# ---- block 1 ----
Figure 1. Cell area per tile (block 1).
Drawn at 2 px/um. 17 x 17 tiles, from black (low) to pale yellow (high), 0 to 100% covered.
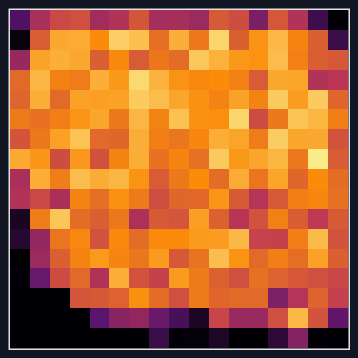

==> src/rtl/mult_div_unit.sv <==
// Iterative signed multiply/divide unit feeding the HI/LO registers.
// One shift-add (mult) or restoring-divide step per clock, then a sign-fix cycle.
module mult_div_unit #(
  parameter int WIDTH = 32
) (
  input  logic             clk,
  input  logic             reset,
  input  logic             start,
  input  logic             op,
  input  logic [WIDTH-1:0] a,
  input  logic [WIDTH-1:0] b,
  output logic             busy,
  output logic             done,
  output logic             div_zero,
  output logic [WIDTH-1:0] hi,
  output logic [WIDTH-1:0] lo
);

  localparam int CW = (WIDTH > 1) ? $clog2(WIDTH) : 1;

  typedef enum logic [1:0] {IDLE, CALC, FIX} state_t;

  state_t             state;
  logic               op_r;
  logic               sign_a;
  logic               sign_b;
  logic [WIDTH-1:0]   mag_a;
  logic [WIDTH-1:0]   mag_b;
  logic [2*WIDTH-1:0] acc;
  logic [2*WIDTH-1:0] acc_next;
  logic [CW-1:0]      counter;

  logic [WIDTH:0]     add_sum;
  logic [WIDTH:0]     shifted;
  logic [WIDTH:0]     diff;
  logic [WIDTH-1:0]   rem_next;
  logic               q_bit;

  // acc holds {partial product, unconsumed multiplier} for mult and
  // {partial remainder, dividend/quotient bits} for div.
  always_comb begin
    add_sum  = {1'b0, acc[2*WIDTH-1:WIDTH]} + {1'b0, (acc[0] ? mag_a : {WIDTH{1'b0}})};
    shifted  = acc[2*WIDTH-1:WIDTH-1];
    diff     = shifted - {1'b0, mag_b};
    q_bit    = (shifted >= {1'b0, mag_b});
    rem_next = q_bit ? diff[WIDTH-1:0] : shifted[WIDTH-1:0];
    if (op_r)
      acc_next = {rem_next, acc[WIDTH-2:0], q_bit};
    else
      acc_next = {add_sum, acc[WIDTH-1:1]};
  end

  always_ff @(posedge clk or posedge reset) begin
    if (reset) begin
      state    <= IDLE;
      busy     <= 1'b0;
      done     <= 1'b0;
      div_zero <= 1'b0;
      hi       <= '0;
      lo       <= '0;
      counter  <= '0;
      op_r     <= 1'b0;
      sign_a   <= 1'b0;
      sign_b   <= 1'b0;
      mag_a    <= '0;
      mag_b    <= '0;
      acc      <= '0;
    end else begin
      done <= 1'b0;
      case (state)
        IDLE: begin
          if (start) begin
            op_r     <= op;
            sign_a   <= a[WIDTH-1];
            sign_b   <= b[WIDTH-1];
            mag_a    <= a[WIDTH-1] ? -a : a;
            mag_b    <= b[WIDTH-1] ? -b : b;
            div_zero <= op && (b == '0);
            if (op && (b == '0)) begin
              done <= 1'b1;
            end else begin
              state   <= CALC;
              busy    <= 1'b1;
              counter <= '0;
              // Seed the low half with the operand consumed bit by bit.
              if (op)
                acc <= {{WIDTH{1'b0}}, (a[WIDTH-1] ? -a : a)};
              else
                acc <= {{WIDTH{1'b0}}, (b[WIDTH-1] ? -b : b)};
            end
          end
        end
        CALC: begin
          acc     <= acc_next;
          counter <= counter + 1'b1;
          if (counter == CW'(WIDTH - 1))
            state <= FIX;
        end
        FIX: begin
          if (op_r) begin
            lo <= (sign_a ^ sign_b) ? -acc[WIDTH-1:0] : acc[WIDTH-1:0];
            hi <= sign_a ? -acc[2*WIDTH-1:WIDTH] : acc[2*WIDTH-1:WIDTH];
          end else begin
            {hi, lo} <= (sign_a ^ sign_b) ? -acc : acc;
          end
          done  <= 1'b1;
          busy  <= 1'b0;
          state <= IDLE;
        end
        default: state <= IDLE;
      endcase
    end
  end

endmodule
==> config.mk <==
export PLATFORM = sky130hd
export DESIGN_NAME = mult_div_unit
export DESIGN_NICKNAME = d
export VERILOG_FILES = /design/src/rtl/mult_div_unit.sv
export SDC_FILE = /design/constraint.sdc
export NUM_CORES = 1
export LEC_CHECK = 0
export CAP_MARGIN = 25
export CORE_UTILIZATION = 55
export DETAILED_ROUTE_END_ITERATION = 7
export PLACE_DENSITY = 0.79
export SLEW_MARGIN = 15
export SYNTH_ARGS = -nofsm -noshare
export SYNTH_HDL_FRONTEND = slang
export SYNTH_SLANG_ARGS = --single-unit
==> constraint.sdc <==
create_clock -name clk -period 13 [get_ports clk]
set_input_delay 2.6 -clock clk [delete_from_list [all_inputs] [get_ports clk]]
set_output_delay 2.6 -clock clk [all_outputs]
set_load 0.01 [all_outputs]
# ---- block 2 ----
[src/rtl/fp_pkg.sv]
`default_nettype none
// fp_pkg: shared constants, FSM encoding and packed-float field offsets for the FP normalizer.
// Rev 1.0 -- FP_NORM_ROUND_EN adds the ROUND state.
package fp_pkg;
  localparam int EXP_W  = 8;
  localparam int MANT_W = 23;
  localparam int GRS_W  = 3;
  localparam int BIAS   = 127;

  localparam logic [EXP_W-1:0] EXP_MAX = '1;

  localparam int FRAC_LSB = 0;
  localparam int EXP_LSB  = MANT_W;
  localparam int SIGN_BIT = EXP_W + MANT_W;

  typedef enum logic [2:0] {
    ST_IDLE  = 3'd0,
    ST_NORM  = 3'd1,
    ST_PACK  = 3'd2,
`ifdef FP_NORM_ROUND_EN
    ST_OUT   = 3'd3,
    ST_ROUND = 3'd4
`else
    ST_OUT   = 3'd3
`endif
  } state_t;
endpackage
`default_nettype wire

[src/rtl/fp_round_rne.sv]
`default_nettype none
// fp_round_rne: combinational round-to-nearest-even of {exp, significand, GRS}.
// Rev 1.0 -- used only when FP_NORM_ROUND_EN is defined.
module fp_round_rne #(
  parameter int EXP_W  = 8,
  parameter int MANT_W = 23,
  parameter int GRS_W  = 3
) (
  input  logic [EXP_W:0]    exp_in,
  input  logic [MANT_W:0]   sig_in,
  input  logic [GRS_W-1:0]  grs_in,
  output logic [EXP_W:0]    exp_out,
  output logic [MANT_W-1:0] frac_out,
  output logic              overflow
);
  logic              round_up;
  logic [MANT_W+1:0] sum;

  always_comb begin
    round_up = grs_in[GRS_W-1] & ((|grs_in[GRS_W-2:0]) | sig_in[0]);
    sum      = {1'b0, sig_in} + (MANT_W+2)'(round_up);
    exp_out  = exp_in;
    frac_out = sum[MANT_W-1:0];
    if (sum[MANT_W+1]) begin
      exp_out  = exp_in + (EXP_W+1)'(1);
      frac_out = sum[MANT_W:1];
    end else if (!sig_in[MANT_W] && sum[MANT_W]) begin
      // a denormal that rounds up into the normal range gains exponent 1
      exp_out = exp_in + (EXP_W+1)'(1);
    end
    overflow = (exp_out >= {1'b0, {EXP_W{1'b1}}});
  end
endmodule
`default_nettype wire

[src/rtl/fp_sub_normalizer.sv]
`default_nettype none
// fp_sub_normalizer: one-bit-per-cycle normalize and pack after FP subtraction.
// Rev 1.0 -- define FP_NORM_ROUND_EN for RNE rounding (adds a ROUND cycle); default truncates.
module fp_sub_normalizer #(
  parameter int EXP_W  = 8,
  parameter int MANT_W = 23,
  parameter int GRS_W  = 3
) (
  input  logic                    clk,
  input  logic                    rst_n,
  input  logic                    in_valid,
  output logic                    in_ready,
  input  logic                    in_sign,
  input  logic [EXP_W-1:0]        in_exp,
  input  logic [MANT_W+GRS_W+1:0] in_mant,
  output logic                    out_valid,
  input  logic                    out_ready,
  output logic [EXP_W+MANT_W:0]   out_result
);
  import fp_pkg::*;

  localparam int MX_W = MANT_W + GRS_W + 2;
  localparam logic [EXP_W:0] EXP_LIM = {1'b0, {EXP_W{1'b1}}};

  state_t              state, state_nxt;
  logic                sign_q;
  logic [EXP_W:0]      exp_q;
  logic [EXP_W:0]      exp_inc;
  logic [MX_W-1:0]     mant_q;
  logic                ovf_q;
  logic                is_zero, has_carry, has_hidden, at_floor;
  logic [EXP_W+MANT_W:0] packed_w;

  assign exp_inc    = exp_q + (EXP_W+1)'(1);
  assign is_zero    = (mant_q == '0);
  assign has_carry  = mant_q[MX_W-1];
  assign has_hidden = mant_q[MX_W-2];
  assign at_floor   = (exp_q <= (EXP_W+1)'(1));
  assign packed_w   = ovf_q ? {sign_q, {EXP_W{1'b1}}, {MANT_W{1'b0}}}
                            : {sign_q, exp_q[EXP_W-1:0], mant_q[MX_W-3:GRS_W]};

`ifdef FP_NORM_ROUND_EN
  logic [EXP_W:0]    rnd_exp;
  logic [MANT_W-1:0] rnd_frac;
  logic              rnd_ovf;

  fp_round_rne #(
    .EXP_W  (EXP_W),
    .MANT_W (MANT_W),
    .GRS_W  (GRS_W)
  ) u_round (
    .exp_in   (exp_q),
    .sig_in   (mant_q[MX_W-2:GRS_W]),
    .grs_in   (mant_q[GRS_W-1:0]),
    .exp_out  (rnd_exp),
    .frac_out (rnd_frac),
    .overflow (rnd_ovf)
  );
`endif

  always_ff @(posedge clk) begin
    if (!rst_n) state <= ST_IDLE;
    else        state <= state_nxt;
  end

  always_comb begin
    state_nxt = state;
    in_ready  = 1'b0;
    out_valid = 1'b0;
    case (state)
      ST_IDLE: begin
        in_ready = 1'b1;
        if (in_valid) state_nxt = ST_NORM;
      end
      ST_NORM: begin
        if (is_zero || has_carry || has_hidden || at_floor) state_nxt = ST_PACK;
      end
`ifdef FP_NORM_ROUND_EN
      ST_PACK:  state_nxt = ST_ROUND;
      ST_ROUND: state_nxt = ST_OUT;
`else
      ST_PACK:  state_nxt = ST_OUT;
`endif
      ST_OUT: begin
        out_valid = 1'b1;
        if (out_ready) state_nxt = ST_IDLE;
      end
      default: state_nxt = ST_IDLE;
    endcase
  end

  always_ff @(posedge clk) begin
    if (!rst_n) begin
      sign_q     <= 1'b0;
      exp_q      <= '0;
      mant_q     <= '0;
      ovf_q      <= 1'b0;
      out_result <= '0;
    end else begin
      case (state)
        ST_IDLE: begin
          if (in_valid) begin
            sign_q <= in_sign;
            exp_q  <= {1'b0, in_exp};
            mant_q <= in_mant;
            ovf_q  <= 1'b0;
          end
        end
        ST_NORM: begin
          if (is_zero) begin
            sign_q <= 1'b0;
            exp_q  <= '0;
          end else if (has_carry) begin
            // shifted-out bit folds into sticky
            mant_q <= {1'b0, mant_q[MX_W-1:2], mant_q[1] | mant_q[0]};
            exp_q  <= exp_inc;
            if (exp_inc >= EXP_LIM) ovf_q <= 1'b1;
          end else if (has_hidden) begin
            exp_q <= exp_q;
          end else if (at_floor) begin
            exp_q <= '0;
          end else begin
            mant_q <= mant_q << 1;
            exp_q  <= exp_q - (EXP_W+1)'(1);
          end
        end
`ifdef FP_NORM_ROUND_EN
        ST_PACK: begin
          if (!ovf_q) begin
            exp_q                 <= rnd_exp;
            mant_q[MX_W-3:GRS_W] <= rnd_frac;
            ovf_q                 <= rnd_ovf;
          end
        end
        ST_ROUND: out_result <= packed_w;
`else
        ST_PACK: out_result <= packed_w;
`endif
        default: ;
      endcase
    end
  end
endmodule
`default_nettype wire

[config.mk]
export PLATFORM = sky130hd
export DESIGN_NAME = fp_sub_normalizer
export DESIGN_NICKNAME = d
export VERILOG_FILES = /design/src/rtl/fp_pkg.sv /design/src/rtl/fp_round_rne.sv /design/src/rtl/fp_sub_normalizer.sv
export SDC_FILE = /design/constraint.sdc
export NUM_CORES = 1
export LEC_CHECK = 0
export CAP_MARGIN = 5
export CORE_UTILIZATION = 35
export DETAILED_ROUTE_END_ITERATION = 16
export PLACE_DENSITY = 0.69
export SYNTH_ARGS = -nofsm -noshare
export SYNTH_HDL_FRONTEND = slang
export SYNTH_SLANG_ARGS = --single-unit
[constraint.sdc]
create_clock -name clk -period 5.45 [get_ports clk]
set_input_delay 0.8175 -clock clk [delete_from_list [all_inputs] [get_ports clk]]
set_output_delay 0.8175 -clock clk [all_outputs]
set_load 0.1 [all_outputs]
# ---- block 3 ----
<file path="src/rtl/mem_pkg.sv">
// Shared opcodes, size/direction/error codes and FSM state encoding for the
// load/store controller.
package mem_pkg;

  localparam logic [3:0] OP_LD = 4'b1001;
  localparam logic [3:0] OP_ST = 4'b1010;

  localparam logic [1:0] SZ_BYTE = 2'b00;
  localparam logic [1:0] SZ_HALF = 2'b01;
  localparam logic [1:0] SZ_WORD = 2'b10;

  localparam logic [1:0] RW_IDLE  = 2'b00;
  localparam logic [1:0] RW_READ  = 2'b01;
  localparam logic [1:0] RW_WRITE = 2'b10;

  localparam logic [1:0] ERR_NONE     = 2'b00;
  localparam logic [1:0] ERR_MISALIGN = 2'b01;
  localparam logic [1:0] ERR_TIMEOUT  = 2'b10;

  typedef enum logic [1:0] {
    StIdle   = 2'd0,
    StAccess = 2'd1,
    StDone   = 2'd2,
    StErr    = 2'd3
  } state_e;

endpackage

</file>
<file path="src/rtl/lane_align.sv">
// Combinational byte-lane steering: store data/byte-enable placement and
// load data extraction with sign or zero extension.
module lane_align
  import mem_pkg::*;
#(
  parameter int unsigned DW = 32,
  localparam int unsigned BW = DW / 8,
  localparam int unsigned LW = $clog2(BW)
) (
  input  logic [1:0]    st_size,
  input  logic [LW-1:0] st_lane,
  input  logic [DW-1:0] st_data,
  output logic [BW-1:0] st_be,
  output logic [DW-1:0] st_wdata,
  input  logic [1:0]    ld_size,
  input  logic [LW-1:0] ld_lane,
  input  logic          ld_uns,
  input  logic [DW-1:0] ld_rdata,
  output logic [DW-1:0] ld_data
);

  logic [BW-1:0] be_base;
  logic [DW-1:0] ld_shift;
  logic [DW-1:0] keep;
  logic          sbit;

  // Store side: place right-aligned data and enables into the addressed lanes.
  always_comb begin
    be_base = BW'(15);
    case (st_size)
      SZ_BYTE: be_base = BW'(1);
      SZ_HALF: be_base = BW'(3);
      default: be_base = BW'(15);
    endcase
    st_be    = be_base << st_lane;
    st_wdata = st_data << {st_lane, 3'b000};
  end

  // Load side: bring the addressed lanes down to bit 0, then fill the upper bits.
  always_comb begin
    ld_shift = ld_rdata >> {ld_lane, 3'b000};
    keep     = DW'(32'hFFFF_FFFF);
    sbit     = ld_shift[31];
    case (ld_size)
      SZ_BYTE: begin
        keep = DW'(8'hFF);
        sbit = ld_shift[7];
      end
      SZ_HALF: begin
        keep = DW'(16'hFFFF);
        sbit = ld_shift[15];
      end
      default: begin
        keep = DW'(32'hFFFF_FFFF);
        sbit = ld_shift[31];
      end
    endcase
    ld_data = (ld_shift & keep) | ((~ld_uns & sbit) ? ~keep : '0);
  end

endmodule

</file>
<file path="src/rtl/mem_access_ctrl.sv">
// Load/store controller between execute and data memory: alignment check,
// single outstanding access with timeout, registered result/status pulses.
module mem_access_ctrl
  import mem_pkg::*;
#(
  parameter int unsigned DW      = 32,
  parameter int unsigned AW      = 32,
  parameter int unsigned TIMEOUT = 15
) (
  input  logic            clk,
  input  logic            rst_n,
  input  logic [3:0]      op,
  input  logic [1:0]      size,
  input  logic            uns,
  input  logic [AW-1:0]   s1,
  input  logic [DW-1:0]   s2,
  input  logic [DW-1:0]   mem_rdata,
  input  logic            mem_ready,
  output logic [1:0]      mem_rw,
  output logic [AW-1:0]   mem_addr,
  output logic [DW-1:0]   mem_wdata,
  output logic [DW/8-1:0] mem_be,
  output logic [DW-1:0]   ld_data,
  output logic            ld_valid,
  output logic            st_done,
  output logic            busy,
  output logic            err,
  output logic [1:0]      err_cause
);

  localparam int unsigned BW = DW / 8;
  localparam int unsigned LW = $clog2(BW);
  localparam int unsigned CW = $clog2(TIMEOUT + 1);

  state_e        state_q, state_d;
  logic [CW-1:0] cnt_q, cnt_d;
  logic [LW-1:0] lane_q, lane_d;
  logic [1:0]    size_q, size_d;
  logic          uns_q, uns_d;
  logic          is_ld_q, is_ld_d;
  logic [1:0]    pend_q, pend_d;
  logic [1:0]    rw_q, rw_d;
  logic [AW-1:0] addr_q, addr_d;
  logic [DW-1:0] wdata_q, wdata_d;
  logic [BW-1:0] be_q, be_d;
  logic [DW-1:0] ld_data_q, ld_data_d;
  logic          ld_valid_q, ld_valid_d;
  logic          st_done_q, st_done_d;
  logic          busy_q, busy_d;
  logic          err_q, err_d;
  logic [1:0]    cause_q, cause_d;

  logic [BW-1:0] al_be;
  logic [DW-1:0] al_wdata;
  logic [DW-1:0] al_ld;
  logic          is_mem_op;
  logic          misalign;

  lane_align #(
    .DW(DW)
  ) u_lane_align (
    .st_size (size),
    .st_lane (s1[LW-1:0]),
    .st_data (s2),
    .st_be   (al_be),
    .st_wdata(al_wdata),
    .ld_size (size_q),
    .ld_lane (lane_q),
    .ld_uns  (uns_q),
    .ld_rdata(mem_rdata),
    .ld_data (al_ld)
  );

  assign is_mem_op = (op == OP_LD) || (op == OP_ST);
  // Reserved size 2'b11 is checked as a word.
  assign misalign  = ((size == SZ_HALF) && s1[0]) || (size[1] && (s1[1:0] != 2'b00));

  // Next-state, datapath capture and registered-output values.
  always_comb begin
    state_d   = state_q;
    cnt_d     = cnt_q;
    lane_d    = lane_q;
    size_d    = size_q;
    uns_d     = uns_q;
    is_ld_d   = is_ld_q;
    pend_d    = pend_q;
    rw_d      = rw_q;
    addr_d    = addr_q;
    wdata_d   = wdata_q;
    be_d      = be_q;
    ld_data_d = ld_data_q;
    unique case (state_q)
      StIdle: begin
        // busy_q still covers the pulse cycle, so a held op is not re-accepted.
        if (is_mem_op && !busy_q) begin
          is_ld_d = (op == OP_LD);
          if (misalign) begin
            state_d = StErr;
            pend_d  = ERR_MISALIGN;
          end else begin
            state_d = StAccess;
            cnt_d   = '0;
            lane_d  = s1[LW-1:0];
            size_d  = size;
            uns_d   = uns;
            addr_d  = s1 & ~AW'(BW - 1);
            be_d    = al_be;
            wdata_d = al_wdata;
            rw_d    = (op == OP_LD) ? RW_READ : RW_WRITE;
          end
        end
      end
      StAccess: begin
        if (mem_ready) begin
          state_d = StDone;
          rw_d    = RW_IDLE;
          if (is_ld_q) ld_data_d = al_ld;
        end else if (cnt_q == CW'(TIMEOUT - 1)) begin
          state_d = StErr;
          pend_d  = ERR_TIMEOUT;
          rw_d    = RW_IDLE;
        end else begin
          cnt_d = cnt_q + 1'b1;
        end
      end
      StDone:  state_d = StIdle;
      StErr:   state_d = StIdle;
      default: state_d = StIdle;
    endcase
    ld_valid_d = (state_q == StDone) && is_ld_q;
    st_done_d  = (state_q == StDone) && !is_ld_q;
    err_d      = (state_q == StErr);
    cause_d    = (state_q == StErr) ? pend_q : cause_q;
    busy_d     = (state_q != StIdle) || (state_d != StIdle);
  end

  // State and output registers; reset drops the memory request immediately.
  always_ff @(posedge clk or negedge rst_n) begin
    if (!rst_n) begin
      state_q    <= StIdle;
      cnt_q      <= '0;
      lane_q     <= '0;
      size_q     <= SZ_BYTE;
      uns_q      <= 1'b0;
      is_ld_q    <= 1'b0;
      pend_q     <= ERR_NONE;
      rw_q       <= RW_IDLE;
      addr_q     <= '0;
      wdata_q    <= '0;
      be_q       <= '0;
      ld_data_q  <= '0;
      ld_valid_q <= 1'b0;
      st_done_q  <= 1'b0;
      busy_q     <= 1'b0;
      err_q      <= 1'b0;
      cause_q    <= ERR_NONE;
    end else begin
      state_q    <= state_d;
      cnt_q      <= cnt_d;
      lane_q     <= lane_d;
      size_q     <= size_d;
      uns_q      <= uns_d;
      is_ld_q    <= is_ld_d;
      pend_q     <= pend_d;
      rw_q       <= rw_d;
      addr_q     <= addr_d;
      wdata_q    <= wdata_d;
      be_q       <= be_d;
      ld_data_q  <= ld_data_d;
      ld_valid_q <= ld_valid_d;
      st_done_q  <= st_done_d;
      busy_q     <= busy_d;
      err_q      <= err_d;
      cause_q    <= cause_d;
    end
  end

  assign mem_rw    = rw_q;
  assign mem_addr  = addr_q;
  assign mem_wdata = wdata_q;
  assign mem_be    = be_q;
  assign ld_data   = ld_data_q;
  assign ld_valid  = ld_valid_q;
  assign st_done   = st_done_q;
  assign busy      = busy_q;
  assign err       = err_q;
  assign err_cause = cause_q;

endmodule

</file>
<file path="config.mk">
export PLATFORM = sky130hd
export DESIGN_NAME = mem_access_ctrl
export DESIGN_NICKNAME = d
export VERILOG_FILES = /design/src/rtl/mem_pkg.sv /design/src/rtl/lane_align.sv /design/src/rtl/mem_access_ctrl.sv
export SDC_FILE = /design/constraint.sdc
export NUM_CORES = 1
export LEC_CHECK = 0
export CORE_MARGIN = 4
export CORE_UTILIZATION = 25
export DETAILED_ROUTE_END_ITERATION = 10
export GPL_ROUTABILITY_DRIVEN = 0
export HOLD_SLACK_MARGIN = 0.06
export PLACE_DENSITY = 0.57
export SYNTH_ARGS = -nofsm -noshare
export SYNTH_HDL_FRONTEND = slang
export SYNTH_SLANG_ARGS = --single-unit
</file>
<file path="constraint.sdc">
create_clock -name clk -period 1.8 [get_ports clk]
set_input_delay 0.27 -clock clk [delete_from_list [all_inputs] [get_ports clk]]
set_output_delay 0.27 -clock clk [all_outputs]
set_load 0.01 [all_outputs]
</file>
Figure 2. Register map, names as in the netlist (block 3).
Drawn at 2 px/um. Other sequential cells in the stronger grey, the rest of the logic in the fainter grey.
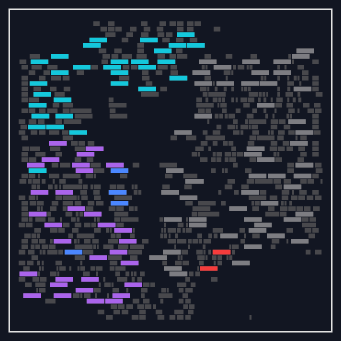
- purple: `mem_wdata` (flops 32)
- red: `state_q` (flops 2)
- blue: `mem_be` (flops 4)
- cyan: `mem_addr` (flops 30)
- not coloured: 52

==> flow_summary.toml, block 3 <==
# flow metrics
[worst_setup_path]
critPathLaunch = "busy"
start_kind = "flop"
slowest_stage = "and4b_4"

[logic_synthesis]
synthTopLogicFamily = "multiplexers"
ys_ff = 120
ys_area_um2 = 5820
yosysMostFrequentCell = "dfrtp_1"
netlist_area_um2 = 5820

[final_timing]
setup_viol = 64
setup_slack_ns = -0.0813
final_max_slew_viol_count = 0
grt_setup_unrepaired = "yes"

[routing]
highest_layer = "met4"

[grt]
antenna_found_initial = 0
grt_use_met3_pct = 5.72
met2_usage_pct = 22.8

[placed_design]
place_ws_ns = -0.576
hpwl_um = 13500

[outcome]
run_status = "finished, violations left"
violations = "setup timing"

[floorplanning]
tap-cell-count = 313
core_util_floorplan_pct = 25.5

[final_layout]
final-nonclk-buf-share_pct = 28.8
seq_area_share_pct = 32.0
n_all_inverters = 11
top_area_cell_class = "sequential cells"

[pwr]
seq_power_share_pct = 33.9
[block 3: path summary, 6_finish.rpt]
path | endpoint | cells after the start
setup reg to reg | mem_wdata[28] | 5
min in group clk | lane_q[0] | 3
hold / removal | err | 2
max in group asynchronous | mem_wdata[1] | 3
setup / recovery | mem_wdata[28] | 5
hold reg to reg | ld_data[5] | 2
[block 3: power by group through the flow]
stage / registers [mW] / logic, mW / clock network (mW)
after global placement: 4.44 / 5.06 / 0
after floorplan: 4.75 / 1.87 / 0
final: 4.43 / 5.23 / 3.40
after global routing: 4.59 / 5.63 / 3.62
after CTS: 4.43 / 5.19 / 3.51
after detailed placement: 4.44 / 5.11 / 0
[block 3: repair_timing]
action,CTS,global route
hold endpoints to repair,120,0
cloned,3,2
hold buffers,1,0
pin swaps,0,1
gates resized,11,26
buffers inserted,6,4
setup endpoints to repair,63,80
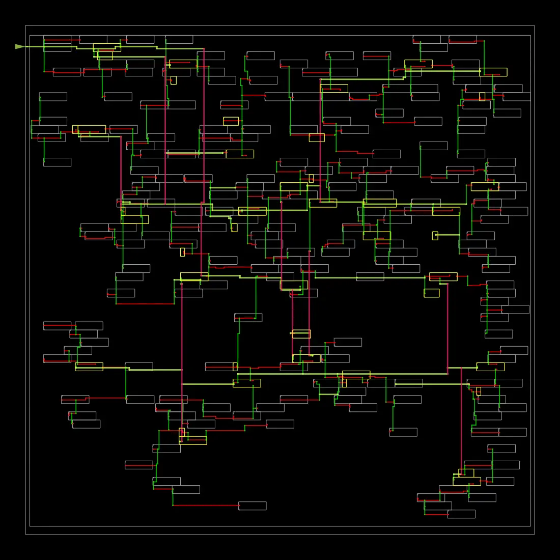
Figure 3: block 1, clock nets.
flip-flops: 205
clk pwr: 672 uW

## Picture notes: Figure 1
- tiles over 75% full: 30%
- fullest tile: 96%
- nearly empty tiles: 8.0%
- mean over tiles: 60%

==> flow_summary.toml, block 1 <==
# flow metrics
[routing]
drc = 0
wl_um = 48100

[outcome]
run_status = "finished clean"

[final_timing]
max_freq_mhz = 161
setup_viol = 0
slew_headroom_pct = 35.1
fin_worst_skew_ns = 0.0128
grt_setup_unrepaired = "no"
tightest_slew_ns = 0.966
final_max_slew_viol_count = 0

[pwr]
total_power_mw = 4.94
pg_comb_mw = 2.96

[floorplanning]
ios = 135
rows = 60
core_util_floorplan_pct = 56.6
tap-cell-count = 372

[worst_setup_path]
worstPathRequired_ns = 13.42

[grt]
globalRouteMet1Util_pct = 44.6
grt.busiest_layer = "met2"

[logic_synthesis]
synthTopLogicFamily = "AND-OR/OR-AND gates"
ys_seq_share_pct = 33.4
yosysUniqueCellTypes = 83
ys_cells = 1887

[clock_network]
cts-resized-gates = 0
clkLatencyLatePin_ns = 0.54
cts_tree = "built"

[placed_design]
hpwl_um = 35200
portBuffers = 134
## block 1: path summary, 6_finish.rpt
path / to / slack, ns / depth (start not counted)
worst max-delay path: acc[28] / 6.80 / 9
worst max register to register: acc[58] / 8.76 / 11
worst min-delay path: mag_a[19] / 0.47 / 2
max in group asynchronous: acc[3] / 8.84 / 4
min in group asynchronous: counter[0] / 2.42 / 2
worst min register to register: mag_a[19] / 0.47 / 2
## block 1: synth_stat cells (17+ instances only)
library cell / n / area, um2
o31ai_1: 21 / 158
mux2i_1: 43 / 430
or3_1: 19 / 119
nor3_1: 30 / 150
dfrtp_1: 205 / 5130
inv_1: 67 / 251
xor2_1: 75 / 657
a21o_1: 34 / 255
clkbuf_1: 98 / 368
a21oi_1: 110 / 551
xnor2_1: 91 / 797
ha_1: 70 / 876
o21ai_0: 257 / 1290
a211oi_1: 28 / 210
or4_1: 17 / 128
nand2_1: 269 / 1010
nor2_1: 116 / 435
and2_1: 37 / 231
nand3_1: 20 / 100
nand2b_1: 19 / 119
## block 1: worst max-delay path, delay by kind of cell
kind,cells,cell delay [ns]
compound gates,2,1.12
buf+inv,2,1.01
simple gates,5,1.88
Figure 4. The metal 2 layer (block 2).
Drawn at 3 px/um.
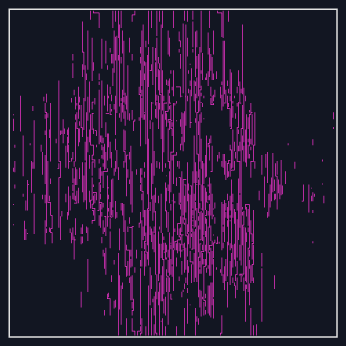
- share of all routed wire: 46%
- wire length on this layer: 5110 um
- longest straight run: 46.2 um
- nets with wire on the layer: 457

==> flow_summary.toml, block 2 <==
# flow metrics
[worst_setup_path]
endpoint = "mant_q[25]"
path_class = "flop to flop"
worstPathRequired_ns = 5.71
crit_arrival_ns = 4.22

[grt]
overflow = 0
grt_max_degree = 84
grt.busiest_layer = "met2"

[final_layout]
top_area_cell_class = "combinational gates"
final-nonclk-buf-share_pct = 15.5
nNonClkBuffers = 79
flop_area_um2 = 1460
clk_share_pct = 5.06

[logic_synthesis]
syn_area_per_cell_um2 = 8.56
syn-num-nets = 515
ys_sh_xor_pct = 0.439

[placed_design]
place_ws_ns = 1.54
hpwl_um = 7290

[final_timing]
fin_worst_skew_ns = 0.00550
period_minus_slack_ns = 3.96

[routing]
first_pass_iters = 6

[outcome]
run_status = "finished clean"

[pwr]
p_comb_share_pct = 53.8
[block 2: sequential cells by signal (all words and copies together) (netlist names)]
| name | cells |
|---|---|
| ovf_q | 1 |
| out_result | 32 |
| sign_q | 1 |
| exp_q | 9 |
| state | 2 |
| mant_q | 28 |
[block 2: worst max-delay path: stages, from the launching register on]
cell and delay [ns]:
dfxtp_1 0.34, inv_1 0.09, ha_1 0.14, buf_4 0.40
clkinv_1 0.88, o21ai_1 0.64, o31ai_2 0.18, a21oi_4 0.87
mux2i_1 0.29
[block 2: cells in the final DEF, fill, tap and decap left out, types with 4 or more instances in the layout]
cell,Yosys,routed
a21oi_1,43,42
a221o_1,24,24
a22oi_1,4,4
a31oi_1,4,4
buf_4,1,5
clkbuf_16,0,9
clkdlybuf4s50_1,0,73
dfxtp_1,73,73
ha_1,8,8
inv_1,7,7
mux2i_1,30,30
nand2_1,41,41
nand2b_1,6,6
nand3_1,11,11
nand3b_1,6,6
nand4_1,4,4
nor2_1,40,40
nor2b_1,20,20
nor3_1,4,4
nor4_1,5,5
o211ai_1,29,29
o21ai_0,17,17
o22ai_1,4,4
or2_2,4,4

# ---- block 4 ----
Figure 5. Register map, names as in the netlist (block 4).
Drawn at 6 px/um. Other sequential cells in the stronger grey, the rest of the logic in the fainter grey.
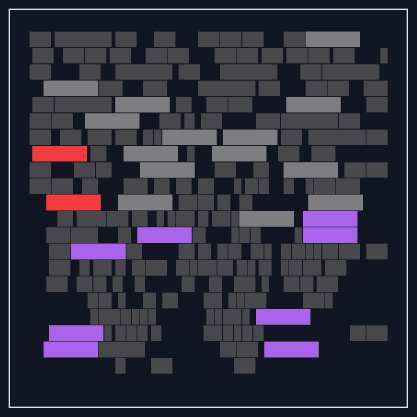

==> config.mk <==
export PLATFORM = sky130hd
export DESIGN_NAME = mux_scan_sequencer_flat
export DESIGN_NICKNAME = d
export VERILOG_FILES = /design/src/rtl/mux_scan_pkg.sv /design/src/rtl/mux_scan_sequencer_if.sv /design/src/rtl/mux_scan_sel.sv /design/src/rtl/mux_scan_sequencer.sv /design/src/flat_wrapper.sv
export SDC_FILE = /design/constraint.sdc
export NUM_CORES = 1
export LEC_CHECK = 0
export CAP_MARGIN = 20
export CORE_MARGIN = 3
export CORE_UTILIZATION = 44
export DETAILED_ROUTE_END_ITERATION = 16
export HOLD_SLACK_MARGIN = 0.03
export PLACE_DENSITY_LB_ADDON = 0.08
export SLEW_MARGIN = 0
export SYNTH_ARGS = -nofsm -noshare
export SYNTH_HDL_FRONTEND = slang
export SYNTH_SLANG_ARGS = --single-unit
export TNS_END_PERCENT = 30
==> constraint.sdc <==
create_clock -name clk -period 2.55 [get_ports clk]
set_clock_uncertainty 0.2 [all_clocks]
set_input_delay 0.255 -clock clk [delete_from_list [all_inputs] [get_ports clk]]
set_output_delay 0.255 -clock clk [all_outputs]
set_load 0.005 [all_outputs]
==> src/rtl/mux_scan_pkg.sv <==
// rtl/mux_scan_pkg.sv - shared types and defaults for the mux scan sequencer
package mux_scan_pkg;

    localparam int DEF_N_CH = 4;
    localparam int DEF_W    = 8;

    typedef enum logic [1:0] {
        ST_IDLE,
        ST_CAPTURE,
        ST_PRESENT,
        ST_DWELL
    } state_t;

    // Channel index width, never narrower than one bit
    function automatic int sel_width(input int n);
        return (n > 2) ? $clog2(n) : 1;
    endfunction

endpackage

==> src/rtl/mux_scan_sequencer_if.sv <==
// rtl/mux_scan_sequencer_if.sv - sample output handshake bundle
interface mux_scan_sequencer_if
    import mux_scan_pkg::*;
#(
    parameter int W     = DEF_W,
    parameter int SEL_W = sel_width(DEF_N_CH)
);

    logic [W-1:0]     out_data;
    logic [SEL_W-1:0] out_ch;
    logic             out_valid;
    logic             out_ready;

    modport master (
        output out_data,
        output out_ch,
        output out_valid,
        input  out_ready
    );

    modport slave (
        input  out_data,
        input  out_ch,
        input  out_valid,
        output out_ready
    );

endinterface

==> src/rtl/mux_scan_sel.sv <==
// rtl/mux_scan_sel.sv - channel slice selection with range check
module mux_scan_sel
    import mux_scan_pkg::*;
#(
    parameter int  N_CH  = DEF_N_CH,
    parameter int  W     = DEF_W,
    localparam int SEL_W = sel_width(N_CH)
) (
    input  logic [N_CH*W-1:0] din,
    input  logic [SEL_W-1:0]  idx,
    output logic [W-1:0]      data,
    output logic [SEL_W-1:0]  ch,
    output logic              range_err
);

    // Out-of-range indices fall back to channel 0 and raise range_err
    always_comb begin
        range_err = (int'(idx) >= N_CH);
        ch        = range_err ? '0 : idx;
        data      = '0;
        for (int i = 0; i < N_CH; i++) begin
            if (ch == SEL_W'(i)) begin
                data = din[i*W +: W];
            end
        end
    end

endmodule

==> src/rtl/mux_scan_sequencer.sv <==
// rtl/mux_scan_sequencer.sv - manual/round-robin channel sampler with ready/valid output
module mux_scan_sequencer
    import mux_scan_pkg::*;
#(
    parameter int  N_CH  = DEF_N_CH,
    parameter int  W     = DEF_W,
    localparam int SEL_W = sel_width(N_CH)
) (
    input  logic                 clk,
    input  logic                 rst_n,
    input  logic                 en,
    input  logic                 mode,
    input  logic [SEL_W-1:0]     sel,
    input  logic [7:0]           dwell,
    input  logic [N_CH*W-1:0]    din,
    output logic                 sel_err,
    mux_scan_sequencer_if.master out_if
);

    state_t           state;
    logic [SEL_W-1:0] scan_ptr;
    logic [7:0]       dwell_cnt;
    logic             cap_mode;
    logic [SEL_W-1:0] idx;
    logic [W-1:0]     sel_data;
    logic [SEL_W-1:0] sel_ch;
    logic             range_err;

    assign idx = mode ? scan_ptr : sel;

    mux_scan_sel #(
        .N_CH (N_CH),
        .W    (W)
    ) u_sel (
        .din       (din),
        .idx       (idx),
        .data      (sel_data),
        .ch        (sel_ch),
        .range_err (range_err)
    );

    // scan_ptr is always in range, so only a bad manual sel can flag here
    assign sel_err = (state == ST_CAPTURE) && range_err;

    // Sequencer FSM: capture, hold until accepted, optional dwell between scan samples
    always_ff @(posedge clk or negedge rst_n) begin
        if (!rst_n) begin
            state            <= ST_IDLE;
            scan_ptr         <= '0;
            dwell_cnt        <= '0;
            cap_mode         <= 1'b0;
            out_if.out_data  <= '0;
            out_if.out_ch    <= '0;
            out_if.out_valid <= 1'b0;
        end else begin
            case (state)
                ST_IDLE: begin
                    out_if.out_valid <= 1'b0;
                    if (en) begin
                        state <= ST_CAPTURE;
                    end
                end
                ST_CAPTURE: begin
                    out_if.out_data  <= sel_data;
                    out_if.out_ch    <= sel_ch;
                    out_if.out_valid <= 1'b1;
                    cap_mode         <= mode;
                    state            <= ST_PRESENT;
                end
                ST_PRESENT: begin
                    if (out_if.out_ready) begin
                        out_if.out_valid <= 1'b0;
                        // Only a sample taken in scan mode moves the scan pointer
                        if (cap_mode) begin
                            scan_ptr <= (scan_ptr == SEL_W'(N_CH - 1)) ? '0 : scan_ptr + 1'b1;
                        end
                        if (!en) begin
                            state <= ST_IDLE;
                        end else if (!mode || (dwell == 8'd0)) begin
                            state <= ST_CAPTURE;
                        end else begin
                            dwell_cnt <= dwell - 8'd1;
                            state     <= ST_DWELL;
                        end
                    end
                end
                ST_DWELL: begin
                    if (!en) begin
                        state <= ST_IDLE;
                    end else if (dwell_cnt == 8'd0) begin
                        state <= ST_CAPTURE;
                    end else begin
                        dwell_cnt <= dwell_cnt - 8'd1;
                    end
                end
                default: state <= ST_IDLE;
            endcase
        end
    end

endmodule
==> src/flat_wrapper.sv <==
// flat-port wrapper written by rule: the top's interface ports become plain ports
module mux_scan_sequencer_flat import mux_scan_pkg::*;
#(
    parameter int  N_CH  = DEF_N_CH,
    parameter int  W     = DEF_W,
    localparam int SEL_W = sel_width(N_CH)
)
  (clk, rst_n, en, mode, sel, dwell, din, sel_err, out_if_out_data, out_if_out_ch, out_if_out_valid, out_if_out_ready);
  mux_scan_sequencer_if #(.W(W)) out_if_i ();
  input  logic clk;
  input  logic rst_n;
  input  logic en;
  input  logic mode;
  input  logic [SEL_W-1:0] sel;
  input  logic [7:0] dwell;
  input  logic [N_CH*W-1:0] din;
  output logic sel_err;
  output wire logic [$bits(out_if_i.out_data)-1:0] out_if_out_data;
  output wire logic [$bits(out_if_i.out_ch)-1:0] out_if_out_ch;
  output wire logic [$bits(out_if_i.out_valid)-1:0] out_if_out_valid;
  input wire logic [$bits(out_if_i.out_ready)-1:0] out_if_out_ready;
  assign out_if_out_data = out_if_i.out_data;
  assign out_if_out_ch = out_if_i.out_ch;
  assign out_if_out_valid = out_if_i.out_valid;
  assign out_if_i.out_ready = out_if_out_ready;
  mux_scan_sequencer #(.N_CH(N_CH), .W(W)) u_core (.clk(clk), .rst_n(rst_n), .en(en), .mode(mode), .sel(sel), .dwell(dwell), .din(din), .sel_err(sel_err), .out_if(out_if_i));
endmodule
# ---- block 5 ----
$ cat src/rtl/uart_pkg.sv
// Shared UART definitions: state encoding, parity selectors and the parity helper.
package uart_pkg;
  localparam logic [2:0] IDLE   = 3'd0;
  localparam logic [2:0] START  = 3'd1;
  localparam logic [2:0] DATA   = 3'd2;
  localparam logic [2:0] PARITY = 3'd3;
  localparam logic [2:0] STOP1  = 3'd4;
  localparam logic [2:0] STOP2  = 3'd5;

  localparam logic PAR_EVEN = 1'b0;
  localparam logic PAR_ODD  = 1'b1;

  typedef enum logic [2:0] {
    S_IDLE   = IDLE,
    S_START  = START,
    S_DATA   = DATA,
    S_PARITY = PARITY,
    S_STOP1  = STOP1,
    S_STOP2  = STOP2
  } uart_state_e;

  // Callers zero-extend the data word; the extra zeros do not affect the XOR.
  function automatic logic par_bit(input logic [15:0] d, input logic typ);
    return (^d) ^ (typ == PAR_ODD);
  endfunction
endpackage

$ cat src/rtl/uart_tx_shreg.sv
// TX data shift register with data-bit counter; dout is the next bit to put on the line.
module uart_tx_shreg
  import uart_pkg::*;
#(
  parameter int DATA_WIDTH = 8
) (
  input  logic                  CLK,
  input  logic                  RST,
  input  logic                  load,
  input  logic                  shift,
  input  logic                  first,
  input  logic [DATA_WIDTH-1:0] din,
  output logic                  dout,
  output logic                  last
);
  localparam int CW = (DATA_WIDTH > 1) ? $clog2(DATA_WIDTH) : 1;
  localparam logic [CW-1:0] LAST_IDX = CW'(DATA_WIDTH - 1);

  logic [DATA_WIDTH-1:0] sr;
  logic [CW-1:0]         cnt;

  // The first shift happens when the start bit ends, so cnt tracks the bit on the line.
  always_ff @(posedge CLK) begin
    if (RST) begin
      sr  <= '0;
      cnt <= '0;
    end else if (load) begin
      sr  <= din;
      cnt <= '0;
    end else if (shift) begin
      sr  <= sr >> 1;
      cnt <= first ? '0 : cnt + 1'b1;
    end
  end

  assign dout = sr[0];
  assign last = (cnt == LAST_IDX);
endmodule

$ cat src/rtl/uart_tx_ctrl_p.sv
// UART transmit controller: valid/accept capture, LSB-first serialisation,
// optional parity, one or two stop bits, back-to-back frames paced by TICK.
module uart_tx_ctrl_p #(
  parameter int DATA_WIDTH = 8
) (
  input  logic                  CLK,
  input  logic                  RST,
  input  logic                  TICK,
  input  logic [DATA_WIDTH-1:0] P_DATA,
  input  logic                  Data_Valid,
  input  logic                  PAR_EN,
  input  logic                  PAR_TYP,
  input  logic                  STOP2,
  output logic                  accept,
  output logic                  TX_OUT,
  output logic                  busy
);
  import uart_pkg::*;

  uart_state_e state;
  logic par_en_q, stop2_q, parity_q;
  logic dout, last, final_stop, capture, shift, first;

  assign final_stop = (state == S_STOP2) || (state == S_STOP1 && !stop2_q);
  assign capture    = TICK && Data_Valid && (state == S_IDLE || final_stop);
  assign accept     = capture && !RST;
  assign first      = (state == S_START);
  assign shift      = TICK && (first || (state == S_DATA && !last));

  uart_tx_shreg #(.DATA_WIDTH(DATA_WIDTH)) u_shreg (
    .CLK  (CLK),
    .RST  (RST),
    .load (capture),
    .shift(shift),
    .first(first),
    .din  (P_DATA),
    .dout (dout),
    .last (last)
  );

  always_ff @(posedge CLK) begin
    if (RST) begin
      state    <= S_IDLE;
      TX_OUT   <= 1'b1;
      busy     <= 1'b0;
      par_en_q <= 1'b0;
      stop2_q  <= 1'b0;
      parity_q <= 1'b0;
    end else begin
      if (capture) begin
        par_en_q <= PAR_EN;
        stop2_q  <= STOP2;
        parity_q <= par_bit(16'(P_DATA), PAR_TYP);
      end
      if (TICK) begin
        case (state)
          S_IDLE: if (capture) begin
            state  <= S_START;
            TX_OUT <= 1'b0;
            busy   <= 1'b1;
          end
          S_START: begin
            state  <= S_DATA;
            TX_OUT <= dout;
          end
          S_DATA: begin
            if (!last) begin
              TX_OUT <= dout;
            end else if (par_en_q) begin
              state  <= S_PARITY;
              TX_OUT <= parity_q;
            end else begin
              state  <= S_STOP1;
              TX_OUT <= 1'b1;
            end
          end
          S_PARITY: begin
            state  <= S_STOP1;
            TX_OUT <= 1'b1;
          end
          S_STOP1, S_STOP2: begin
            if (state == S_STOP1 && stop2_q) begin
              state  <= S_STOP2;
              TX_OUT <= 1'b1;
            end else if (capture) begin
              // Back-to-back: start bit follows the stop bit with no idle gap.
              state  <= S_START;
              TX_OUT <= 1'b0;
            end else begin
              state  <= S_IDLE;
              TX_OUT <= 1'b1;
              busy   <= 1'b0;
            end
          end
          default: begin
            state  <= S_IDLE;
            TX_OUT <= 1'b1;
            busy   <= 1'b0;
          end
        endcase
      end
    end
  end
endmodule

$ cat config.mk
export PLATFORM = sky130hd
export DESIGN_NAME = uart_tx_ctrl_p
export DESIGN_NICKNAME = d
export VERILOG_FILES = /design/src/rtl/uart_pkg.sv /design/src/rtl/uart_tx_shreg.sv /design/src/rtl/uart_tx_ctrl_p.sv
export SDC_FILE = /design/constraint.sdc
export NUM_CORES = 1
export LEC_CHECK = 0
export ABC_AREA = 1
export CAP_MARGIN = 20
export CELL_PAD_IN_SITES_DETAIL_PLACEMENT = 2
export CELL_PAD_IN_SITES_GLOBAL_PLACEMENT = 2
export CORE_MARGIN = 8
export CORE_UTILIZATION = 28
export CTS_CLUSTER_SIZE = 20
export DETAILED_ROUTE_END_ITERATION = 16
export PLACE_DENSITY = 0.89
export SETUP_SLACK_MARGIN = 0.02
export SYNTH_ARGS = -nofsm -noshare
export SYNTH_HDL_FRONTEND = slang
export SYNTH_SLANG_ARGS = --single-unit
$ cat constraint.sdc
create_clock -name CLK -period 1.6 [get_ports CLK]
set_input_delay 0.24 -clock CLK [delete_from_list [all_inputs] [get_ports CLK]]
set_output_delay 0.24 -clock CLK [all_outputs]
set_load 0.02 [all_outputs]

==> gallery <==
Floorplan with the power grid.
picture 1
Drawn at 6 px/um. Pins as bars on the die edge.
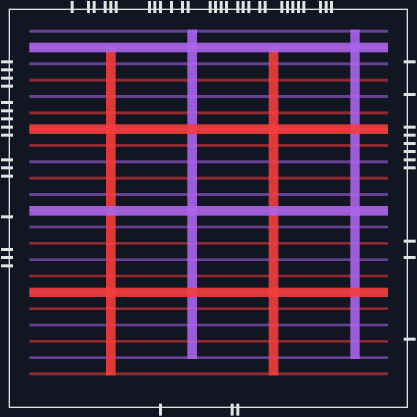
picture 2
Drawn at 4 px/um. Pins as bars on the die edge.
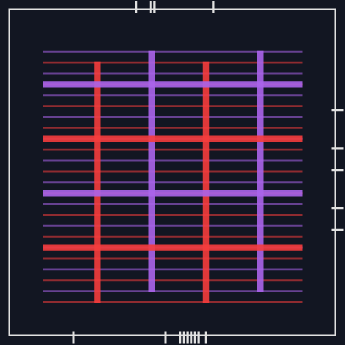
picture 1 -> block 4
picture 2 -> block 5
Of these, most pins: picture 1
Of these, largest die: picture 2

Figure 6. Clock nets (block 4).
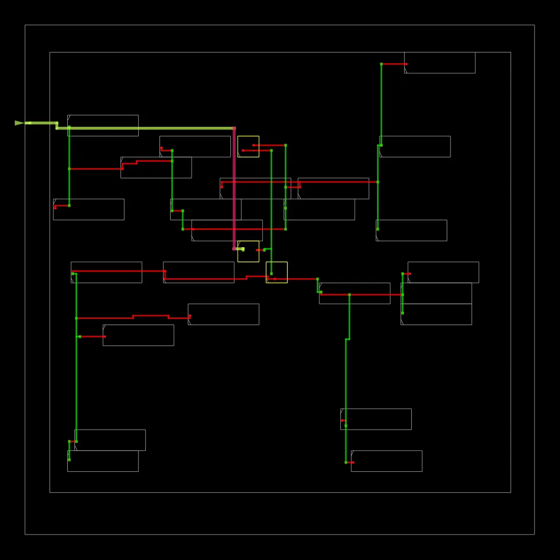
flip-flops: 24
Clock buffer cells: 3

Notes on Figure 5 above:
- purple: `u_core.dwell_cnt` (flops 8)
- red: `u_core.scan_ptr` (flops 2)
- not coloured: 14

==> flow_summary.toml, block 4 <==
# flow metrics
[outcome]
run_status = "finished clean"

[final_layout]
post_route_cells_drive_above_1_share_pct = 13.2
stdcell_area_um2 = 2260

[grt]
antenna_found_initial = 0

[pwr]
ir_worst_vdd_mv = 0.457

[floorplanning]
dieArea_um2 = 4370

[final_timing]
grt_setup_unrepaired = "no"

[logic_synthesis]
ys_ff = 24
netlist_area_um2 = 1590
mux_area_share_pct = 24.3
synth_area_leader_cell = "dfrtp_1"
ys.warnings.count = 0

[clock_network]
clk_pin_slew_ns = 0.13

[worst_setup_path]
critPathLaunch = "u_core.dwell_cnt[0]"
crit_arrival_ns = 2.24

[placed_design]
placed_area_um2 = 2240
==> block 4: kinds of logic after synthesis <==
logic type,count (synthesis)
xor gates and xnor gates,1
DFF,24
AOI/OAI and AO/OA,39
adders and majority gates,1
other,1
buffers and inverters,13
muxes,24
and+or+nand+nor,49
==> block 4: final cells by class <==
class                           count  area [um2]  area share (%)
Tap cell                           46        57.6            2.55
Multi-Input combinational cell    115         922            40.8
Inverter                            3        11.3           0.498
Clock buffer                        3        22.5           0.997
Timing Repair Buffer               67         646            28.6
Sequential cell                    24         601            26.6
==> block 4: registers in the layout (all words and copies together), names as in the netlist <==
register	flops
u_core.scan_ptr	2
u_core.dwell_cnt	8
u_core.out_if.out_data	8
u_core.state	2
u_core.out_if.out_ch	2
u_core.out_if.out_valid	1
u_core.cap_mode	1
==> block 4: synth_stat cells, drive strengths merged (3+ instances only) <==
cell type	instances
nor2	12
mux4	8
nor2b	4
clkbuf	4
buf	6
a31oi	5
nor4	3
o21ai	11
inv	3
mux2	10
mux2i	6
a21oi	10
and3	4
nand3	3
dfrtp	24
nand2	14
==> block 4: report_power, final <==
group	switching, mW	internal [mW]
combinational	0.301	0.516
clock	0.108	0.0551
sequential	0.184	0.561
total	0.594	1.13
Figure 7. The metal 2 layer (block 5).
Drawn at 4 px/um.
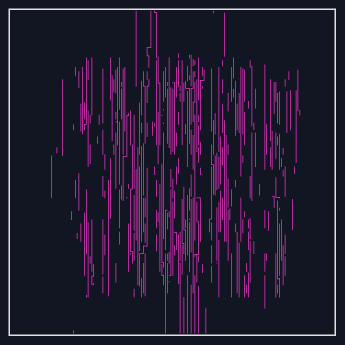
- main direction: vertical
- share of all routed wire: 52%
- longest straight run: 34.3 um

==> flow_summary.toml, block 5 <==
# flow metrics
[outcome]
run_status = "finished clean"

[final_layout]
syn_to_final_growth_pct = 43.9
nets = 243
final-nonclk-buf-share_pct = 21.4
top_area_cell_class = "combinational gates"

[worst_setup_path]
critPathBufInv = 2
critical_path.max_stage_delay_ns = 0.40

[clock_network]
cts.htree.levels = 1

[pwr]
p_leak_nw = 0.783
p_clk_uw = 358
pg_comb_uw = 389

[logic_synthesis]
aoi_share_pct = 10.3
ys_area_um2 = 1190

[placed_design]
portBuffers = 17
place.gp.congestion = 0.774
-- block 5: synth_stat cells, drive strengths merged --
library cell  instances  area [um2]
xnor2                 2        17.5
nand3                18         123
xor2                  1        8.76
o21ai                10        53.8
o211ai                1        7.51
nor2                 25         109
ha                    2        25.0
nand3b                1        7.51
buf                   4        35.0
a21oi                10        61.3
dfxtp                19         380
inv                  23        86.3
nand4                 6        37.5
nand2                59         231
nor3                  1        5.00
-- block 5: per-stage QoR --
stage          setup TNS, ns  hold WS, ns  instances  total power, mW  setup slack (ns)
5_1_grt               -0.146        0.523        275             1.36           -0.0467
4_1_cts                    0        0.485        273             1.25            0.0211
3_3_place_gp           -1.65        0.455        266            0.856            -0.381
3_5_place_dp           -2.22        0.465        266            0.881            -0.388
2_1_floorplan              0        0.309        182            0.737             0.153
6_report                   0        0.488        275             1.28           0.00745
-- block 5: metal layers --
layer | up-vias | wire [um]
met4 | 0 | 131
met2 | 27 | 2620
met3 | 12 | 149
met1 | 675 | 2090
li1 | 664 | -
met5 | - | 0
-- block 5: tightest hold or removal path: cells and delay by family, from the launching register on --
kind            cells  cell delay (ns)
simple gates        1             0.06
flops               1             0.34
compound gates      1             0.07

# ---- block 6 ----
Figure 8. Register map, names as in the netlist (block 6).
Drawn at 6 px/um. Other sequential cells in the stronger grey, the rest of the logic in the fainter grey.
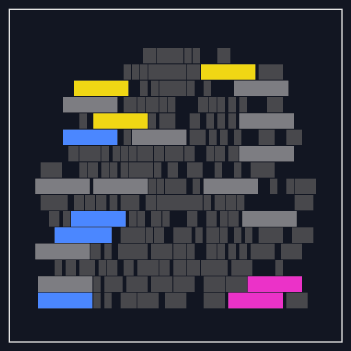

File: config.mk
export PLATFORM = sky130hd
export DESIGN_NAME = clk_div_ctrl
export DESIGN_NICKNAME = d
export VERILOG_FILES = /design/src/rtl/clk_div_ctrl_pkg.sv /design/src/rtl/clk_div_ctrl_arb.sv /design/src/rtl/clk_div_ctrl.sv
export SDC_FILE = /design/constraint.sdc
export NUM_CORES = 1
export LEC_CHECK = 0
export ABC_AREA = 1
export CAP_MARGIN = 10
export CORE_MARGIN = 4
export CORE_UTILIZATION = 50
export CTS_CLUSTER_SIZE = 40
export DETAILED_ROUTE_END_ITERATION = 10
export GPL_TIMING_DRIVEN = 0
export PLACE_DENSITY = 0.82
export SLEW_MARGIN = 30
export SYNTH_ARGS = -nofsm -noshare
export SYNTH_HDL_FRONTEND = slang
export SYNTH_SLANG_ARGS = --single-unit
File: constraint.sdc
create_clock -name ref_clk -period 1.9 [get_ports ref_clk]
set_input_delay 0.57 -clock ref_clk [delete_from_list [all_inputs] [get_ports ref_clk]]
set_output_delay 0.57 -clock ref_clk [all_outputs]
set_load 0.01 [all_outputs]
File: src/rtl/clk_div_ctrl_pkg.sv
// Shared types and constants for the clock-divider sequencer (clk_div_ctrl).
// Optional macro CLK_DIV_CTRL_ROUND_ROBIN_EN selects round-robin arbitration.
package clk_div_ctrl_pkg;

    typedef enum logic [2:0] {
        IDLE   = 3'd0,
        GATE   = 3'd1,
        LOAD   = 3'd2,
        UNGATE = 3'd3,
        ACK    = 3'd4
    } state_e;

    // Ratios below this cannot be programmed into the divider.
    localparam int MIN_RATIO = 2;

endpackage

File: src/rtl/clk_div_ctrl_arb.sv
// Requester arbiter for clk_div_ctrl: one-hot grant plus encoded index, only while enable is high.
// CLK_DIV_CTRL_ROUND_ROBIN_EN defined: round-robin; otherwise fixed priority (lowest index wins).
module clk_div_ctrl_arb #(
    parameter int NUM_REQ = 2,
    parameter int IDX_W   = 1
) (
`ifdef CLK_DIV_CTRL_ROUND_ROBIN_EN
    input  logic               ref_clk,
    input  logic               reset,
`endif
    input  logic [NUM_REQ-1:0] req,
    input  logic               enable,
    output logic [NUM_REQ-1:0] grant,
    output logic [IDX_W-1:0]   grant_idx
);

    logic found;

`ifdef CLK_DIV_CTRL_ROUND_ROBIN_EN
    logic [IDX_W-1:0] ptr;
    logic [IDX_W-1:0] idx;

    // NOTE: every variable written in always_comb gets a default first, so no path can infer a latch.
    always_comb begin
        grant     = '0;
        grant_idx = '0;
        found     = 1'b0;
        idx       = '0;
        for (int k = 0; k < NUM_REQ; k++) begin
            idx = IDX_W'((int'(ptr) + k) % NUM_REQ);
            if (enable && req[idx] && !found) begin
                found      = 1'b1;
                grant[idx] = 1'b1;
                grant_idx  = idx;
            end
        end
    end

    // Every grant ends in exactly one ack or nack, so advancing at grant time tracks the last winner.
    // NOTE: sequential state uses non-blocking assignments and an asynchronous active-low reset.
    always_ff @(posedge ref_clk or negedge reset) begin
        if (!reset) begin
            ptr <= '0;
        end else if (found) begin
            ptr <= (grant_idx == IDX_W'(NUM_REQ - 1)) ? '0 : grant_idx + 1'b1;
        end
    end
`else
    always_comb begin
        grant     = '0;
        grant_idx = '0;
        found     = 1'b0;
        for (int i = 0; i < NUM_REQ; i++) begin
            if (enable && req[i] && !found) begin
                found     = 1'b1;
                grant[i]  = 1'b1;
                grant_idx = IDX_W'(i);
            end
        end
    end
`endif

endmodule

File: src/rtl/clk_div_ctrl.sv
// Glitch-safe sequencer for the programmable clock divider: gate, settle, load, ungate, settle, ack.
// CLK_DIV_CTRL_ROUND_ROBIN_EN selects round-robin arbitration in clk_div_ctrl_arb.
module clk_div_ctrl
    import clk_div_ctrl_pkg::*;
#(
    parameter int DIV_RATIO_WIDTH = 4,
    parameter int NUM_REQ         = 2,
    parameter int SETTLE_CYCLES   = 4,
    parameter int RESET_RATIO     = 2
) (
    input  logic                               ref_clk,
    input  logic                               reset,
    input  logic [NUM_REQ-1:0]                 req,
    input  logic [NUM_REQ*DIV_RATIO_WIDTH-1:0] req_ratio,
    output logic [NUM_REQ-1:0]                 ack,
    output logic [NUM_REQ-1:0]                 nack,
    output logic                               busy,
    output logic                               div_enable,
    output logic [DIV_RATIO_WIDTH-1:0]         div_ratio
);

    localparam int IDX_W = (NUM_REQ > 1) ? $clog2(NUM_REQ) : 1;
    localparam int CNT_W = $clog2(SETTLE_CYCLES + 1);
    localparam logic [CNT_W-1:0]           CNT_LOAD  = CNT_W'(SETTLE_CYCLES - 1);
    localparam logic [DIV_RATIO_WIDTH-1:0] MIN_R     = DIV_RATIO_WIDTH'(MIN_RATIO);
    localparam logic [DIV_RATIO_WIDTH-1:0] RST_RATIO = DIV_RATIO_WIDTH'(RESET_RATIO);

    state_e                     state, state_nxt;
    logic [CNT_W-1:0]           cnt, cnt_nxt;
    logic [DIV_RATIO_WIDTH-1:0] ratio_q, ratio_nxt, div_ratio_nxt, sel_ratio;
    logic [IDX_W-1:0]           owner_q, owner_nxt, grant_idx;
    logic [NUM_REQ-1:0]         grant, ack_nxt, nack_nxt;
    logic                       div_enable_nxt, arb_en;

    // A response cycle is never an arbitration cycle, so a requester always gets one cycle to drop req.
    assign arb_en = (state == IDLE) && !(|ack) && !(|nack);
    assign busy   = (state != IDLE);

    clk_div_ctrl_arb #(
        .NUM_REQ (NUM_REQ),
        .IDX_W   (IDX_W)
    ) u_arb (
`ifdef CLK_DIV_CTRL_ROUND_ROBIN_EN
        .ref_clk   (ref_clk),
        .reset     (reset),
`endif
        .req       (req),
        .enable    (arb_en),
        .grant     (grant),
        .grant_idx (grant_idx)
    );

    always_comb begin
        sel_ratio = '0;
        for (int i = 0; i < NUM_REQ; i++) begin
            if (grant[i]) sel_ratio = req_ratio[i*DIV_RATIO_WIDTH +: DIV_RATIO_WIDTH];
        end
    end

    // Outputs are computed for the next state and registered, so each lands in the cycle its state starts.
    always_comb begin
        state_nxt      = state;
        cnt_nxt        = cnt;
        ratio_nxt      = ratio_q;
        owner_nxt      = owner_q;
        div_enable_nxt = div_enable;
        div_ratio_nxt  = div_ratio;
        ack_nxt        = '0;
        nack_nxt       = '0;
        case (state)
            IDLE: begin
                if (|grant) begin
                    ratio_nxt = sel_ratio;
                    owner_nxt = grant_idx;
                    if (sel_ratio < MIN_R) begin
                        nack_nxt = grant;
                    end else if (sel_ratio == div_ratio && div_enable) begin
                        ack_nxt = grant;
                    end else begin
                        state_nxt      = GATE;
                        cnt_nxt        = CNT_LOAD;
                        div_enable_nxt = 1'b0;
                    end
                end
            end
            GATE: begin
                if (cnt == '0) begin
                    state_nxt     = LOAD;
                    div_ratio_nxt = ratio_q;
                end else begin
                    cnt_nxt = cnt - 1'b1;
                end
            end
            LOAD: begin
                state_nxt      = UNGATE;
                cnt_nxt        = CNT_LOAD;
                div_enable_nxt = 1'b1;
            end
            UNGATE: begin
                if (cnt == '0) begin
                    state_nxt        = ACK;
                    ack_nxt[owner_q] = 1'b1;
                end else begin
                    cnt_nxt = cnt - 1'b1;
                end
            end
            ACK:     state_nxt = IDLE;
            default: state_nxt = IDLE;
        endcase
    end

    always_ff @(posedge ref_clk or negedge reset) begin
        if (!reset) begin
            state      <= IDLE;
            cnt        <= '0;
            ratio_q    <= '0;
            owner_q    <= '0;
            div_enable <= 1'b0;
            div_ratio  <= RST_RATIO;
            ack        <= '0;
            nack       <= '0;
        end else begin
            state      <= state_nxt;
            cnt        <= cnt_nxt;
            ratio_q    <= ratio_nxt;
            owner_q    <= owner_nxt;
            div_enable <= div_enable_nxt;
            div_ratio  <= div_ratio_nxt;
            ack        <= ack_nxt;
            nack       <= nack_nxt;
        end
    end

endmodule

# ---- block 7 ----
$ cat src/rtl/sipo_word_deserializer.sv
// Serial-to-parallel word collector with selectable bit order, valid/ready output
// holding register, and sticky overflow / framing-error flags.
module sipo_word_deserializer #(
    parameter int WIDTH = 8
) (
    input  logic             clk,
    input  logic             rst,
    input  logic             ser_in,
    input  logic             ser_valid,
    input  logic             sof,
    input  logic             lsb_first,
    output logic [WIDTH-1:0] word_out,
    output logic             word_valid,
    input  logic             word_ready,
    output logic             busy,
    output logic             overflow,
    output logic             frame_err,
    input  logic             err_clr
);

    localparam int CW = $clog2(WIDTH);
    localparam logic [CW-1:0] LAST = CW'(WIDTH - 1);

    typedef enum logic {IDLE, COLLECT} state_t;

    state_t           state, state_next;
    logic [CW-1:0]    cnt, idx, cnt_next;
    logic [WIDTH-1:0] asm_q, asm_base, asm_next;
    logic             order_q, order_cur;
    logic             accept, restart, complete;

    // A sof-qualified bit always restarts at index 0; so does a wrapped count.
    always_comb begin
        restart   = ser_valid && sof;
        accept    = ser_valid && (sof || (state == COLLECT));
        idx       = restart ? '0 : cnt;
        order_cur = (idx == '0) ? lsb_first : order_q;
        asm_base  = (idx == '0) ? '0 : asm_q;
        asm_next  = order_cur ? {ser_in, asm_base[WIDTH-1:1]}
                              : {asm_base[WIDTH-2:0], ser_in};
        complete  = accept && (idx == LAST);
        cnt_next  = complete ? '0 : idx + CW'(1);
    end

    always_ff @(posedge clk or posedge rst) begin
        if (rst) state <= IDLE;
        else     state <= state_next;
    end

    always_comb begin
        state_next = state;
        if (state == IDLE && restart) state_next = COLLECT;
    end

    always_comb begin
        busy = (state == COLLECT);
    end

    always_ff @(posedge clk or posedge rst) begin
        if (rst) begin
            cnt        <= '0;
            asm_q      <= '0;
            order_q    <= 1'b0;
            word_out   <= '0;
            word_valid <= 1'b0;
            overflow   <= 1'b0;
            frame_err  <= 1'b0;
        end else begin
            if (accept) begin
                cnt     <= cnt_next;
                asm_q   <= asm_next;
                order_q <= order_cur;
            end
            // A completing word may replace one being consumed on the same edge.
            if (complete && (!word_valid || word_ready)) begin
                word_out   <= asm_next;
                word_valid <= 1'b1;
            end else if (word_valid && word_ready) begin
                word_valid <= 1'b0;
            end
            overflow  <= (complete && word_valid && !word_ready) || (overflow && !err_clr);
            frame_err <= (restart && (state == COLLECT) && (cnt != '0)) || (frame_err && !err_clr);
        end
    end

endmodule
$ cat config.mk
export PLATFORM = sky130hd
export DESIGN_NAME = sipo_word_deserializer
export DESIGN_NICKNAME = d
export VERILOG_FILES = /design/src/rtl/sipo_word_deserializer.sv
export SDC_FILE = /design/constraint.sdc
export NUM_CORES = 1
export LEC_CHECK = 0
export CORE_MARGIN = 8
export CORE_UTILIZATION = 45
export CTS_CLUSTER_DIAMETER = 200
export DETAILED_ROUTE_END_ITERATION = 7
export GPL_TIMING_DRIVEN = 0
export PLACE_DENSITY_LB_ADDON = 0.3
export SLEW_MARGIN = 0
export SYNTH_ARGS = -nofsm -noshare
export SYNTH_HDL_FRONTEND = slang
export SYNTH_SLANG_ARGS = --single-unit
$ cat constraint.sdc
create_clock -name clk -period 1.5 [get_ports clk]
set_input_delay 0.3 -clock clk [delete_from_list [all_inputs] [get_ports clk]]
set_output_delay 0.3 -clock clk [all_outputs]
set_load 0.01 [all_outputs]
Figure 9. Cell area per tile (block 7).
Drawn at 6 px/um. 7 x 7 tiles, from black (low) to pale yellow (high), 0 to 100% covered.
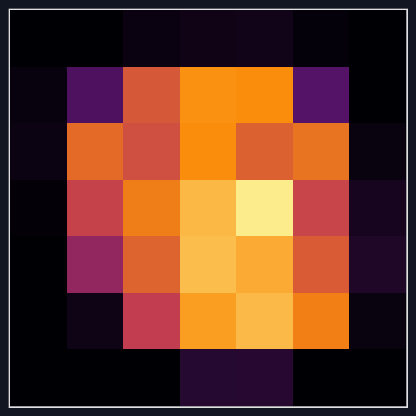
- densest ninth of the die: centre
- tiles over 75% full: 18%
- fullest tile: 96%
- mean over tiles: 33%
- emptiest ninth of the die: lower left

==> flow_summary.toml, block 7 <==
# flow metrics
[grt]
overflow = 0
grt_pass1_vias = 879

[logic_synthesis]
ys_seq_share_pct = 53.2
ys_sh_xor_pct = 0
synthArstFlopShare_pct = 100
ys.warnings.count = 0
ys_sh_adder_pct = 3.33
ys_cells = 116

[routing]
vias_per_cell = 5.23
first_pass_iters = 4
ant_nets = 0
vias = 899
wl_um = 2490

[worst_setup_path]
cp_top_family = "buffers and inverters"
critPathLaunch = "sof"
critical_path.max_stage_delay_ns = 0.29
worstPathRequired_ns = 1.72
endpoint = "order_q"
start_kind = "primary input"
r2r-end = "order_q"

[min_path]
hold_path.class = "primary input to flop"

[floorplanning]
rows = 18
core_util_floorplan_pct = 46.4

[outcome]
run_status = "finished clean"

[final_layout]
syn_to_final_growth_pct = 31.6
layout_top_cell = "nand2_1"

[clock_network]
clk_pin_slew_ns = 0.14
cts-resized-gates = 26
==> block 7: through the flow <==
step	worst slack, ns	hold WS (ns)	util, %
CTS	0.00663	0.399	58.7
global route	-0.0358	0.472	61.1
detailed placement	-0.757	0.469	55.8
finish	0.0326	0.447	61.1
floorplan	0.0626	0.315	-
global placement	-0.689	0.463	55.8
==> block 7: area by class of cell <==
class / count / area [um2]
plain buffers: 3 / 23.8
fillers: 214 / 947
flip-flops and latches: 24 / 601
inverters: 6 / 22.5
multi-input cells: 82 / 554
well taps: 30 / 37.5
clock buffers: 4 / 36.3
repair buffers: 23 / 210
==> block 7: worst reg2reg max path, cell delays in order, from the launching register on <==
cell and delay (ns):
dfrtp_1 0.40, and2_4 0.15, inv_2 0.06, ha_4 0.13
nand2b_1 0.06, buf_4 0.17, nor2_4 0.08, mux2_4 0.29
==> block 7: registers in the layout, summed over array words and instances (netlist names) <==
register    flops
frame_err       1
word_valid      1
busy            1
order_q         1
overflow        1
cnt             3
asm_q           8
word_out        8
==> block 7: power by group <==
part / switching, mW / total, mW / internal, mW
clock network: 0.197 / 0.346 / 0.148
logic: 0.376 / 0.799 / 0.423
registers: 0.135 / 0.943 / 0.807
Figure 10. The metal 2 layer (block 6).
Drawn at 6 px/um.
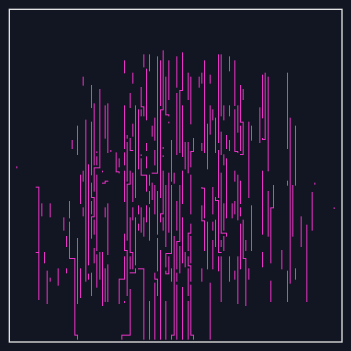
- longest straight run: 27.5 um
- wire length on this layer: 1320 um

Figure 11. Floorplan with the power grid (block 6).
Drawn at 6 px/um. Pins as bars on the die edge.
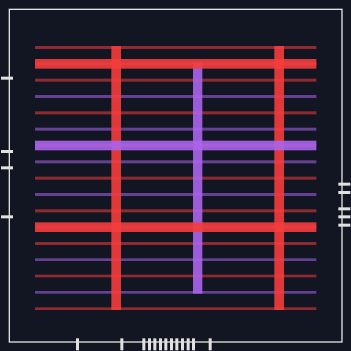
- red: VSS
- purple: VDD
- signal pins: 22
- rows: 16
- met4 straps: 3
- met1 rails: 17

## Picture notes: Figure 8
- magenta: `nack` (flops 2)
- blue: `div_ratio` (flops 4)
- yellow: `cnt` (flops 3)
- not coloured: 11

==> flow_summary.toml, block 6 <==
# flow metrics
[final_layout]
stdcell_area_um2 = 1440
fin_cells = 194
diodes = 0
seq_area_share_pct = 34.9
post_route_cells_drive_above_1_share_pct = 15.0
comb_cells = 92

[worst_setup_path]
cp_top_family = "buffers and inverters"
critPathLaunch = "div_ratio[0]"
crit_fanout = 4
cp_cell_sequence = "clkdlybuf4s50_1"

[placed_design]
place_ws_ns = -0.376

[clock_network]
cts_setup_buffers = 4

[final_timing]
hold_viol = 0
slew_headroom_pct = 70.3
tightest_slew_ns = 0.445

[grt]
grt_pass1_wl_um = 4440
grt_max_degree = 21

[outcome]
run_status = "finished clean"

[routing]
wl_um = 2600

[logic_synthesis]
ys_seq_share_pct = 45.0

[pwr]
swShare_pct = 43.2
[block 6: flip-flops by register name, summed over array words and instances, names as in the netlist]
name and flops:
ack 2, cnt 3, div_enable 1, div_ratio 4, nack 2, owner_q 1
ratio_q 4, state 3
[block 6: synth_stat cells (all sizes together)]
| master | n | area, um2 |
|---|---|---|
| nor2 | 10 | 62.6 |
| dfstp | 1 | 26.3 |
| nor3 | 1 | 5.00 |
| nand4 | 10 | 75.1 |
| o211ai | 1 | 7.51 |
| nand3 | 14 | 92.6 |
| ha | 2 | 25.0 |
| dfrtp | 19 | 475 |
| buf | 1 | 11.3 |
| o21ai | 12 | 60.1 |
| a211oi | 1 | 7.51 |
| nand2 | 38 | 158 |
| xnor2 | 1 | 8.76 |
| a21oi | 2 | 10.0 |
| inv | 24 | 90.1 |
[block 6: worst paths after layout]
kind / end / slack (ns) / cells past startpoint
worst max-delay path: div_ratio[0] / 0.06 / 1
worst min-delay path: div_enable / 0.17 / 1
worst max register to register: cnt[1] / 0.11 / 12
worst min register to register: cnt[1] / 0.51 / 2
max in group asynchronous: div_ratio[1] / 1.38 / 1
min in group ref_clk: cnt[1] / 0.51 / 2

# ---- block 8 ----
Figure 12. The metal 2 layer (block 8).
Drawn at 2 px/um.
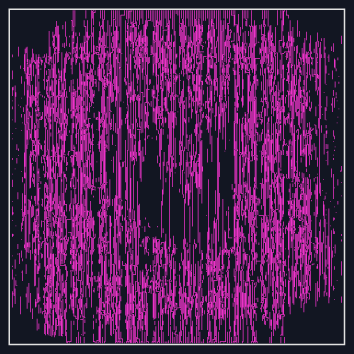

## config.mk

```make
export PLATFORM = sky130hd
export DESIGN_NAME = ascon_state_loader
export DESIGN_NICKNAME = d
export VERILOG_FILES = /design/src/rtl/ascon_state_loader.sv
export SDC_FILE = /design/constraint.sdc
export NUM_CORES = 1
export LEC_CHECK = 0
export CAP_MARGIN = 20
export CORE_MARGIN = 2
export CORE_UTILIZATION = 48
export DETAILED_ROUTE_END_ITERATION = 16
export GPL_TIMING_DRIVEN = 0
export PLACE_DENSITY = 0.79
export SLEW_MARGIN = 20
export SYNTH_ARGS = -nofsm -noshare
export SYNTH_HDL_FRONTEND = slang
export SYNTH_SLANG_ARGS = --single-unit
```

## constraint.sdc

```tcl
create_clock -name clk_i -period 1.9 [get_ports clk_i]
set_input_delay 0.38 -clock clk_i [delete_from_list [all_inputs] [get_ports clk_i]]
set_output_delay 0.38 -clock clk_i [all_outputs]
set_load 0.01 [all_outputs]
```

## src/rtl/ascon_state_loader.sv

```systemverilog
// ascon_state_loader: assembles the 320-bit Ascon state S = IV || K || N from a narrow
// word stream and hands the completed state over with a valid/ready handshake.
// Ports:
//   clk_i, rst_i                          clock (rising edge), synchronous active-high reset
//   load_start_i                          start a new load (restarts a load in progress)
//   data_i, data_valid_i, data_ready_o    WORD_W beat stream, first beat most significant
//   state_o, state_valid_o, state_ready_i state handoff; state_o[0] is S0
//   busy_o                                high while loading or holding a state
// Optional: define ASCON_LOADER_XOR_EN to add xor_mode_i; an XOR load keeps the existing
// state and XORs every accepted beat into its slice instead of overwriting it.
module ascon_state_loader #(
    parameter int WORD_W = 32,
    parameter int KEY_W  = 128
) (
    input  logic              clk_i,
    input  logic              rst_i,
    input  logic              load_start_i,
`ifdef ASCON_LOADER_XOR_EN
    input  logic              xor_mode_i,
`endif
    input  logic [WORD_W-1:0] data_i,
    input  logic              data_valid_i,
    output logic              data_ready_o,
    output logic [0:4][63:0]  state_o,
    output logic              state_valid_o,
    input  logic              state_ready_i,
    output logic              busy_o
);
    localparam int IV_W  = 320 - 128 - KEY_W;
    localparam int BEATS = 320 / WORD_W;
    localparam int CW    = $clog2(BEATS);

    if ((IV_W != 64 && IV_W != 32) || (64 % WORD_W) != 0 || WORD_W < 8) begin : g_bad_params
        $error("ascon_state_loader: unsupported WORD_W/KEY_W combination");
    end

    typedef enum logic [1:0] {IDLE, LOAD, HOLD} fsm_t;

    fsm_t           fsm, fsm_n;
    logic [319:0]   st, st_n, ins, msk;
    logic [CW-1:0]  cnt, cnt_n;
    logic           go, xm, xs;

`ifdef ASCON_LOADER_XOR_EN
    // The mode is captured with the start and governs every beat of that load.
    always_ff @(posedge clk_i) begin
        if (rst_i) xm <= 1'b0;
        else if (go) xm <= xor_mode_i;
    end
    assign xs = xor_mode_i;
`else
    assign xm = 1'b0;
    assign xs = 1'b0;
`endif

    always_comb begin
        fsm_n = fsm;
        st_n  = st;
        cnt_n = cnt;
        // Beat k lands at flattened bits [319-k*WORD_W -: WORD_W].
        ins   = {data_i, {(320-WORD_W){1'b0}}} >> (32'(cnt) * WORD_W);
        msk   = {{WORD_W{1'b1}}, {(320-WORD_W){1'b0}}} >> (32'(cnt) * WORD_W);
        // A start is honoured in IDLE and LOAD, and in HOLD only together with the handoff.
        go    = load_start_i && (fsm != HOLD || state_ready_i);
        if (go) begin
            fsm_n = LOAD;
            cnt_n = '0;
            st_n  = xs ? st : '0;
        end else if (fsm == LOAD && data_valid_i) begin
            st_n  = xm ? st ^ ins : (st & ~msk) | ins;
            cnt_n = cnt + 1'b1;
            fsm_n = (cnt == CW'(BEATS-1)) ? HOLD : LOAD;
        end else if (fsm == HOLD && state_ready_i) begin
            fsm_n = IDLE;
        end
    end

    always_ff @(posedge clk_i) begin
        if (rst_i) begin
            fsm <= IDLE;
            st  <= '0;
            cnt <= '0;
        end else begin
            fsm <= fsm_n;
            st  <= st_n;
            cnt <= cnt_n;
        end
    end

    assign data_ready_o  = (fsm == LOAD);
    assign state_valid_o = (fsm == HOLD);
    assign busy_o        = (fsm != IDLE);
    assign state_o       = st;
endmodule

```

# ---- block 9 ----
### src/rtl/mips_cpu_pkg.sv
// Shared types for the MIPS pipeline, including the fetch-stage additions.
//   reg_t / inst_t   : 32-bit register and instruction word types
//   if_state_enum    : fetch-stage FSM states
//   fetch_entry_t    : one fetched word together with its PC
//   IF_BUF_DEPTH     : depth of the fetch queue between IF and ID
package mips_cpu_pkg;

  typedef logic [31:0] reg_t;
  typedef logic [31:0] inst_t;

  localparam int IF_BUF_DEPTH = 2;

  // Wide enough to hold 0..IF_BUF_DEPTH.
  typedef logic [1:0] buf_cnt_t;

  typedef enum logic [1:0] {
    RST_HOLD,
    FETCH,
    HOLD,
    DISCARD
  } if_state_enum;

  typedef struct packed {
    reg_t  pc;
    inst_t inst;
  } fetch_entry_t;

  // Clear the byte-offset bits so the address is word aligned.
  function automatic reg_t word_align(input reg_t addr);
    return addr & ~32'h3;
  endfunction

endpackage

### src/rtl/stage_if_fetch_buf.sv
// fetch_buf: 2-entry FIFO of fetch_entry_t between the fetch FSM and ID.
//   clk, rst_n  : clock, asynchronous active-low reset
//   push/entry  : write entry at the tail
//   pop         : drop the head (caller guarantees count != 0)
//   clear       : empty the queue; wins over push and pop
//   count       : number of valid entries (0..IF_BUF_DEPTH)
//   head        : entry 0, registered storage (no path from push data)
module fetch_buf
  import mips_cpu_pkg::*;
(
  input  logic         clk,
  input  logic         rst_n,
  input  logic         push,
  input  fetch_entry_t push_entry,
  input  logic         pop,
  input  logic         clear,
  output buf_cnt_t     count,
  output fetch_entry_t head
);

  fetch_entry_t mem_q [IF_BUF_DEPTH];
  fetch_entry_t mem_d [IF_BUF_DEPTH];
  buf_cnt_t     count_q;
  buf_cnt_t     count_d;

  // Entry 0 is always the head; a pop shifts entry 1 down.
  always_comb begin
    mem_d   = mem_q;
    count_d = count_q;
    if (clear) begin
      count_d = '0;
    end else begin
      unique case ({push, pop})
        2'b10: begin
          mem_d[count_q[0]] = push_entry;
          count_d           = count_q + 2'd1;
        end
        2'b01: begin
          mem_d[0] = mem_q[1];
          count_d  = count_q - 2'd1;
        end
        2'b11: begin
          // Count is unchanged; the new word lands behind whatever remains.
          if (count_q == 2'd1) begin
            mem_d[0] = push_entry;
          end else begin
            mem_d[0] = mem_q[1];
            mem_d[1] = push_entry;
          end
        end
        default: ;
      endcase
    end
  end

  always_ff @(posedge clk or negedge rst_n) begin
    if (!rst_n) begin
      count_q <= '0;
      for (int i = 0; i < IF_BUF_DEPTH; i++) begin
        mem_q[i] <= '0;
      end
    end else begin
      count_q <= count_d;
      mem_q   <= mem_d;
    end
  end

  assign count = count_q;
  assign head  = mem_q[0];

endmodule

### src/rtl/stage_if.sv
// stage_if: instruction-fetch stage. Holds the PC, runs a single-outstanding
// req/ack handshake to instruction memory and queues returned words (with
// their PCs) for the decode stage through a valid/ready handshake.
//   cpu_clk_50M, cpu_rst_n    : clock, asynchronous active-low reset
//   ireq, iaddr, iack, irdata : instruction memory handshake
//   flush, redirect_pc        : discard queued/in-flight fetches, restart
//   if_o_valid, if_i_ready    : queue-head handshake towards regs_ifid
//   if_o_inst, if_o_pc        : queue-head word and its PC
module stage_if
  import mips_cpu_pkg::*;
#(
  parameter logic [31:0] RESET_PC = 32'h0000_0000
) (
  input  logic        cpu_clk_50M,
  input  logic        cpu_rst_n,
  output logic        ireq,
  output logic [31:0] iaddr,
  input  logic        iack,
  input  logic [31:0] irdata,
  input  logic        flush,
  input  logic [31:0] redirect_pc,
  output logic        if_o_valid,
  input  logic        if_i_ready,
  output inst_t       if_o_inst,
  output logic [31:0] if_o_pc
);

  if_state_enum state_q, state_d;
  reg_t         pc_q, pc_d;              // address of the current/next fetch
  reg_t         redirect_q, redirect_d;  // target held while in DISCARD

  logic         push, pop;
  buf_cnt_t     count;
  fetch_entry_t head;
  fetch_entry_t push_entry;
  reg_t         flush_pc;

  assign ireq       = (state_q == FETCH) || (state_q == DISCARD);
  assign iaddr      = pc_q;
  assign if_o_valid = (count != '0);
  assign flush_pc   = word_align(redirect_pc);
  assign push_entry = '{pc: pc_q, inst: irdata};
  // Flush has priority, so a pop in the flush cycle is suppressed.
  assign pop        = if_o_valid && if_i_ready && !flush;

  always_comb begin
    state_d    = state_q;
    pc_d       = pc_q;
    redirect_d = redirect_q;
    push       = 1'b0;
    unique case (state_q)
      RST_HOLD: begin
        state_d = FETCH;
        if (flush) pc_d = flush_pc;
      end
      FETCH: begin
        if (flush) begin
          if (iack) begin
            pc_d = flush_pc;
          end else begin
            // Request stays on the bus; remember where to go once it returns.
            redirect_d = flush_pc;
            state_d    = DISCARD;
          end
        end else if (iack) begin
          push = 1'b1;
          pc_d = pc_q + 32'd4;
          // Queue fills when one entry stays and this word joins it.
          if (count == 2'd1 && !pop) state_d = HOLD;
        end
      end
      HOLD: begin
        if (flush) begin
          pc_d    = flush_pc;
          state_d = FETCH;
        end else if (pop || count < 2'(IF_BUF_DEPTH)) begin
          state_d = FETCH;
        end
      end
      DISCARD: begin
        if (flush) redirect_d = flush_pc;
        if (iack) begin
          state_d = FETCH;
          pc_d    = flush ? flush_pc : redirect_q;
        end
      end
      default: state_d = RST_HOLD;
    endcase
  end

  always_ff @(posedge cpu_clk_50M or negedge cpu_rst_n) begin
    if (!cpu_rst_n) begin
      state_q    <= RST_HOLD;
      pc_q       <= RESET_PC;
      redirect_q <= RESET_PC;
    end else begin
      state_q    <= state_d;
      pc_q       <= pc_d;
      redirect_q <= redirect_d;
    end
  end

  fetch_buf u_fetch_buf (
    .clk        (cpu_clk_50M),
    .rst_n      (cpu_rst_n),
    .push       (push),
    .push_entry (push_entry),
    .pop        (pop),
    .clear      (flush),
    .count      (count),
    .head       (head)
  );

  assign if_o_inst = head.inst;
  assign if_o_pc   = head.pc;

endmodule

### config.mk
export PLATFORM = sky130hd
export DESIGN_NAME = stage_if
export DESIGN_NICKNAME = d
export VERILOG_FILES = /design/src/rtl/mips_cpu_pkg.sv /design/src/rtl/stage_if_fetch_buf.sv /design/src/rtl/stage_if.sv
export SDC_FILE = /design/constraint.sdc
export NUM_CORES = 1
export LEC_CHECK = 0
export ABC_AREA = 0
export CELL_PAD_IN_SITES_DETAIL_PLACEMENT = 1
export CELL_PAD_IN_SITES_GLOBAL_PLACEMENT = 1
export CORE_MARGIN = 8
export CORE_UTILIZATION = 30
export CTS_BUF_LIST = sky130_fd_sc_hd__clkbuf_8
export CTS_CLUSTER_SIZE = 12
export DETAILED_ROUTE_END_ITERATION = 10
export PLACE_DENSITY = 0.69
export SETUP_SLACK_MARGIN = 0.2
export SLEW_MARGIN = 0
export SYNTH_ARGS = -nofsm -noshare
export SYNTH_HDL_FRONTEND = slang
export SYNTH_SLANG_ARGS = --single-unit
export TNS_END_PERCENT = 5
### constraint.sdc
create_clock -name cpu_clk_50M -period 3.2 [get_ports cpu_clk_50M]
set_clock_uncertainty 0.05 [all_clocks]
set_input_delay 0.96 -clock cpu_clk_50M [delete_from_list [all_inputs] [get_ports cpu_clk_50M]]
set_output_delay 0.96 -clock cpu_clk_50M [all_outputs]
set_load 0.05 [all_outputs]
# ---- block 10 ----
===== src/rtl/mux4_rr_arbiter.sv =====
`default_nettype none
// ============================================================================
// Module      : mux4_rr_arbiter
// Description : Round-robin arbiter that shares one 4:1 data mux between four
//               valid/ready producer streams. The grant is held for a whole
//               packet (until an accepted beat with last=1). The muxed beat is
//               registered into a one-entry output stage that can drain and
//               refill in the same cycle. The registered select code is
//               exported so sibling mux trees can steer in step with it.
// Ports       : clk_i        - clock, rising edge
//               rst_ni       - asynchronous active-low reset
//               in_valid_i   - per-requester beat valid [3:0]
//               in_ready_o   - per-requester beat accept [3:0]
//               in_data_i    - requester k data in [k*WIDTH +: WIDTH]
//               in_last_i    - per-requester end-of-packet flag [3:0]
//               out_valid_o  - output register holds a beat
//               out_ready_i  - consumer accepts the beat
//               out_data_o   - registered muxed data
//               out_last_o   - registered last flag
//               sel_o        - source index of most recently accepted beat
//               busy_o       - arbiter locked mid-packet
// Revision    : 1.0 - initial release
// ============================================================================
module mux4_rr_arbiter #(
    parameter int WIDTH = 8
) (
    input  logic                 clk_i,
    input  logic                 rst_ni,
    input  logic [3:0]           in_valid_i,
    output logic [3:0]           in_ready_o,
    input  logic [4*WIDTH-1:0]   in_data_i,
    input  logic [3:0]           in_last_i,
    output logic                 out_valid_o,
    input  logic                 out_ready_i,
    output logic [WIDTH-1:0]     out_data_o,
    output logic                 out_last_o,
    output logic [1:0]           sel_o,
    output logic                 busy_o
);

    typedef enum logic [0:0] {
        ST_IDLE   = 1'b0,
        ST_LOCKED = 1'b1
    } state_t;

    state_t             r_state;
    state_t             w_state_nxt;
    logic [1:0]         r_ptr;
    logic [1:0]         w_ptr_nxt;
    logic [1:0]         r_sel;
    logic               r_out_valid;
    logic [WIDTH-1:0]   r_out_data;
    logic               r_out_last;

    logic [1:0]         w_grant;
    logic               w_grant_vld;
    logic               w_space;
    logic [3:0]         w_in_ready;
    logic [1:0]         w_src;
    logic               w_accept;
    logic               w_src_last;
    logic [WIDTH-1:0]   w_src_data;

    // The output stage can take a new beat when empty or when it is being
    // drained this very cycle.
    assign w_space = ~r_out_valid | out_ready_i;

    // Rotating priority search starting at r_ptr. Iterating from the farthest
    // offset down to zero lets the nearest valid requester win.
    always_comb begin
        w_grant     = r_ptr;
        w_grant_vld = 1'b0;
        for (int i = 3; i >= 0; i--) begin
            if (in_valid_i[r_ptr + 2'(i)]) begin
                w_grant     = r_ptr + 2'(i);
                w_grant_vld = 1'b1;
            end
        end
    end

    // Next-state / output logic
    always_comb begin
        w_state_nxt = r_state;
        w_ptr_nxt   = r_ptr;
        w_src       = w_grant;
        w_in_ready  = 4'b0000;

        case (r_state)
            ST_IDLE: begin
                w_src = w_grant;
                if (w_grant_vld) begin
                    w_in_ready[w_grant] = w_space;
                end
            end
            ST_LOCKED: begin
                // Owner keeps the grant even while it bubbles.
                w_src             = r_sel;
                w_in_ready[r_sel] = w_space;
            end
            default: begin
                w_src = w_grant;
            end
        endcase

        w_accept   = |(in_valid_i & w_in_ready);
        w_src_last = in_last_i[w_src];

        if (w_accept) begin
            if (w_src_last) begin
                w_state_nxt = ST_IDLE;
                w_ptr_nxt   = w_src + 2'd1;
            end else begin
                w_state_nxt = ST_LOCKED;
            end
        end
    end

    assign w_src_data = in_data_i[int'(w_src)*WIDTH +: WIDTH];

    always_ff @(posedge clk_i or negedge rst_ni) begin
        if (!rst_ni) begin
            r_state <= ST_IDLE;
            r_ptr   <= 2'd0;
        end else begin
            r_state <= w_state_nxt;
            r_ptr   <= w_ptr_nxt;
        end
    end

    // One-entry output register; data is deliberately left in place when the
    // stage empties.
    always_ff @(posedge clk_i or negedge rst_ni) begin
        if (!rst_ni) begin
            r_out_valid <= 1'b0;
            r_out_data  <= '0;
            r_out_last  <= 1'b0;
            r_sel       <= 2'd0;
        end else if (w_accept) begin
            r_out_valid <= 1'b1;
            r_out_data  <= w_src_data;
            r_out_last  <= w_src_last;
            r_sel       <= w_src;
        end else if (out_ready_i) begin
            r_out_valid <= 1'b0;
        end
    end

    assign in_ready_o  = w_in_ready;
    assign out_valid_o = r_out_valid;
    assign out_data_o  = r_out_data;
    assign out_last_o  = r_out_last;
    assign sel_o       = r_sel;
    assign busy_o      = (r_state == ST_LOCKED);

endmodule
`default_nettype wire


===== config.mk =====
export PLATFORM = sky130hd
export DESIGN_NAME = mux4_rr_arbiter
export DESIGN_NICKNAME = d
export VERILOG_FILES = /design/src/rtl/mux4_rr_arbiter.sv
export SDC_FILE = /design/constraint.sdc
export NUM_CORES = 1
export LEC_CHECK = 0
export ABC_AREA = 1
export CORE_MARGIN = 2
export CORE_UTILIZATION = 35
export CTS_BUF_LIST = sky130_fd_sc_hd__clkbuf_8
export DETAILED_ROUTE_END_ITERATION = 8
export PLACE_DENSITY = 0.68
export SYNTH_ARGS = -nofsm -noshare
export SYNTH_HDL_FRONTEND = slang
export SYNTH_SLANG_ARGS = --single-unit

===== constraint.sdc =====
create_clock -name clk_i -period 2.6 [get_ports clk_i]
set_input_delay 0.52 -clock clk_i [delete_from_list [all_inputs] [get_ports clk_i]]
set_output_delay 0.52 -clock clk_i [all_outputs]
set_load 0.01 [all_outputs]

# ---- block 11 ----
[config.mk]
export PLATFORM = sky130hd
export DESIGN_NAME = led_byte_feeder
export DESIGN_NICKNAME = d
export VERILOG_FILES = /design/src/rtl/led_byte_feeder_pkg.sv /design/src/rtl/led_shift_byte_reg.sv /design/src/rtl/led_byte_feeder.sv
export SDC_FILE = /design/constraint.sdc
export NUM_CORES = 1
export LEC_CHECK = 0
export CAP_MARGIN = 30
export CORE_MARGIN = 1
export CORE_UTILIZATION = 32
export CTS_CLUSTER_SIZE = 25
export DETAILED_ROUTE_END_ITERATION = 10
export DONT_BUFFER_PORTS = 1
export SLEW_MARGIN = 30
export SYNTH_ARGS = -nofsm -noshare
export SYNTH_HDL_FRONTEND = slang
export SYNTH_HIERARCHICAL = 1
export SYNTH_SLANG_ARGS = --single-unit
export TNS_END_PERCENT = 100
[constraint.sdc]
create_clock -name clk -period 2.3 [get_ports clk]
set_input_delay 0.345 -clock clk [delete_from_list [all_inputs] [get_ports clk]]
set_output_delay 0.345 -clock clk [all_outputs]
set_load 0.01 [all_outputs]
[src/rtl/led_byte_feeder_pkg.sv]
// Shared definitions for the LED-64 byte feeder.
// Contents:
//   state_e        - feeder FSM encoding (LOAD, START, WAIT, UNLOAD), 2 bits
//   BLK_W, BYTE_W  - block/key width and bus byte width
//   NBYTES         - bytes per block
//   CORE_LAT_DEF   - default core latency (1 load + 32 rounds)
//   shift_in_byte  - shift a block left by one byte, new byte in the LS byte
package led_byte_feeder_pkg;

  localparam int BLK_W        = 64;
  localparam int BYTE_W       = 8;
  localparam int NBYTES       = BLK_W / BYTE_W;
  localparam int CORE_LAT_DEF = 33;

  typedef enum logic [1:0] {
    ST_LOAD   = 2'd0,
    ST_START  = 2'd1,
    ST_WAIT   = 2'd2,
    ST_UNLOAD = 2'd3
  } state_e;

  function automatic logic [BLK_W-1:0] shift_in_byte(
    input logic [BLK_W-1:0]  word,
    input logic [BYTE_W-1:0] b
  );
    return {word[BLK_W-BYTE_W-1:0], b};
  endfunction

endpackage

[src/rtl/led_shift_byte_reg.sv]
// 64-bit byte shift register with a byte counter.
// Ports:
//   clk, rst_n   - clock, asynchronous active-low reset
//   load_i       - parallel load of load_data_i; clears the count
//   load_data_i  - parallel load value
//   shift_i      - shift left by one byte, byte_i enters the LS byte; count+1
//   byte_i       - byte shifted in
//   clr_cnt_i    - clear the count only (contents retained)
//   data_o       - current register contents
//   cnt_o        - bytes shifted since the last load/clear
// With WRAP=1 the count runs 0..7 and wraps, so a count of 0 marks a
// byte boundary of a complete word; with WRAP=0 it stops meaningfully at 8.
module led_shift_byte_reg
  import led_byte_feeder_pkg::*;
#(
  parameter bit WRAP = 1'b0
) (
  input  logic              clk,
  input  logic              rst_n,
  input  logic              load_i,
  input  logic [BLK_W-1:0]  load_data_i,
  input  logic              shift_i,
  input  logic [BYTE_W-1:0] byte_i,
  input  logic              clr_cnt_i,
  output logic [BLK_W-1:0]  data_o,
  output logic [3:0]        cnt_o
);

  logic [BLK_W-1:0] data_q, data_d;
  logic [3:0]       cnt_q, cnt_d;

  always_comb begin
    data_d = data_q;
    cnt_d  = cnt_q;
    if (load_i) begin
      data_d = load_data_i;
      cnt_d  = '0;
    end else if (shift_i) begin
      data_d = shift_in_byte(data_q, byte_i);
      cnt_d  = (WRAP && cnt_q == 4'd7) ? 4'd0 : cnt_q + 4'd1;
    end else if (clr_cnt_i) begin
      cnt_d  = '0;
    end
  end

  always_ff @(posedge clk or negedge rst_n) begin
    if (!rst_n) begin
      data_q <= '0;
      cnt_q  <= '0;
    end else begin
      data_q <= data_d;
      cnt_q  <= cnt_d;
    end
  end

  assign data_o = data_q;
  assign cnt_o  = cnt_q;

endmodule

[src/rtl/led_byte_feeder.sv]
// Byte-serial front end for the LED-64 core.
// Collects a 64-bit key and plaintext from an 8-bit valid/ready stream
// (first byte lands in [63:56]), pulses core_start, waits CORE_LAT cycles,
// captures core_result and streams it out MS byte first.
// Ports:
//   clk, rst_n            - clock, asynchronous active-low reset
//   in_data/in_is_key     - input byte and its destination (1 = key)
//   in_valid/in_ready     - input handshake
//   core_a/core_k         - plaintext/key to the core (held outside LOAD)
//   core_start            - one-cycle launch pulse
//   core_result           - ciphertext from the core
//   out_data/out_valid    - ciphertext byte stream
//   out_ready             - sink ready
// The key is retained between blocks; only a reset or a fresh 8-byte key
// replaces it.
module led_byte_feeder
  import led_byte_feeder_pkg::*;
#(
  parameter int CORE_LAT = CORE_LAT_DEF
) (
  input  logic              clk,
  input  logic              rst_n,
  input  logic [BYTE_W-1:0] in_data,
  input  logic              in_is_key,
  input  logic              in_valid,
  output logic              in_ready,
  output logic [BLK_W-1:0]  core_a,
  output logic [BLK_W-1:0]  core_k,
  output logic              core_start,
  input  logic [BLK_W-1:0]  core_result,
  output logic [BYTE_W-1:0] out_data,
  output logic              out_valid,
  input  logic              out_ready
);

  localparam logic [7:0] WAIT_INIT = 8'(CORE_LAT - 1);

  state_e              state_q, state_d;
  logic [7:0]          wcnt_q, wcnt_d;
  logic                key_ok_q, key_ok_d;

  logic [BLK_W-1:0]    blk_word, key_word, out_word;
  logic [3:0]          dcnt, kcnt, ocnt;
  logic [BYTE_W-1:0]   out_msb;
  logic [BLK_W-BYTE_W-1:0] out_rest_unused;

  logic key_xfer, dat_xfer, out_xfer;
  logic blk_full, key_first, key_last, out_last;
  logic blk_clr, out_load;

  // ---------------------------------------------------------------- datapath
  led_shift_byte_reg #(.WRAP(1'b1)) u_key_reg (
    .clk         (clk),
    .rst_n       (rst_n),
    .load_i      (1'b0),
    .load_data_i ('0),
    .shift_i     (key_xfer),
    .byte_i      (in_data),
    .clr_cnt_i   (1'b0),
    .data_o      (key_word),
    .cnt_o       (kcnt)
  );

  led_shift_byte_reg #(.WRAP(1'b0)) u_blk_reg (
    .clk         (clk),
    .rst_n       (rst_n),
    .load_i      (1'b0),
    .load_data_i ('0),
    .shift_i     (dat_xfer),
    .byte_i      (in_data),
    .clr_cnt_i   (blk_clr),
    .data_o      (blk_word),
    .cnt_o       (dcnt)
  );

  led_shift_byte_reg #(.WRAP(1'b0)) u_out_reg (
    .clk         (clk),
    .rst_n       (rst_n),
    .load_i      (out_load),
    .load_data_i (core_result),
    .shift_i     (out_xfer),
    .byte_i      ('0),
    .clr_cnt_i   (1'b0),
    .data_o      (out_word),
    .cnt_o       (ocnt)
  );

  assign {out_msb, out_rest_unused} = out_word;

  assign blk_full  = (dcnt == 4'd8);
  assign key_first = (kcnt == 4'd0);
  assign key_last  = (kcnt == 4'd7);
  assign out_last  = (ocnt == 4'd7);

  // in_ready already encodes the state, so the transfers need no state term.
  assign key_xfer = in_valid & in_ready & in_is_key;
  assign dat_xfer = in_valid & in_ready & ~in_is_key;
  assign out_xfer = out_valid & out_ready;
  assign blk_clr  = out_xfer & out_last;
  assign out_load = (state_q == ST_WAIT) && (wcnt_q == 8'd0);

  assign core_a = blk_word;
  assign core_k = key_word;

  // ------------------------------------------------------------- FSM: state
  always_ff @(posedge clk or negedge rst_n) begin
    if (!rst_n) begin
      state_q <= ST_LOAD;
    end else begin
      state_q <= state_d;
    end
  end

  // -------------------------------------------------------- FSM: next state
  always_comb begin
    state_d = state_q;
    unique case (state_q)
      // A key byte taken in the exit cycle restarts the key, so launching
      // waits for that new key to complete.
      ST_LOAD:   if (blk_full && key_ok_q && !key_xfer) state_d = ST_START;
      ST_START:  state_d = ST_WAIT;
      ST_WAIT:   if (wcnt_q == 8'd0) state_d = ST_UNLOAD;
      ST_UNLOAD: if (out_xfer && out_last) state_d = ST_LOAD;
      default:   state_d = ST_LOAD;
    endcase
  end

  // ----------------------------------------------------------- FSM: outputs
  always_comb begin
    in_ready   = 1'b0;
    core_start = 1'b0;
    out_valid  = 1'b0;
    unique case (state_q)
      // Combinational in_is_key -> in_ready: key bytes are never blocked in
      // LOAD, data bytes only until the block is full.
      ST_LOAD:   in_ready = rst_n & (in_is_key | ~blk_full);
      ST_START:  core_start = 1'b1;
      ST_WAIT:   ;
      ST_UNLOAD: out_valid = 1'b1;
      default:   ;
    endcase
  end

  assign out_data = out_valid ? out_msb : '0;

  // ---------------------------------------------- wait counter and key flag
  always_comb begin
    wcnt_d   = wcnt_q;
    key_ok_d = key_ok_q;
    if (state_q == ST_START) begin
      wcnt_d = WAIT_INIT;
    end else if (state_q == ST_WAIT && wcnt_q != 8'd0) begin
      wcnt_d = wcnt_q - 8'd1;
    end
    if (key_xfer) begin
      if (key_first) key_ok_d = 1'b0;
      if (key_last)  key_ok_d = 1'b1;
    end
  end

  always_ff @(posedge clk or negedge rst_n) begin
    if (!rst_n) begin
      wcnt_q   <= '0;
      key_ok_q <= 1'b0;
    end else begin
      wcnt_q   <= wcnt_d;
      key_ok_q <= key_ok_d;
    end
  end

endmodule

==> gallery <==
Register map, names as in the netlist.
Plate I
Drawn at 6 px/um. Other sequential cells in the stronger grey, the rest of the logic in the fainter grey.
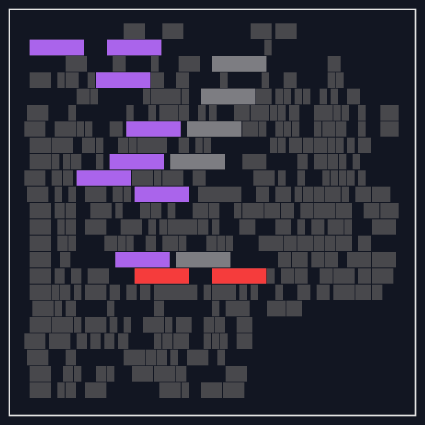
Plate II
Drawn at 2 px/um. Other cells in grey.
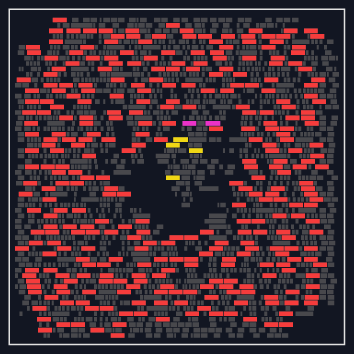
Plate III
Drawn at 2 px/um. Other sequential cells in the stronger grey, the rest of the logic in the fainter grey.
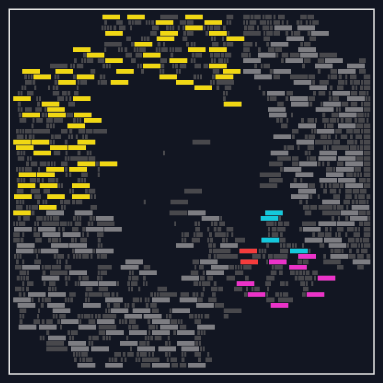
Plate IV
Drawn at 2 px/um. Other sequential cells in the stronger grey, the rest of the logic in the fainter grey.
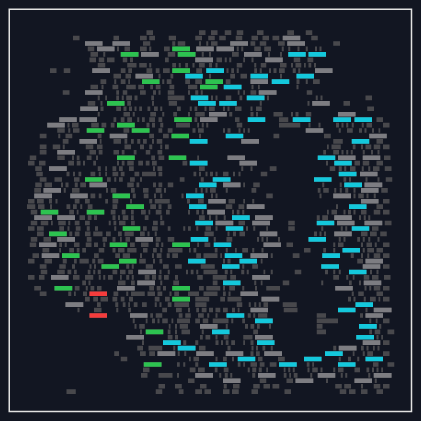
Plate IV comes from block 9.
Plate III comes from block 11.
Plate II comes from block 8.
Plate I comes from block 10.
The one with the fewest sequential cells is Plate I.
The one with the fewest cells is Plate I.

Figure 13. Cell area per tile (block 8).
Drawn at 2 px/um. 17 x 17 tiles, from black (low) to pale yellow (high), 0 to 100% covered.
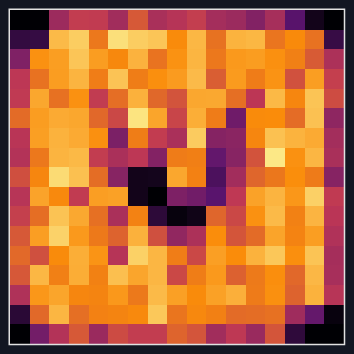
- fullest tile: 95%
- mean over tiles: 63%
- tiles over 75% full: 37%

## Picture notes: Figure 12
- nets with wire on the layer: 1677
- wire length on this layer: 23.4 mm
- longest straight run: 76.7 um
- share of all routed wire: 44%

==> flow_summary.toml, block 8 <==
# flow metrics
[outcome]
run_status = "finished clean"

[worst_setup_path]
cp_top_family = "simple AND/OR/NAND/NOR gates"
r2r_start = "cnt[3]"
crit_arrival_ns = 2.24
rrSetupSlack_ns = 0.04
critical_path.max_stage_delay_ns = 0.54
critPathBufInv = 2
ff2ff_path_depth = 5

[logic_synthesis]
synth_cells = 1554
ys_area_um2 = 12700
mux_area_share_pct = 0.0786
aoi_share_pct = 25.6

[final_layout]
stdcell_area_um2 = 17800
syn_to_final_growth_pct = 39.9
diodes = 0

[clock_network]
cts.htree.levels = 2
ctsRootBufferMaster = "clkbuf_16"
cts.sinks = 326

[final_timing]
setup_slack_ns = 0.0370
final_max_slew_viol_count = 0
setup_tns_ns = 0

[pwr]
cellPowerDensity_nw_per_um2 = 840

[floorplanning]
dieArea_um2 = 27800

[placed_design]
placed_area_um2 = 16400

[routing]
vias = 14100

[grt]
globalRouteMet1Util_pct = 44.8
grt_use_met3_pct = 10.6
[block 8: flip-flops by register name, summed over array words and instances, names as in the netlist]
name / count
fsm: 2
cnt: 4
state_o: 320
[block 8: timing repair]
item	4_1_cts	5_1_grt
gates cloned	0	0
endpoints found under the setup margin	252	306
hold buffers	0	0
gates resized	53	58
buffers inserted	0	1
pin swaps	0	1
[block 8: final cells by class]
cell class              instances  area (um2)  area share [%]
flip-flops and latches        326        6530            36.7
multi-input cells            1005        5260            29.5
repair buffers                328        3290            18.5
plain buffers                 216        1100            6.17
clock buffers                  48        1010            5.65
well taps                     335         419            2.35
clock inverters                13         184            1.03
inverters                       7        26.3           0.148
[block 8: where the power goes]
| part | total [mW] | internal (mW) | switching [mW] | leakage, nW |
|---|---|---|---|---|
| clock network | 7.16 | 4.27 | 2.89 | 0.562 |
| logic | 0.938 | 0.201 | 0.737 | 2.39 |
| registers | 6.86 | 6.85 | 0.0127 | 2.63 |
| total | 15.0 | 11.3 | 3.64 | 5.58 |
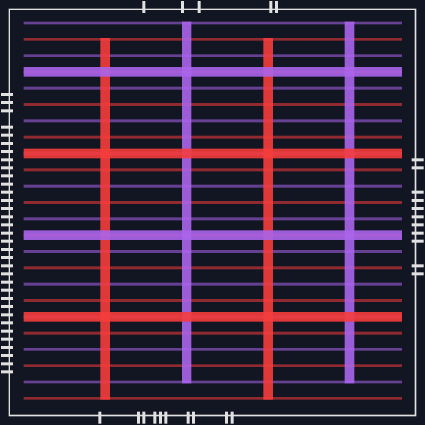
Figure 14: block 10, floorplan with the power grid.
Drawn at 6 px/um. Pins as bars on the die edge.
- purple: VDD
- red: VSS
- met5 straps: 4
- signal pins: 60
- met1 rails: 24
- met4 straps: 4
- rows: 23

==> flow_summary.toml, block 10 <==
# flow metrics
[worst_setup_path]
cp_top_family = "buffers and inverters"
crit_arrival_ns = 1.97
r2r-end = "out_data_o[1]"
critPathBufInv = 4
path_class = "flop to primary output"
ff2ff_path_depth = 18

[logic_synthesis]
synthArstFlopShare_pct = 100
ys_area_um2 = 1410
ys_seq_share_pct = 26.6
mux_area_share_pct = 0

[routing]
wl_um = 3840

[final_layout]
syn_to_final_growth_pct = 56.9
diodes = 0

[outcome]
run_status = "finished clean"

[floorplanning]
core-area_um2 = 3940

[min_path]
worstHoldStart = "out_data_o[7]"

[pwr]
cellPowerDensity_nw_per_um2 = 1480
[block 10: synthesized netlist by cell type, types with 3 or more instances]
cell and n:
nand4_1 6, nand2_2 22, dfrtp_1 15, nand3_2 3, nand2_1 66, nand3_1 11
inv_1 27, o21ai_0 8, o21ai_1 12, buf_4 3, inv_2 6, nand2_4 5
a21oi_1 17
[block 10: cell type report]
class	instances	area share, %
Inverter	34	6.00
Timing Repair Buffer	81	34.2
Tap cell	50	2.83
Clock buffer	3	1.87
Multi-Input combinational cell	161	38.0
Clock inverter	1	0.170
Sequential cell	15	17.0
[block 10: report_power, final]
part | switching (mW) | internal [mW] | leakage [nW]
clock | 0.0751 | 0.104 | 0.0269
sequential | 0.115 | 0.367 | 0.185
combinational | 1.47 | 1.15 | 0.932
[block 10: registers in the layout, indices dropped and copies added (netlist names)]
| signal | flops |
|---|---|
| out_data_o | 8 |
| r_ptr | 2 |
| out_last_o | 1 |
| busy_o | 1 |
| sel_o | 2 |
| out_valid_o | 1 |
[block 10: routing by layer]
metal  vias to the layer above  track usage, %  share of wire, %
met5                         -               0                 0
met3                         2            4.17               6.9
met1                       715            21.1                43
li1                        841               -                 -
met4                         0            5.10              0.91
met2                        54            35.3                50
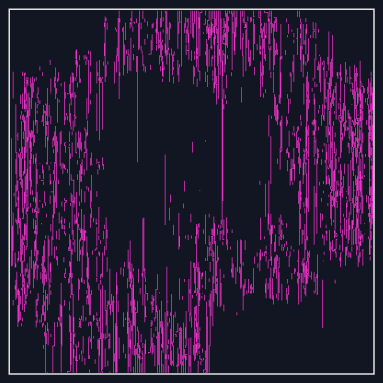
Figure 15: block 11, the metal 2 layer.
Drawn at 2 px/um.
- wire length on this layer: 11600 um
- nets with wire on the layer: 962
- longest straight run: 83.3 um
- main direction: vertical

==> flow_summary.toml, block 11 <==
# flow metrics
[final_timing]
grt_setup_unrepaired = "no"
hold_slack_ns = -0.469
hold_viol = 215
max_freq_mhz = 453
tightest_slew_ns = 0.538

[pwr]
cellPowerDensity_nw_per_um2 = 987

[placed_design]
dp_cells = 1494

[floorplanning]
core_util_floorplan_pct = 32.7
dieArea_um2 = 33000

[grt]
grt_pass1_vias = 7473
grt_max_degree = 218

[outcome]
run_status = "finished, violations left"
violations = "hold timing"

[routing]
wl_met3_um = 2340
drc = 0
ant_nets = 0

[logic_synthesis]
ys.warnings.count = 6
ys_cells = 981

[final_layout]
stdcell_area_um2 = 12900
block 11: cells by family (layout without fill, tap and decap cells):
logic type | after synthesis | after routing | share of synthesized area [%]
compound gates | 221 | 221 | 11.5
xor+xnor | 7 | 7 | 0.593
fa+ha+maj | 9 | 9 | 1.09
buf+inv | 78 | 152 | 5.24
flops | 215 | 215 | 52.1
mux | 196 | 196 | 19.0
other cells | 1 | 155 | 0.0363
simple gates | 254 | 254 | 10.5
block 11: sequential cells by signal (all words and copies together) (netlist names):
name / cells
key_ok_q: 1
state_q: 2
u_blk_reg/cnt_o: 4
u_blk_reg/data_o: 64
u_key_reg/cnt_o: 4
u_key_reg/data_o: 64
u_out_reg/cnt_o: 4
u_out_reg/data_o: 64
wcnt_q: 8
block 11: timing repair:
| item | CTS | global route |
|---|---|---|
| resized | 1 | 0 |
| buffers inserted | 1 | 0 |
| hold endpoints to repair | 283 | 215 |
| setup endpoints to repair | 1 | 0 |
block 11: where the power goes:
part           switching, mW  internal [mW]  total (mW)
Clock                   1.60           2.76        4.36
Sequential             0.871           4.73        5.60
Combinational           1.41           1.32        2.73
Total                   3.88           8.80        12.7
Figure 16. Floorplan with the power grid (block 9).
Drawn at 2 px/um. Pins as bars on the die edge.
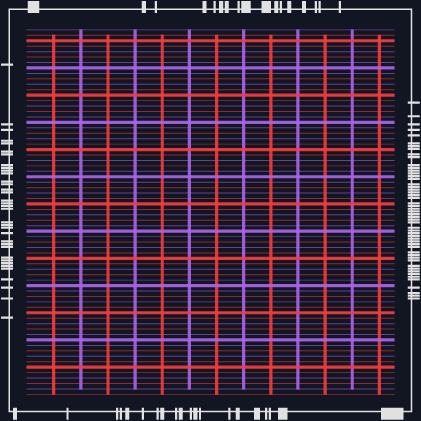
- purple: VDD
- red: VSS
- met1 rails: 68
- met5 straps: 13

==> flow_summary.toml, block 9 <==
# flow metrics
[routing]
vias = 8614

[worst_setup_path]
critical_path.max_stage_delay_ns = 0.89
r2r_start = "u_fetch_buf.count[0]"

[logic_synthesis]
synthArstFlopShare_pct = 100
syn-num-nets = 1200

[final_timing]
final_max_slew_viol_count = 0

[pwr]
power_switching_mw = 6.91

[grt]
grt_use_met3_pct = 4.21
grt_max_degree = 129

[clock_network]
cts.htree.levels = 4
cts_tree = "built"

[outcome]
run_status = "finished clean"

[final_layout]
syn_to_final_growth_pct = 23.9
fillers = 3828
fin_cells = 1682
n_all_inverters = 21
comb_share_pct = 34.5

[floorplanning]
rows = 67
==> block 9: synth_stat cells (3+ instances only) <==
library cell	count
buf_4	69
o211ai_1	9
nor2b_1	3
a22oi_1	10
nor3_1	8
o221ai_1	5
o21ai_1	11
nand3b_1	5
buf_1	4
a221oi_1	58
xor2_1	7
a211oi_1	3
xnor2_1	5
mux2i_1	4
ha_1	3
clkbuf_1	45
nand2b_1	12
a21oi_1	29
o21ai_0	91
o22ai_1	11
dfrtp_1	196
o22a_1	3
a32o_1	4
a31oi_1	13
nand3_1	17
nor4_1	5
o21a_1	5
buf_2	36
a22o_1	7
o32ai_1	3
mux2_2	28
nand2_1	186
a21o_1	3
and3_1	6
nand4_1	8
inv_1	20
a2bb2oi_1	6
nor2_1	149
==> block 9: cells by family after synthesis <==
group | after synthesis | share of synthesized area, %
and+or+nand+nor | 418 | 18.1
AOI/OAI and AO/OA | 290 | 19.4
DFF | 196 | 48.1
buffers and inverters | 177 | 9.52
muxes | 32 | 3.49
xor gates and xnor gates | 12 | 1.03
adders and majority gates | 3 | 0.368


==> gallery <==
Floorplan with the power grid.
image #1
Drawn at 2 px/um. Pins as bars on the die edge.
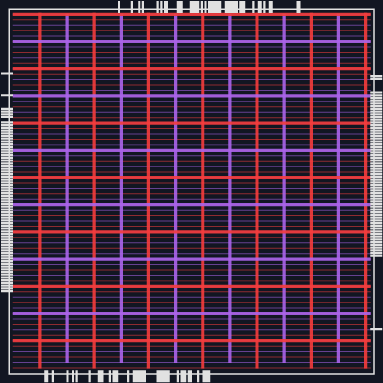
image #2
Drawn at 2 px/um. Pins as bars on the die edge.
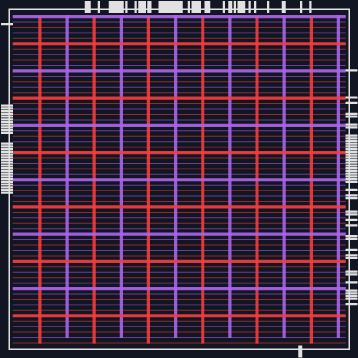
image #3
Drawn at 2 px/um. Pins as bars on the die edge.
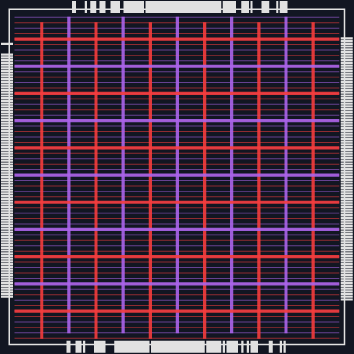
image #4
Drawn at 3 px/um. Pins as bars on the die edge.
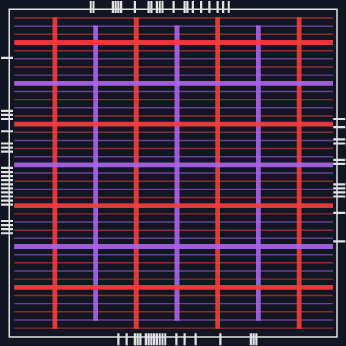
image #5
Drawn at 6 px/um. Pins as bars on the die edge.
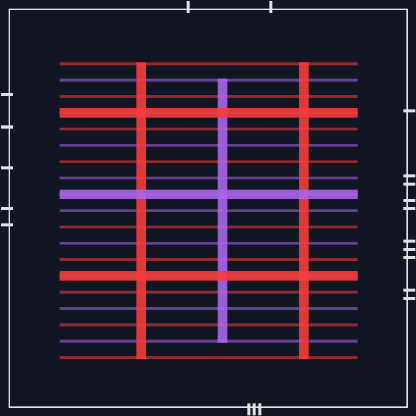
image #6
Drawn at 2 px/um. Pins as bars on the die edge.
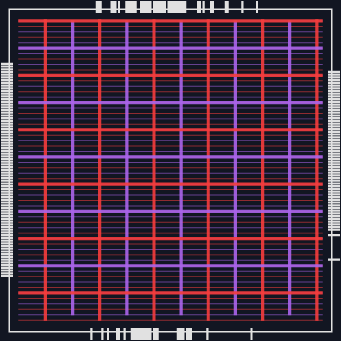
- image #5 = block 7
- image #3 = block 8
- image #2 = block 1
- image #4 = block 2
- image #6 = block 3
- image #1 = block 11
Of these, smallest die: image #5


==> screenshots <==
Register map, names as in the netlist.
panel A
Drawn at 4 px/um. Other sequential cells in the stronger grey, the rest of the logic in the fainter grey.
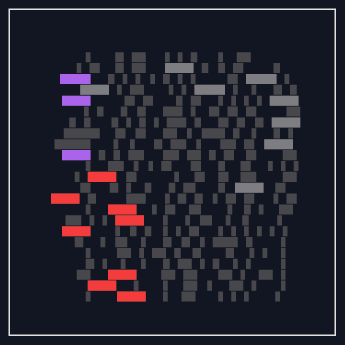
panel B
Drawn at 3 px/um. Other sequential cells in the stronger grey, the rest of the logic in the fainter grey.
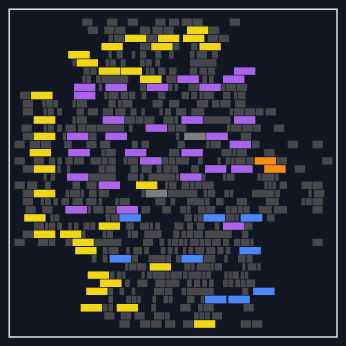
panel C
Drawn at 6 px/um. Other sequential cells in the stronger grey, the rest of the logic in the fainter grey.
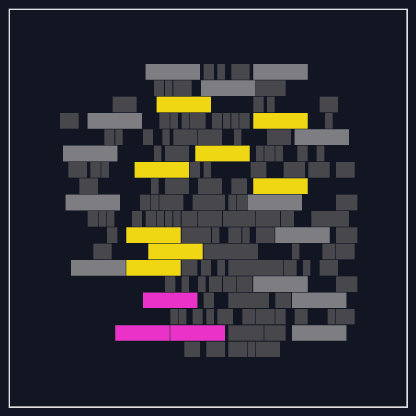
panel D
Drawn at 2 px/um. Other sequential cells in the stronger grey, the rest of the logic in the fainter grey.
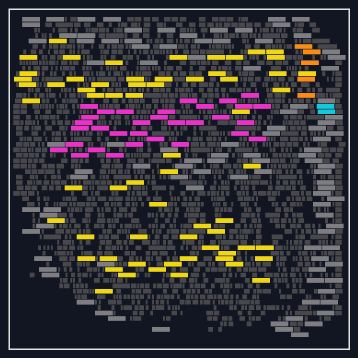
Of these, most sequential cells: panel D
Of these, fewest cells: panel C
For block 2, see panel B.
For block 5, see panel A.
For block 1, see panel D.
For block 7, see panel C.

Key to panel C:
- magenta: `cnt` (flops 3)
- yellow: `asm_q` (flops 8)
- not coloured: 13

Power and IR drop assume default switching activity.
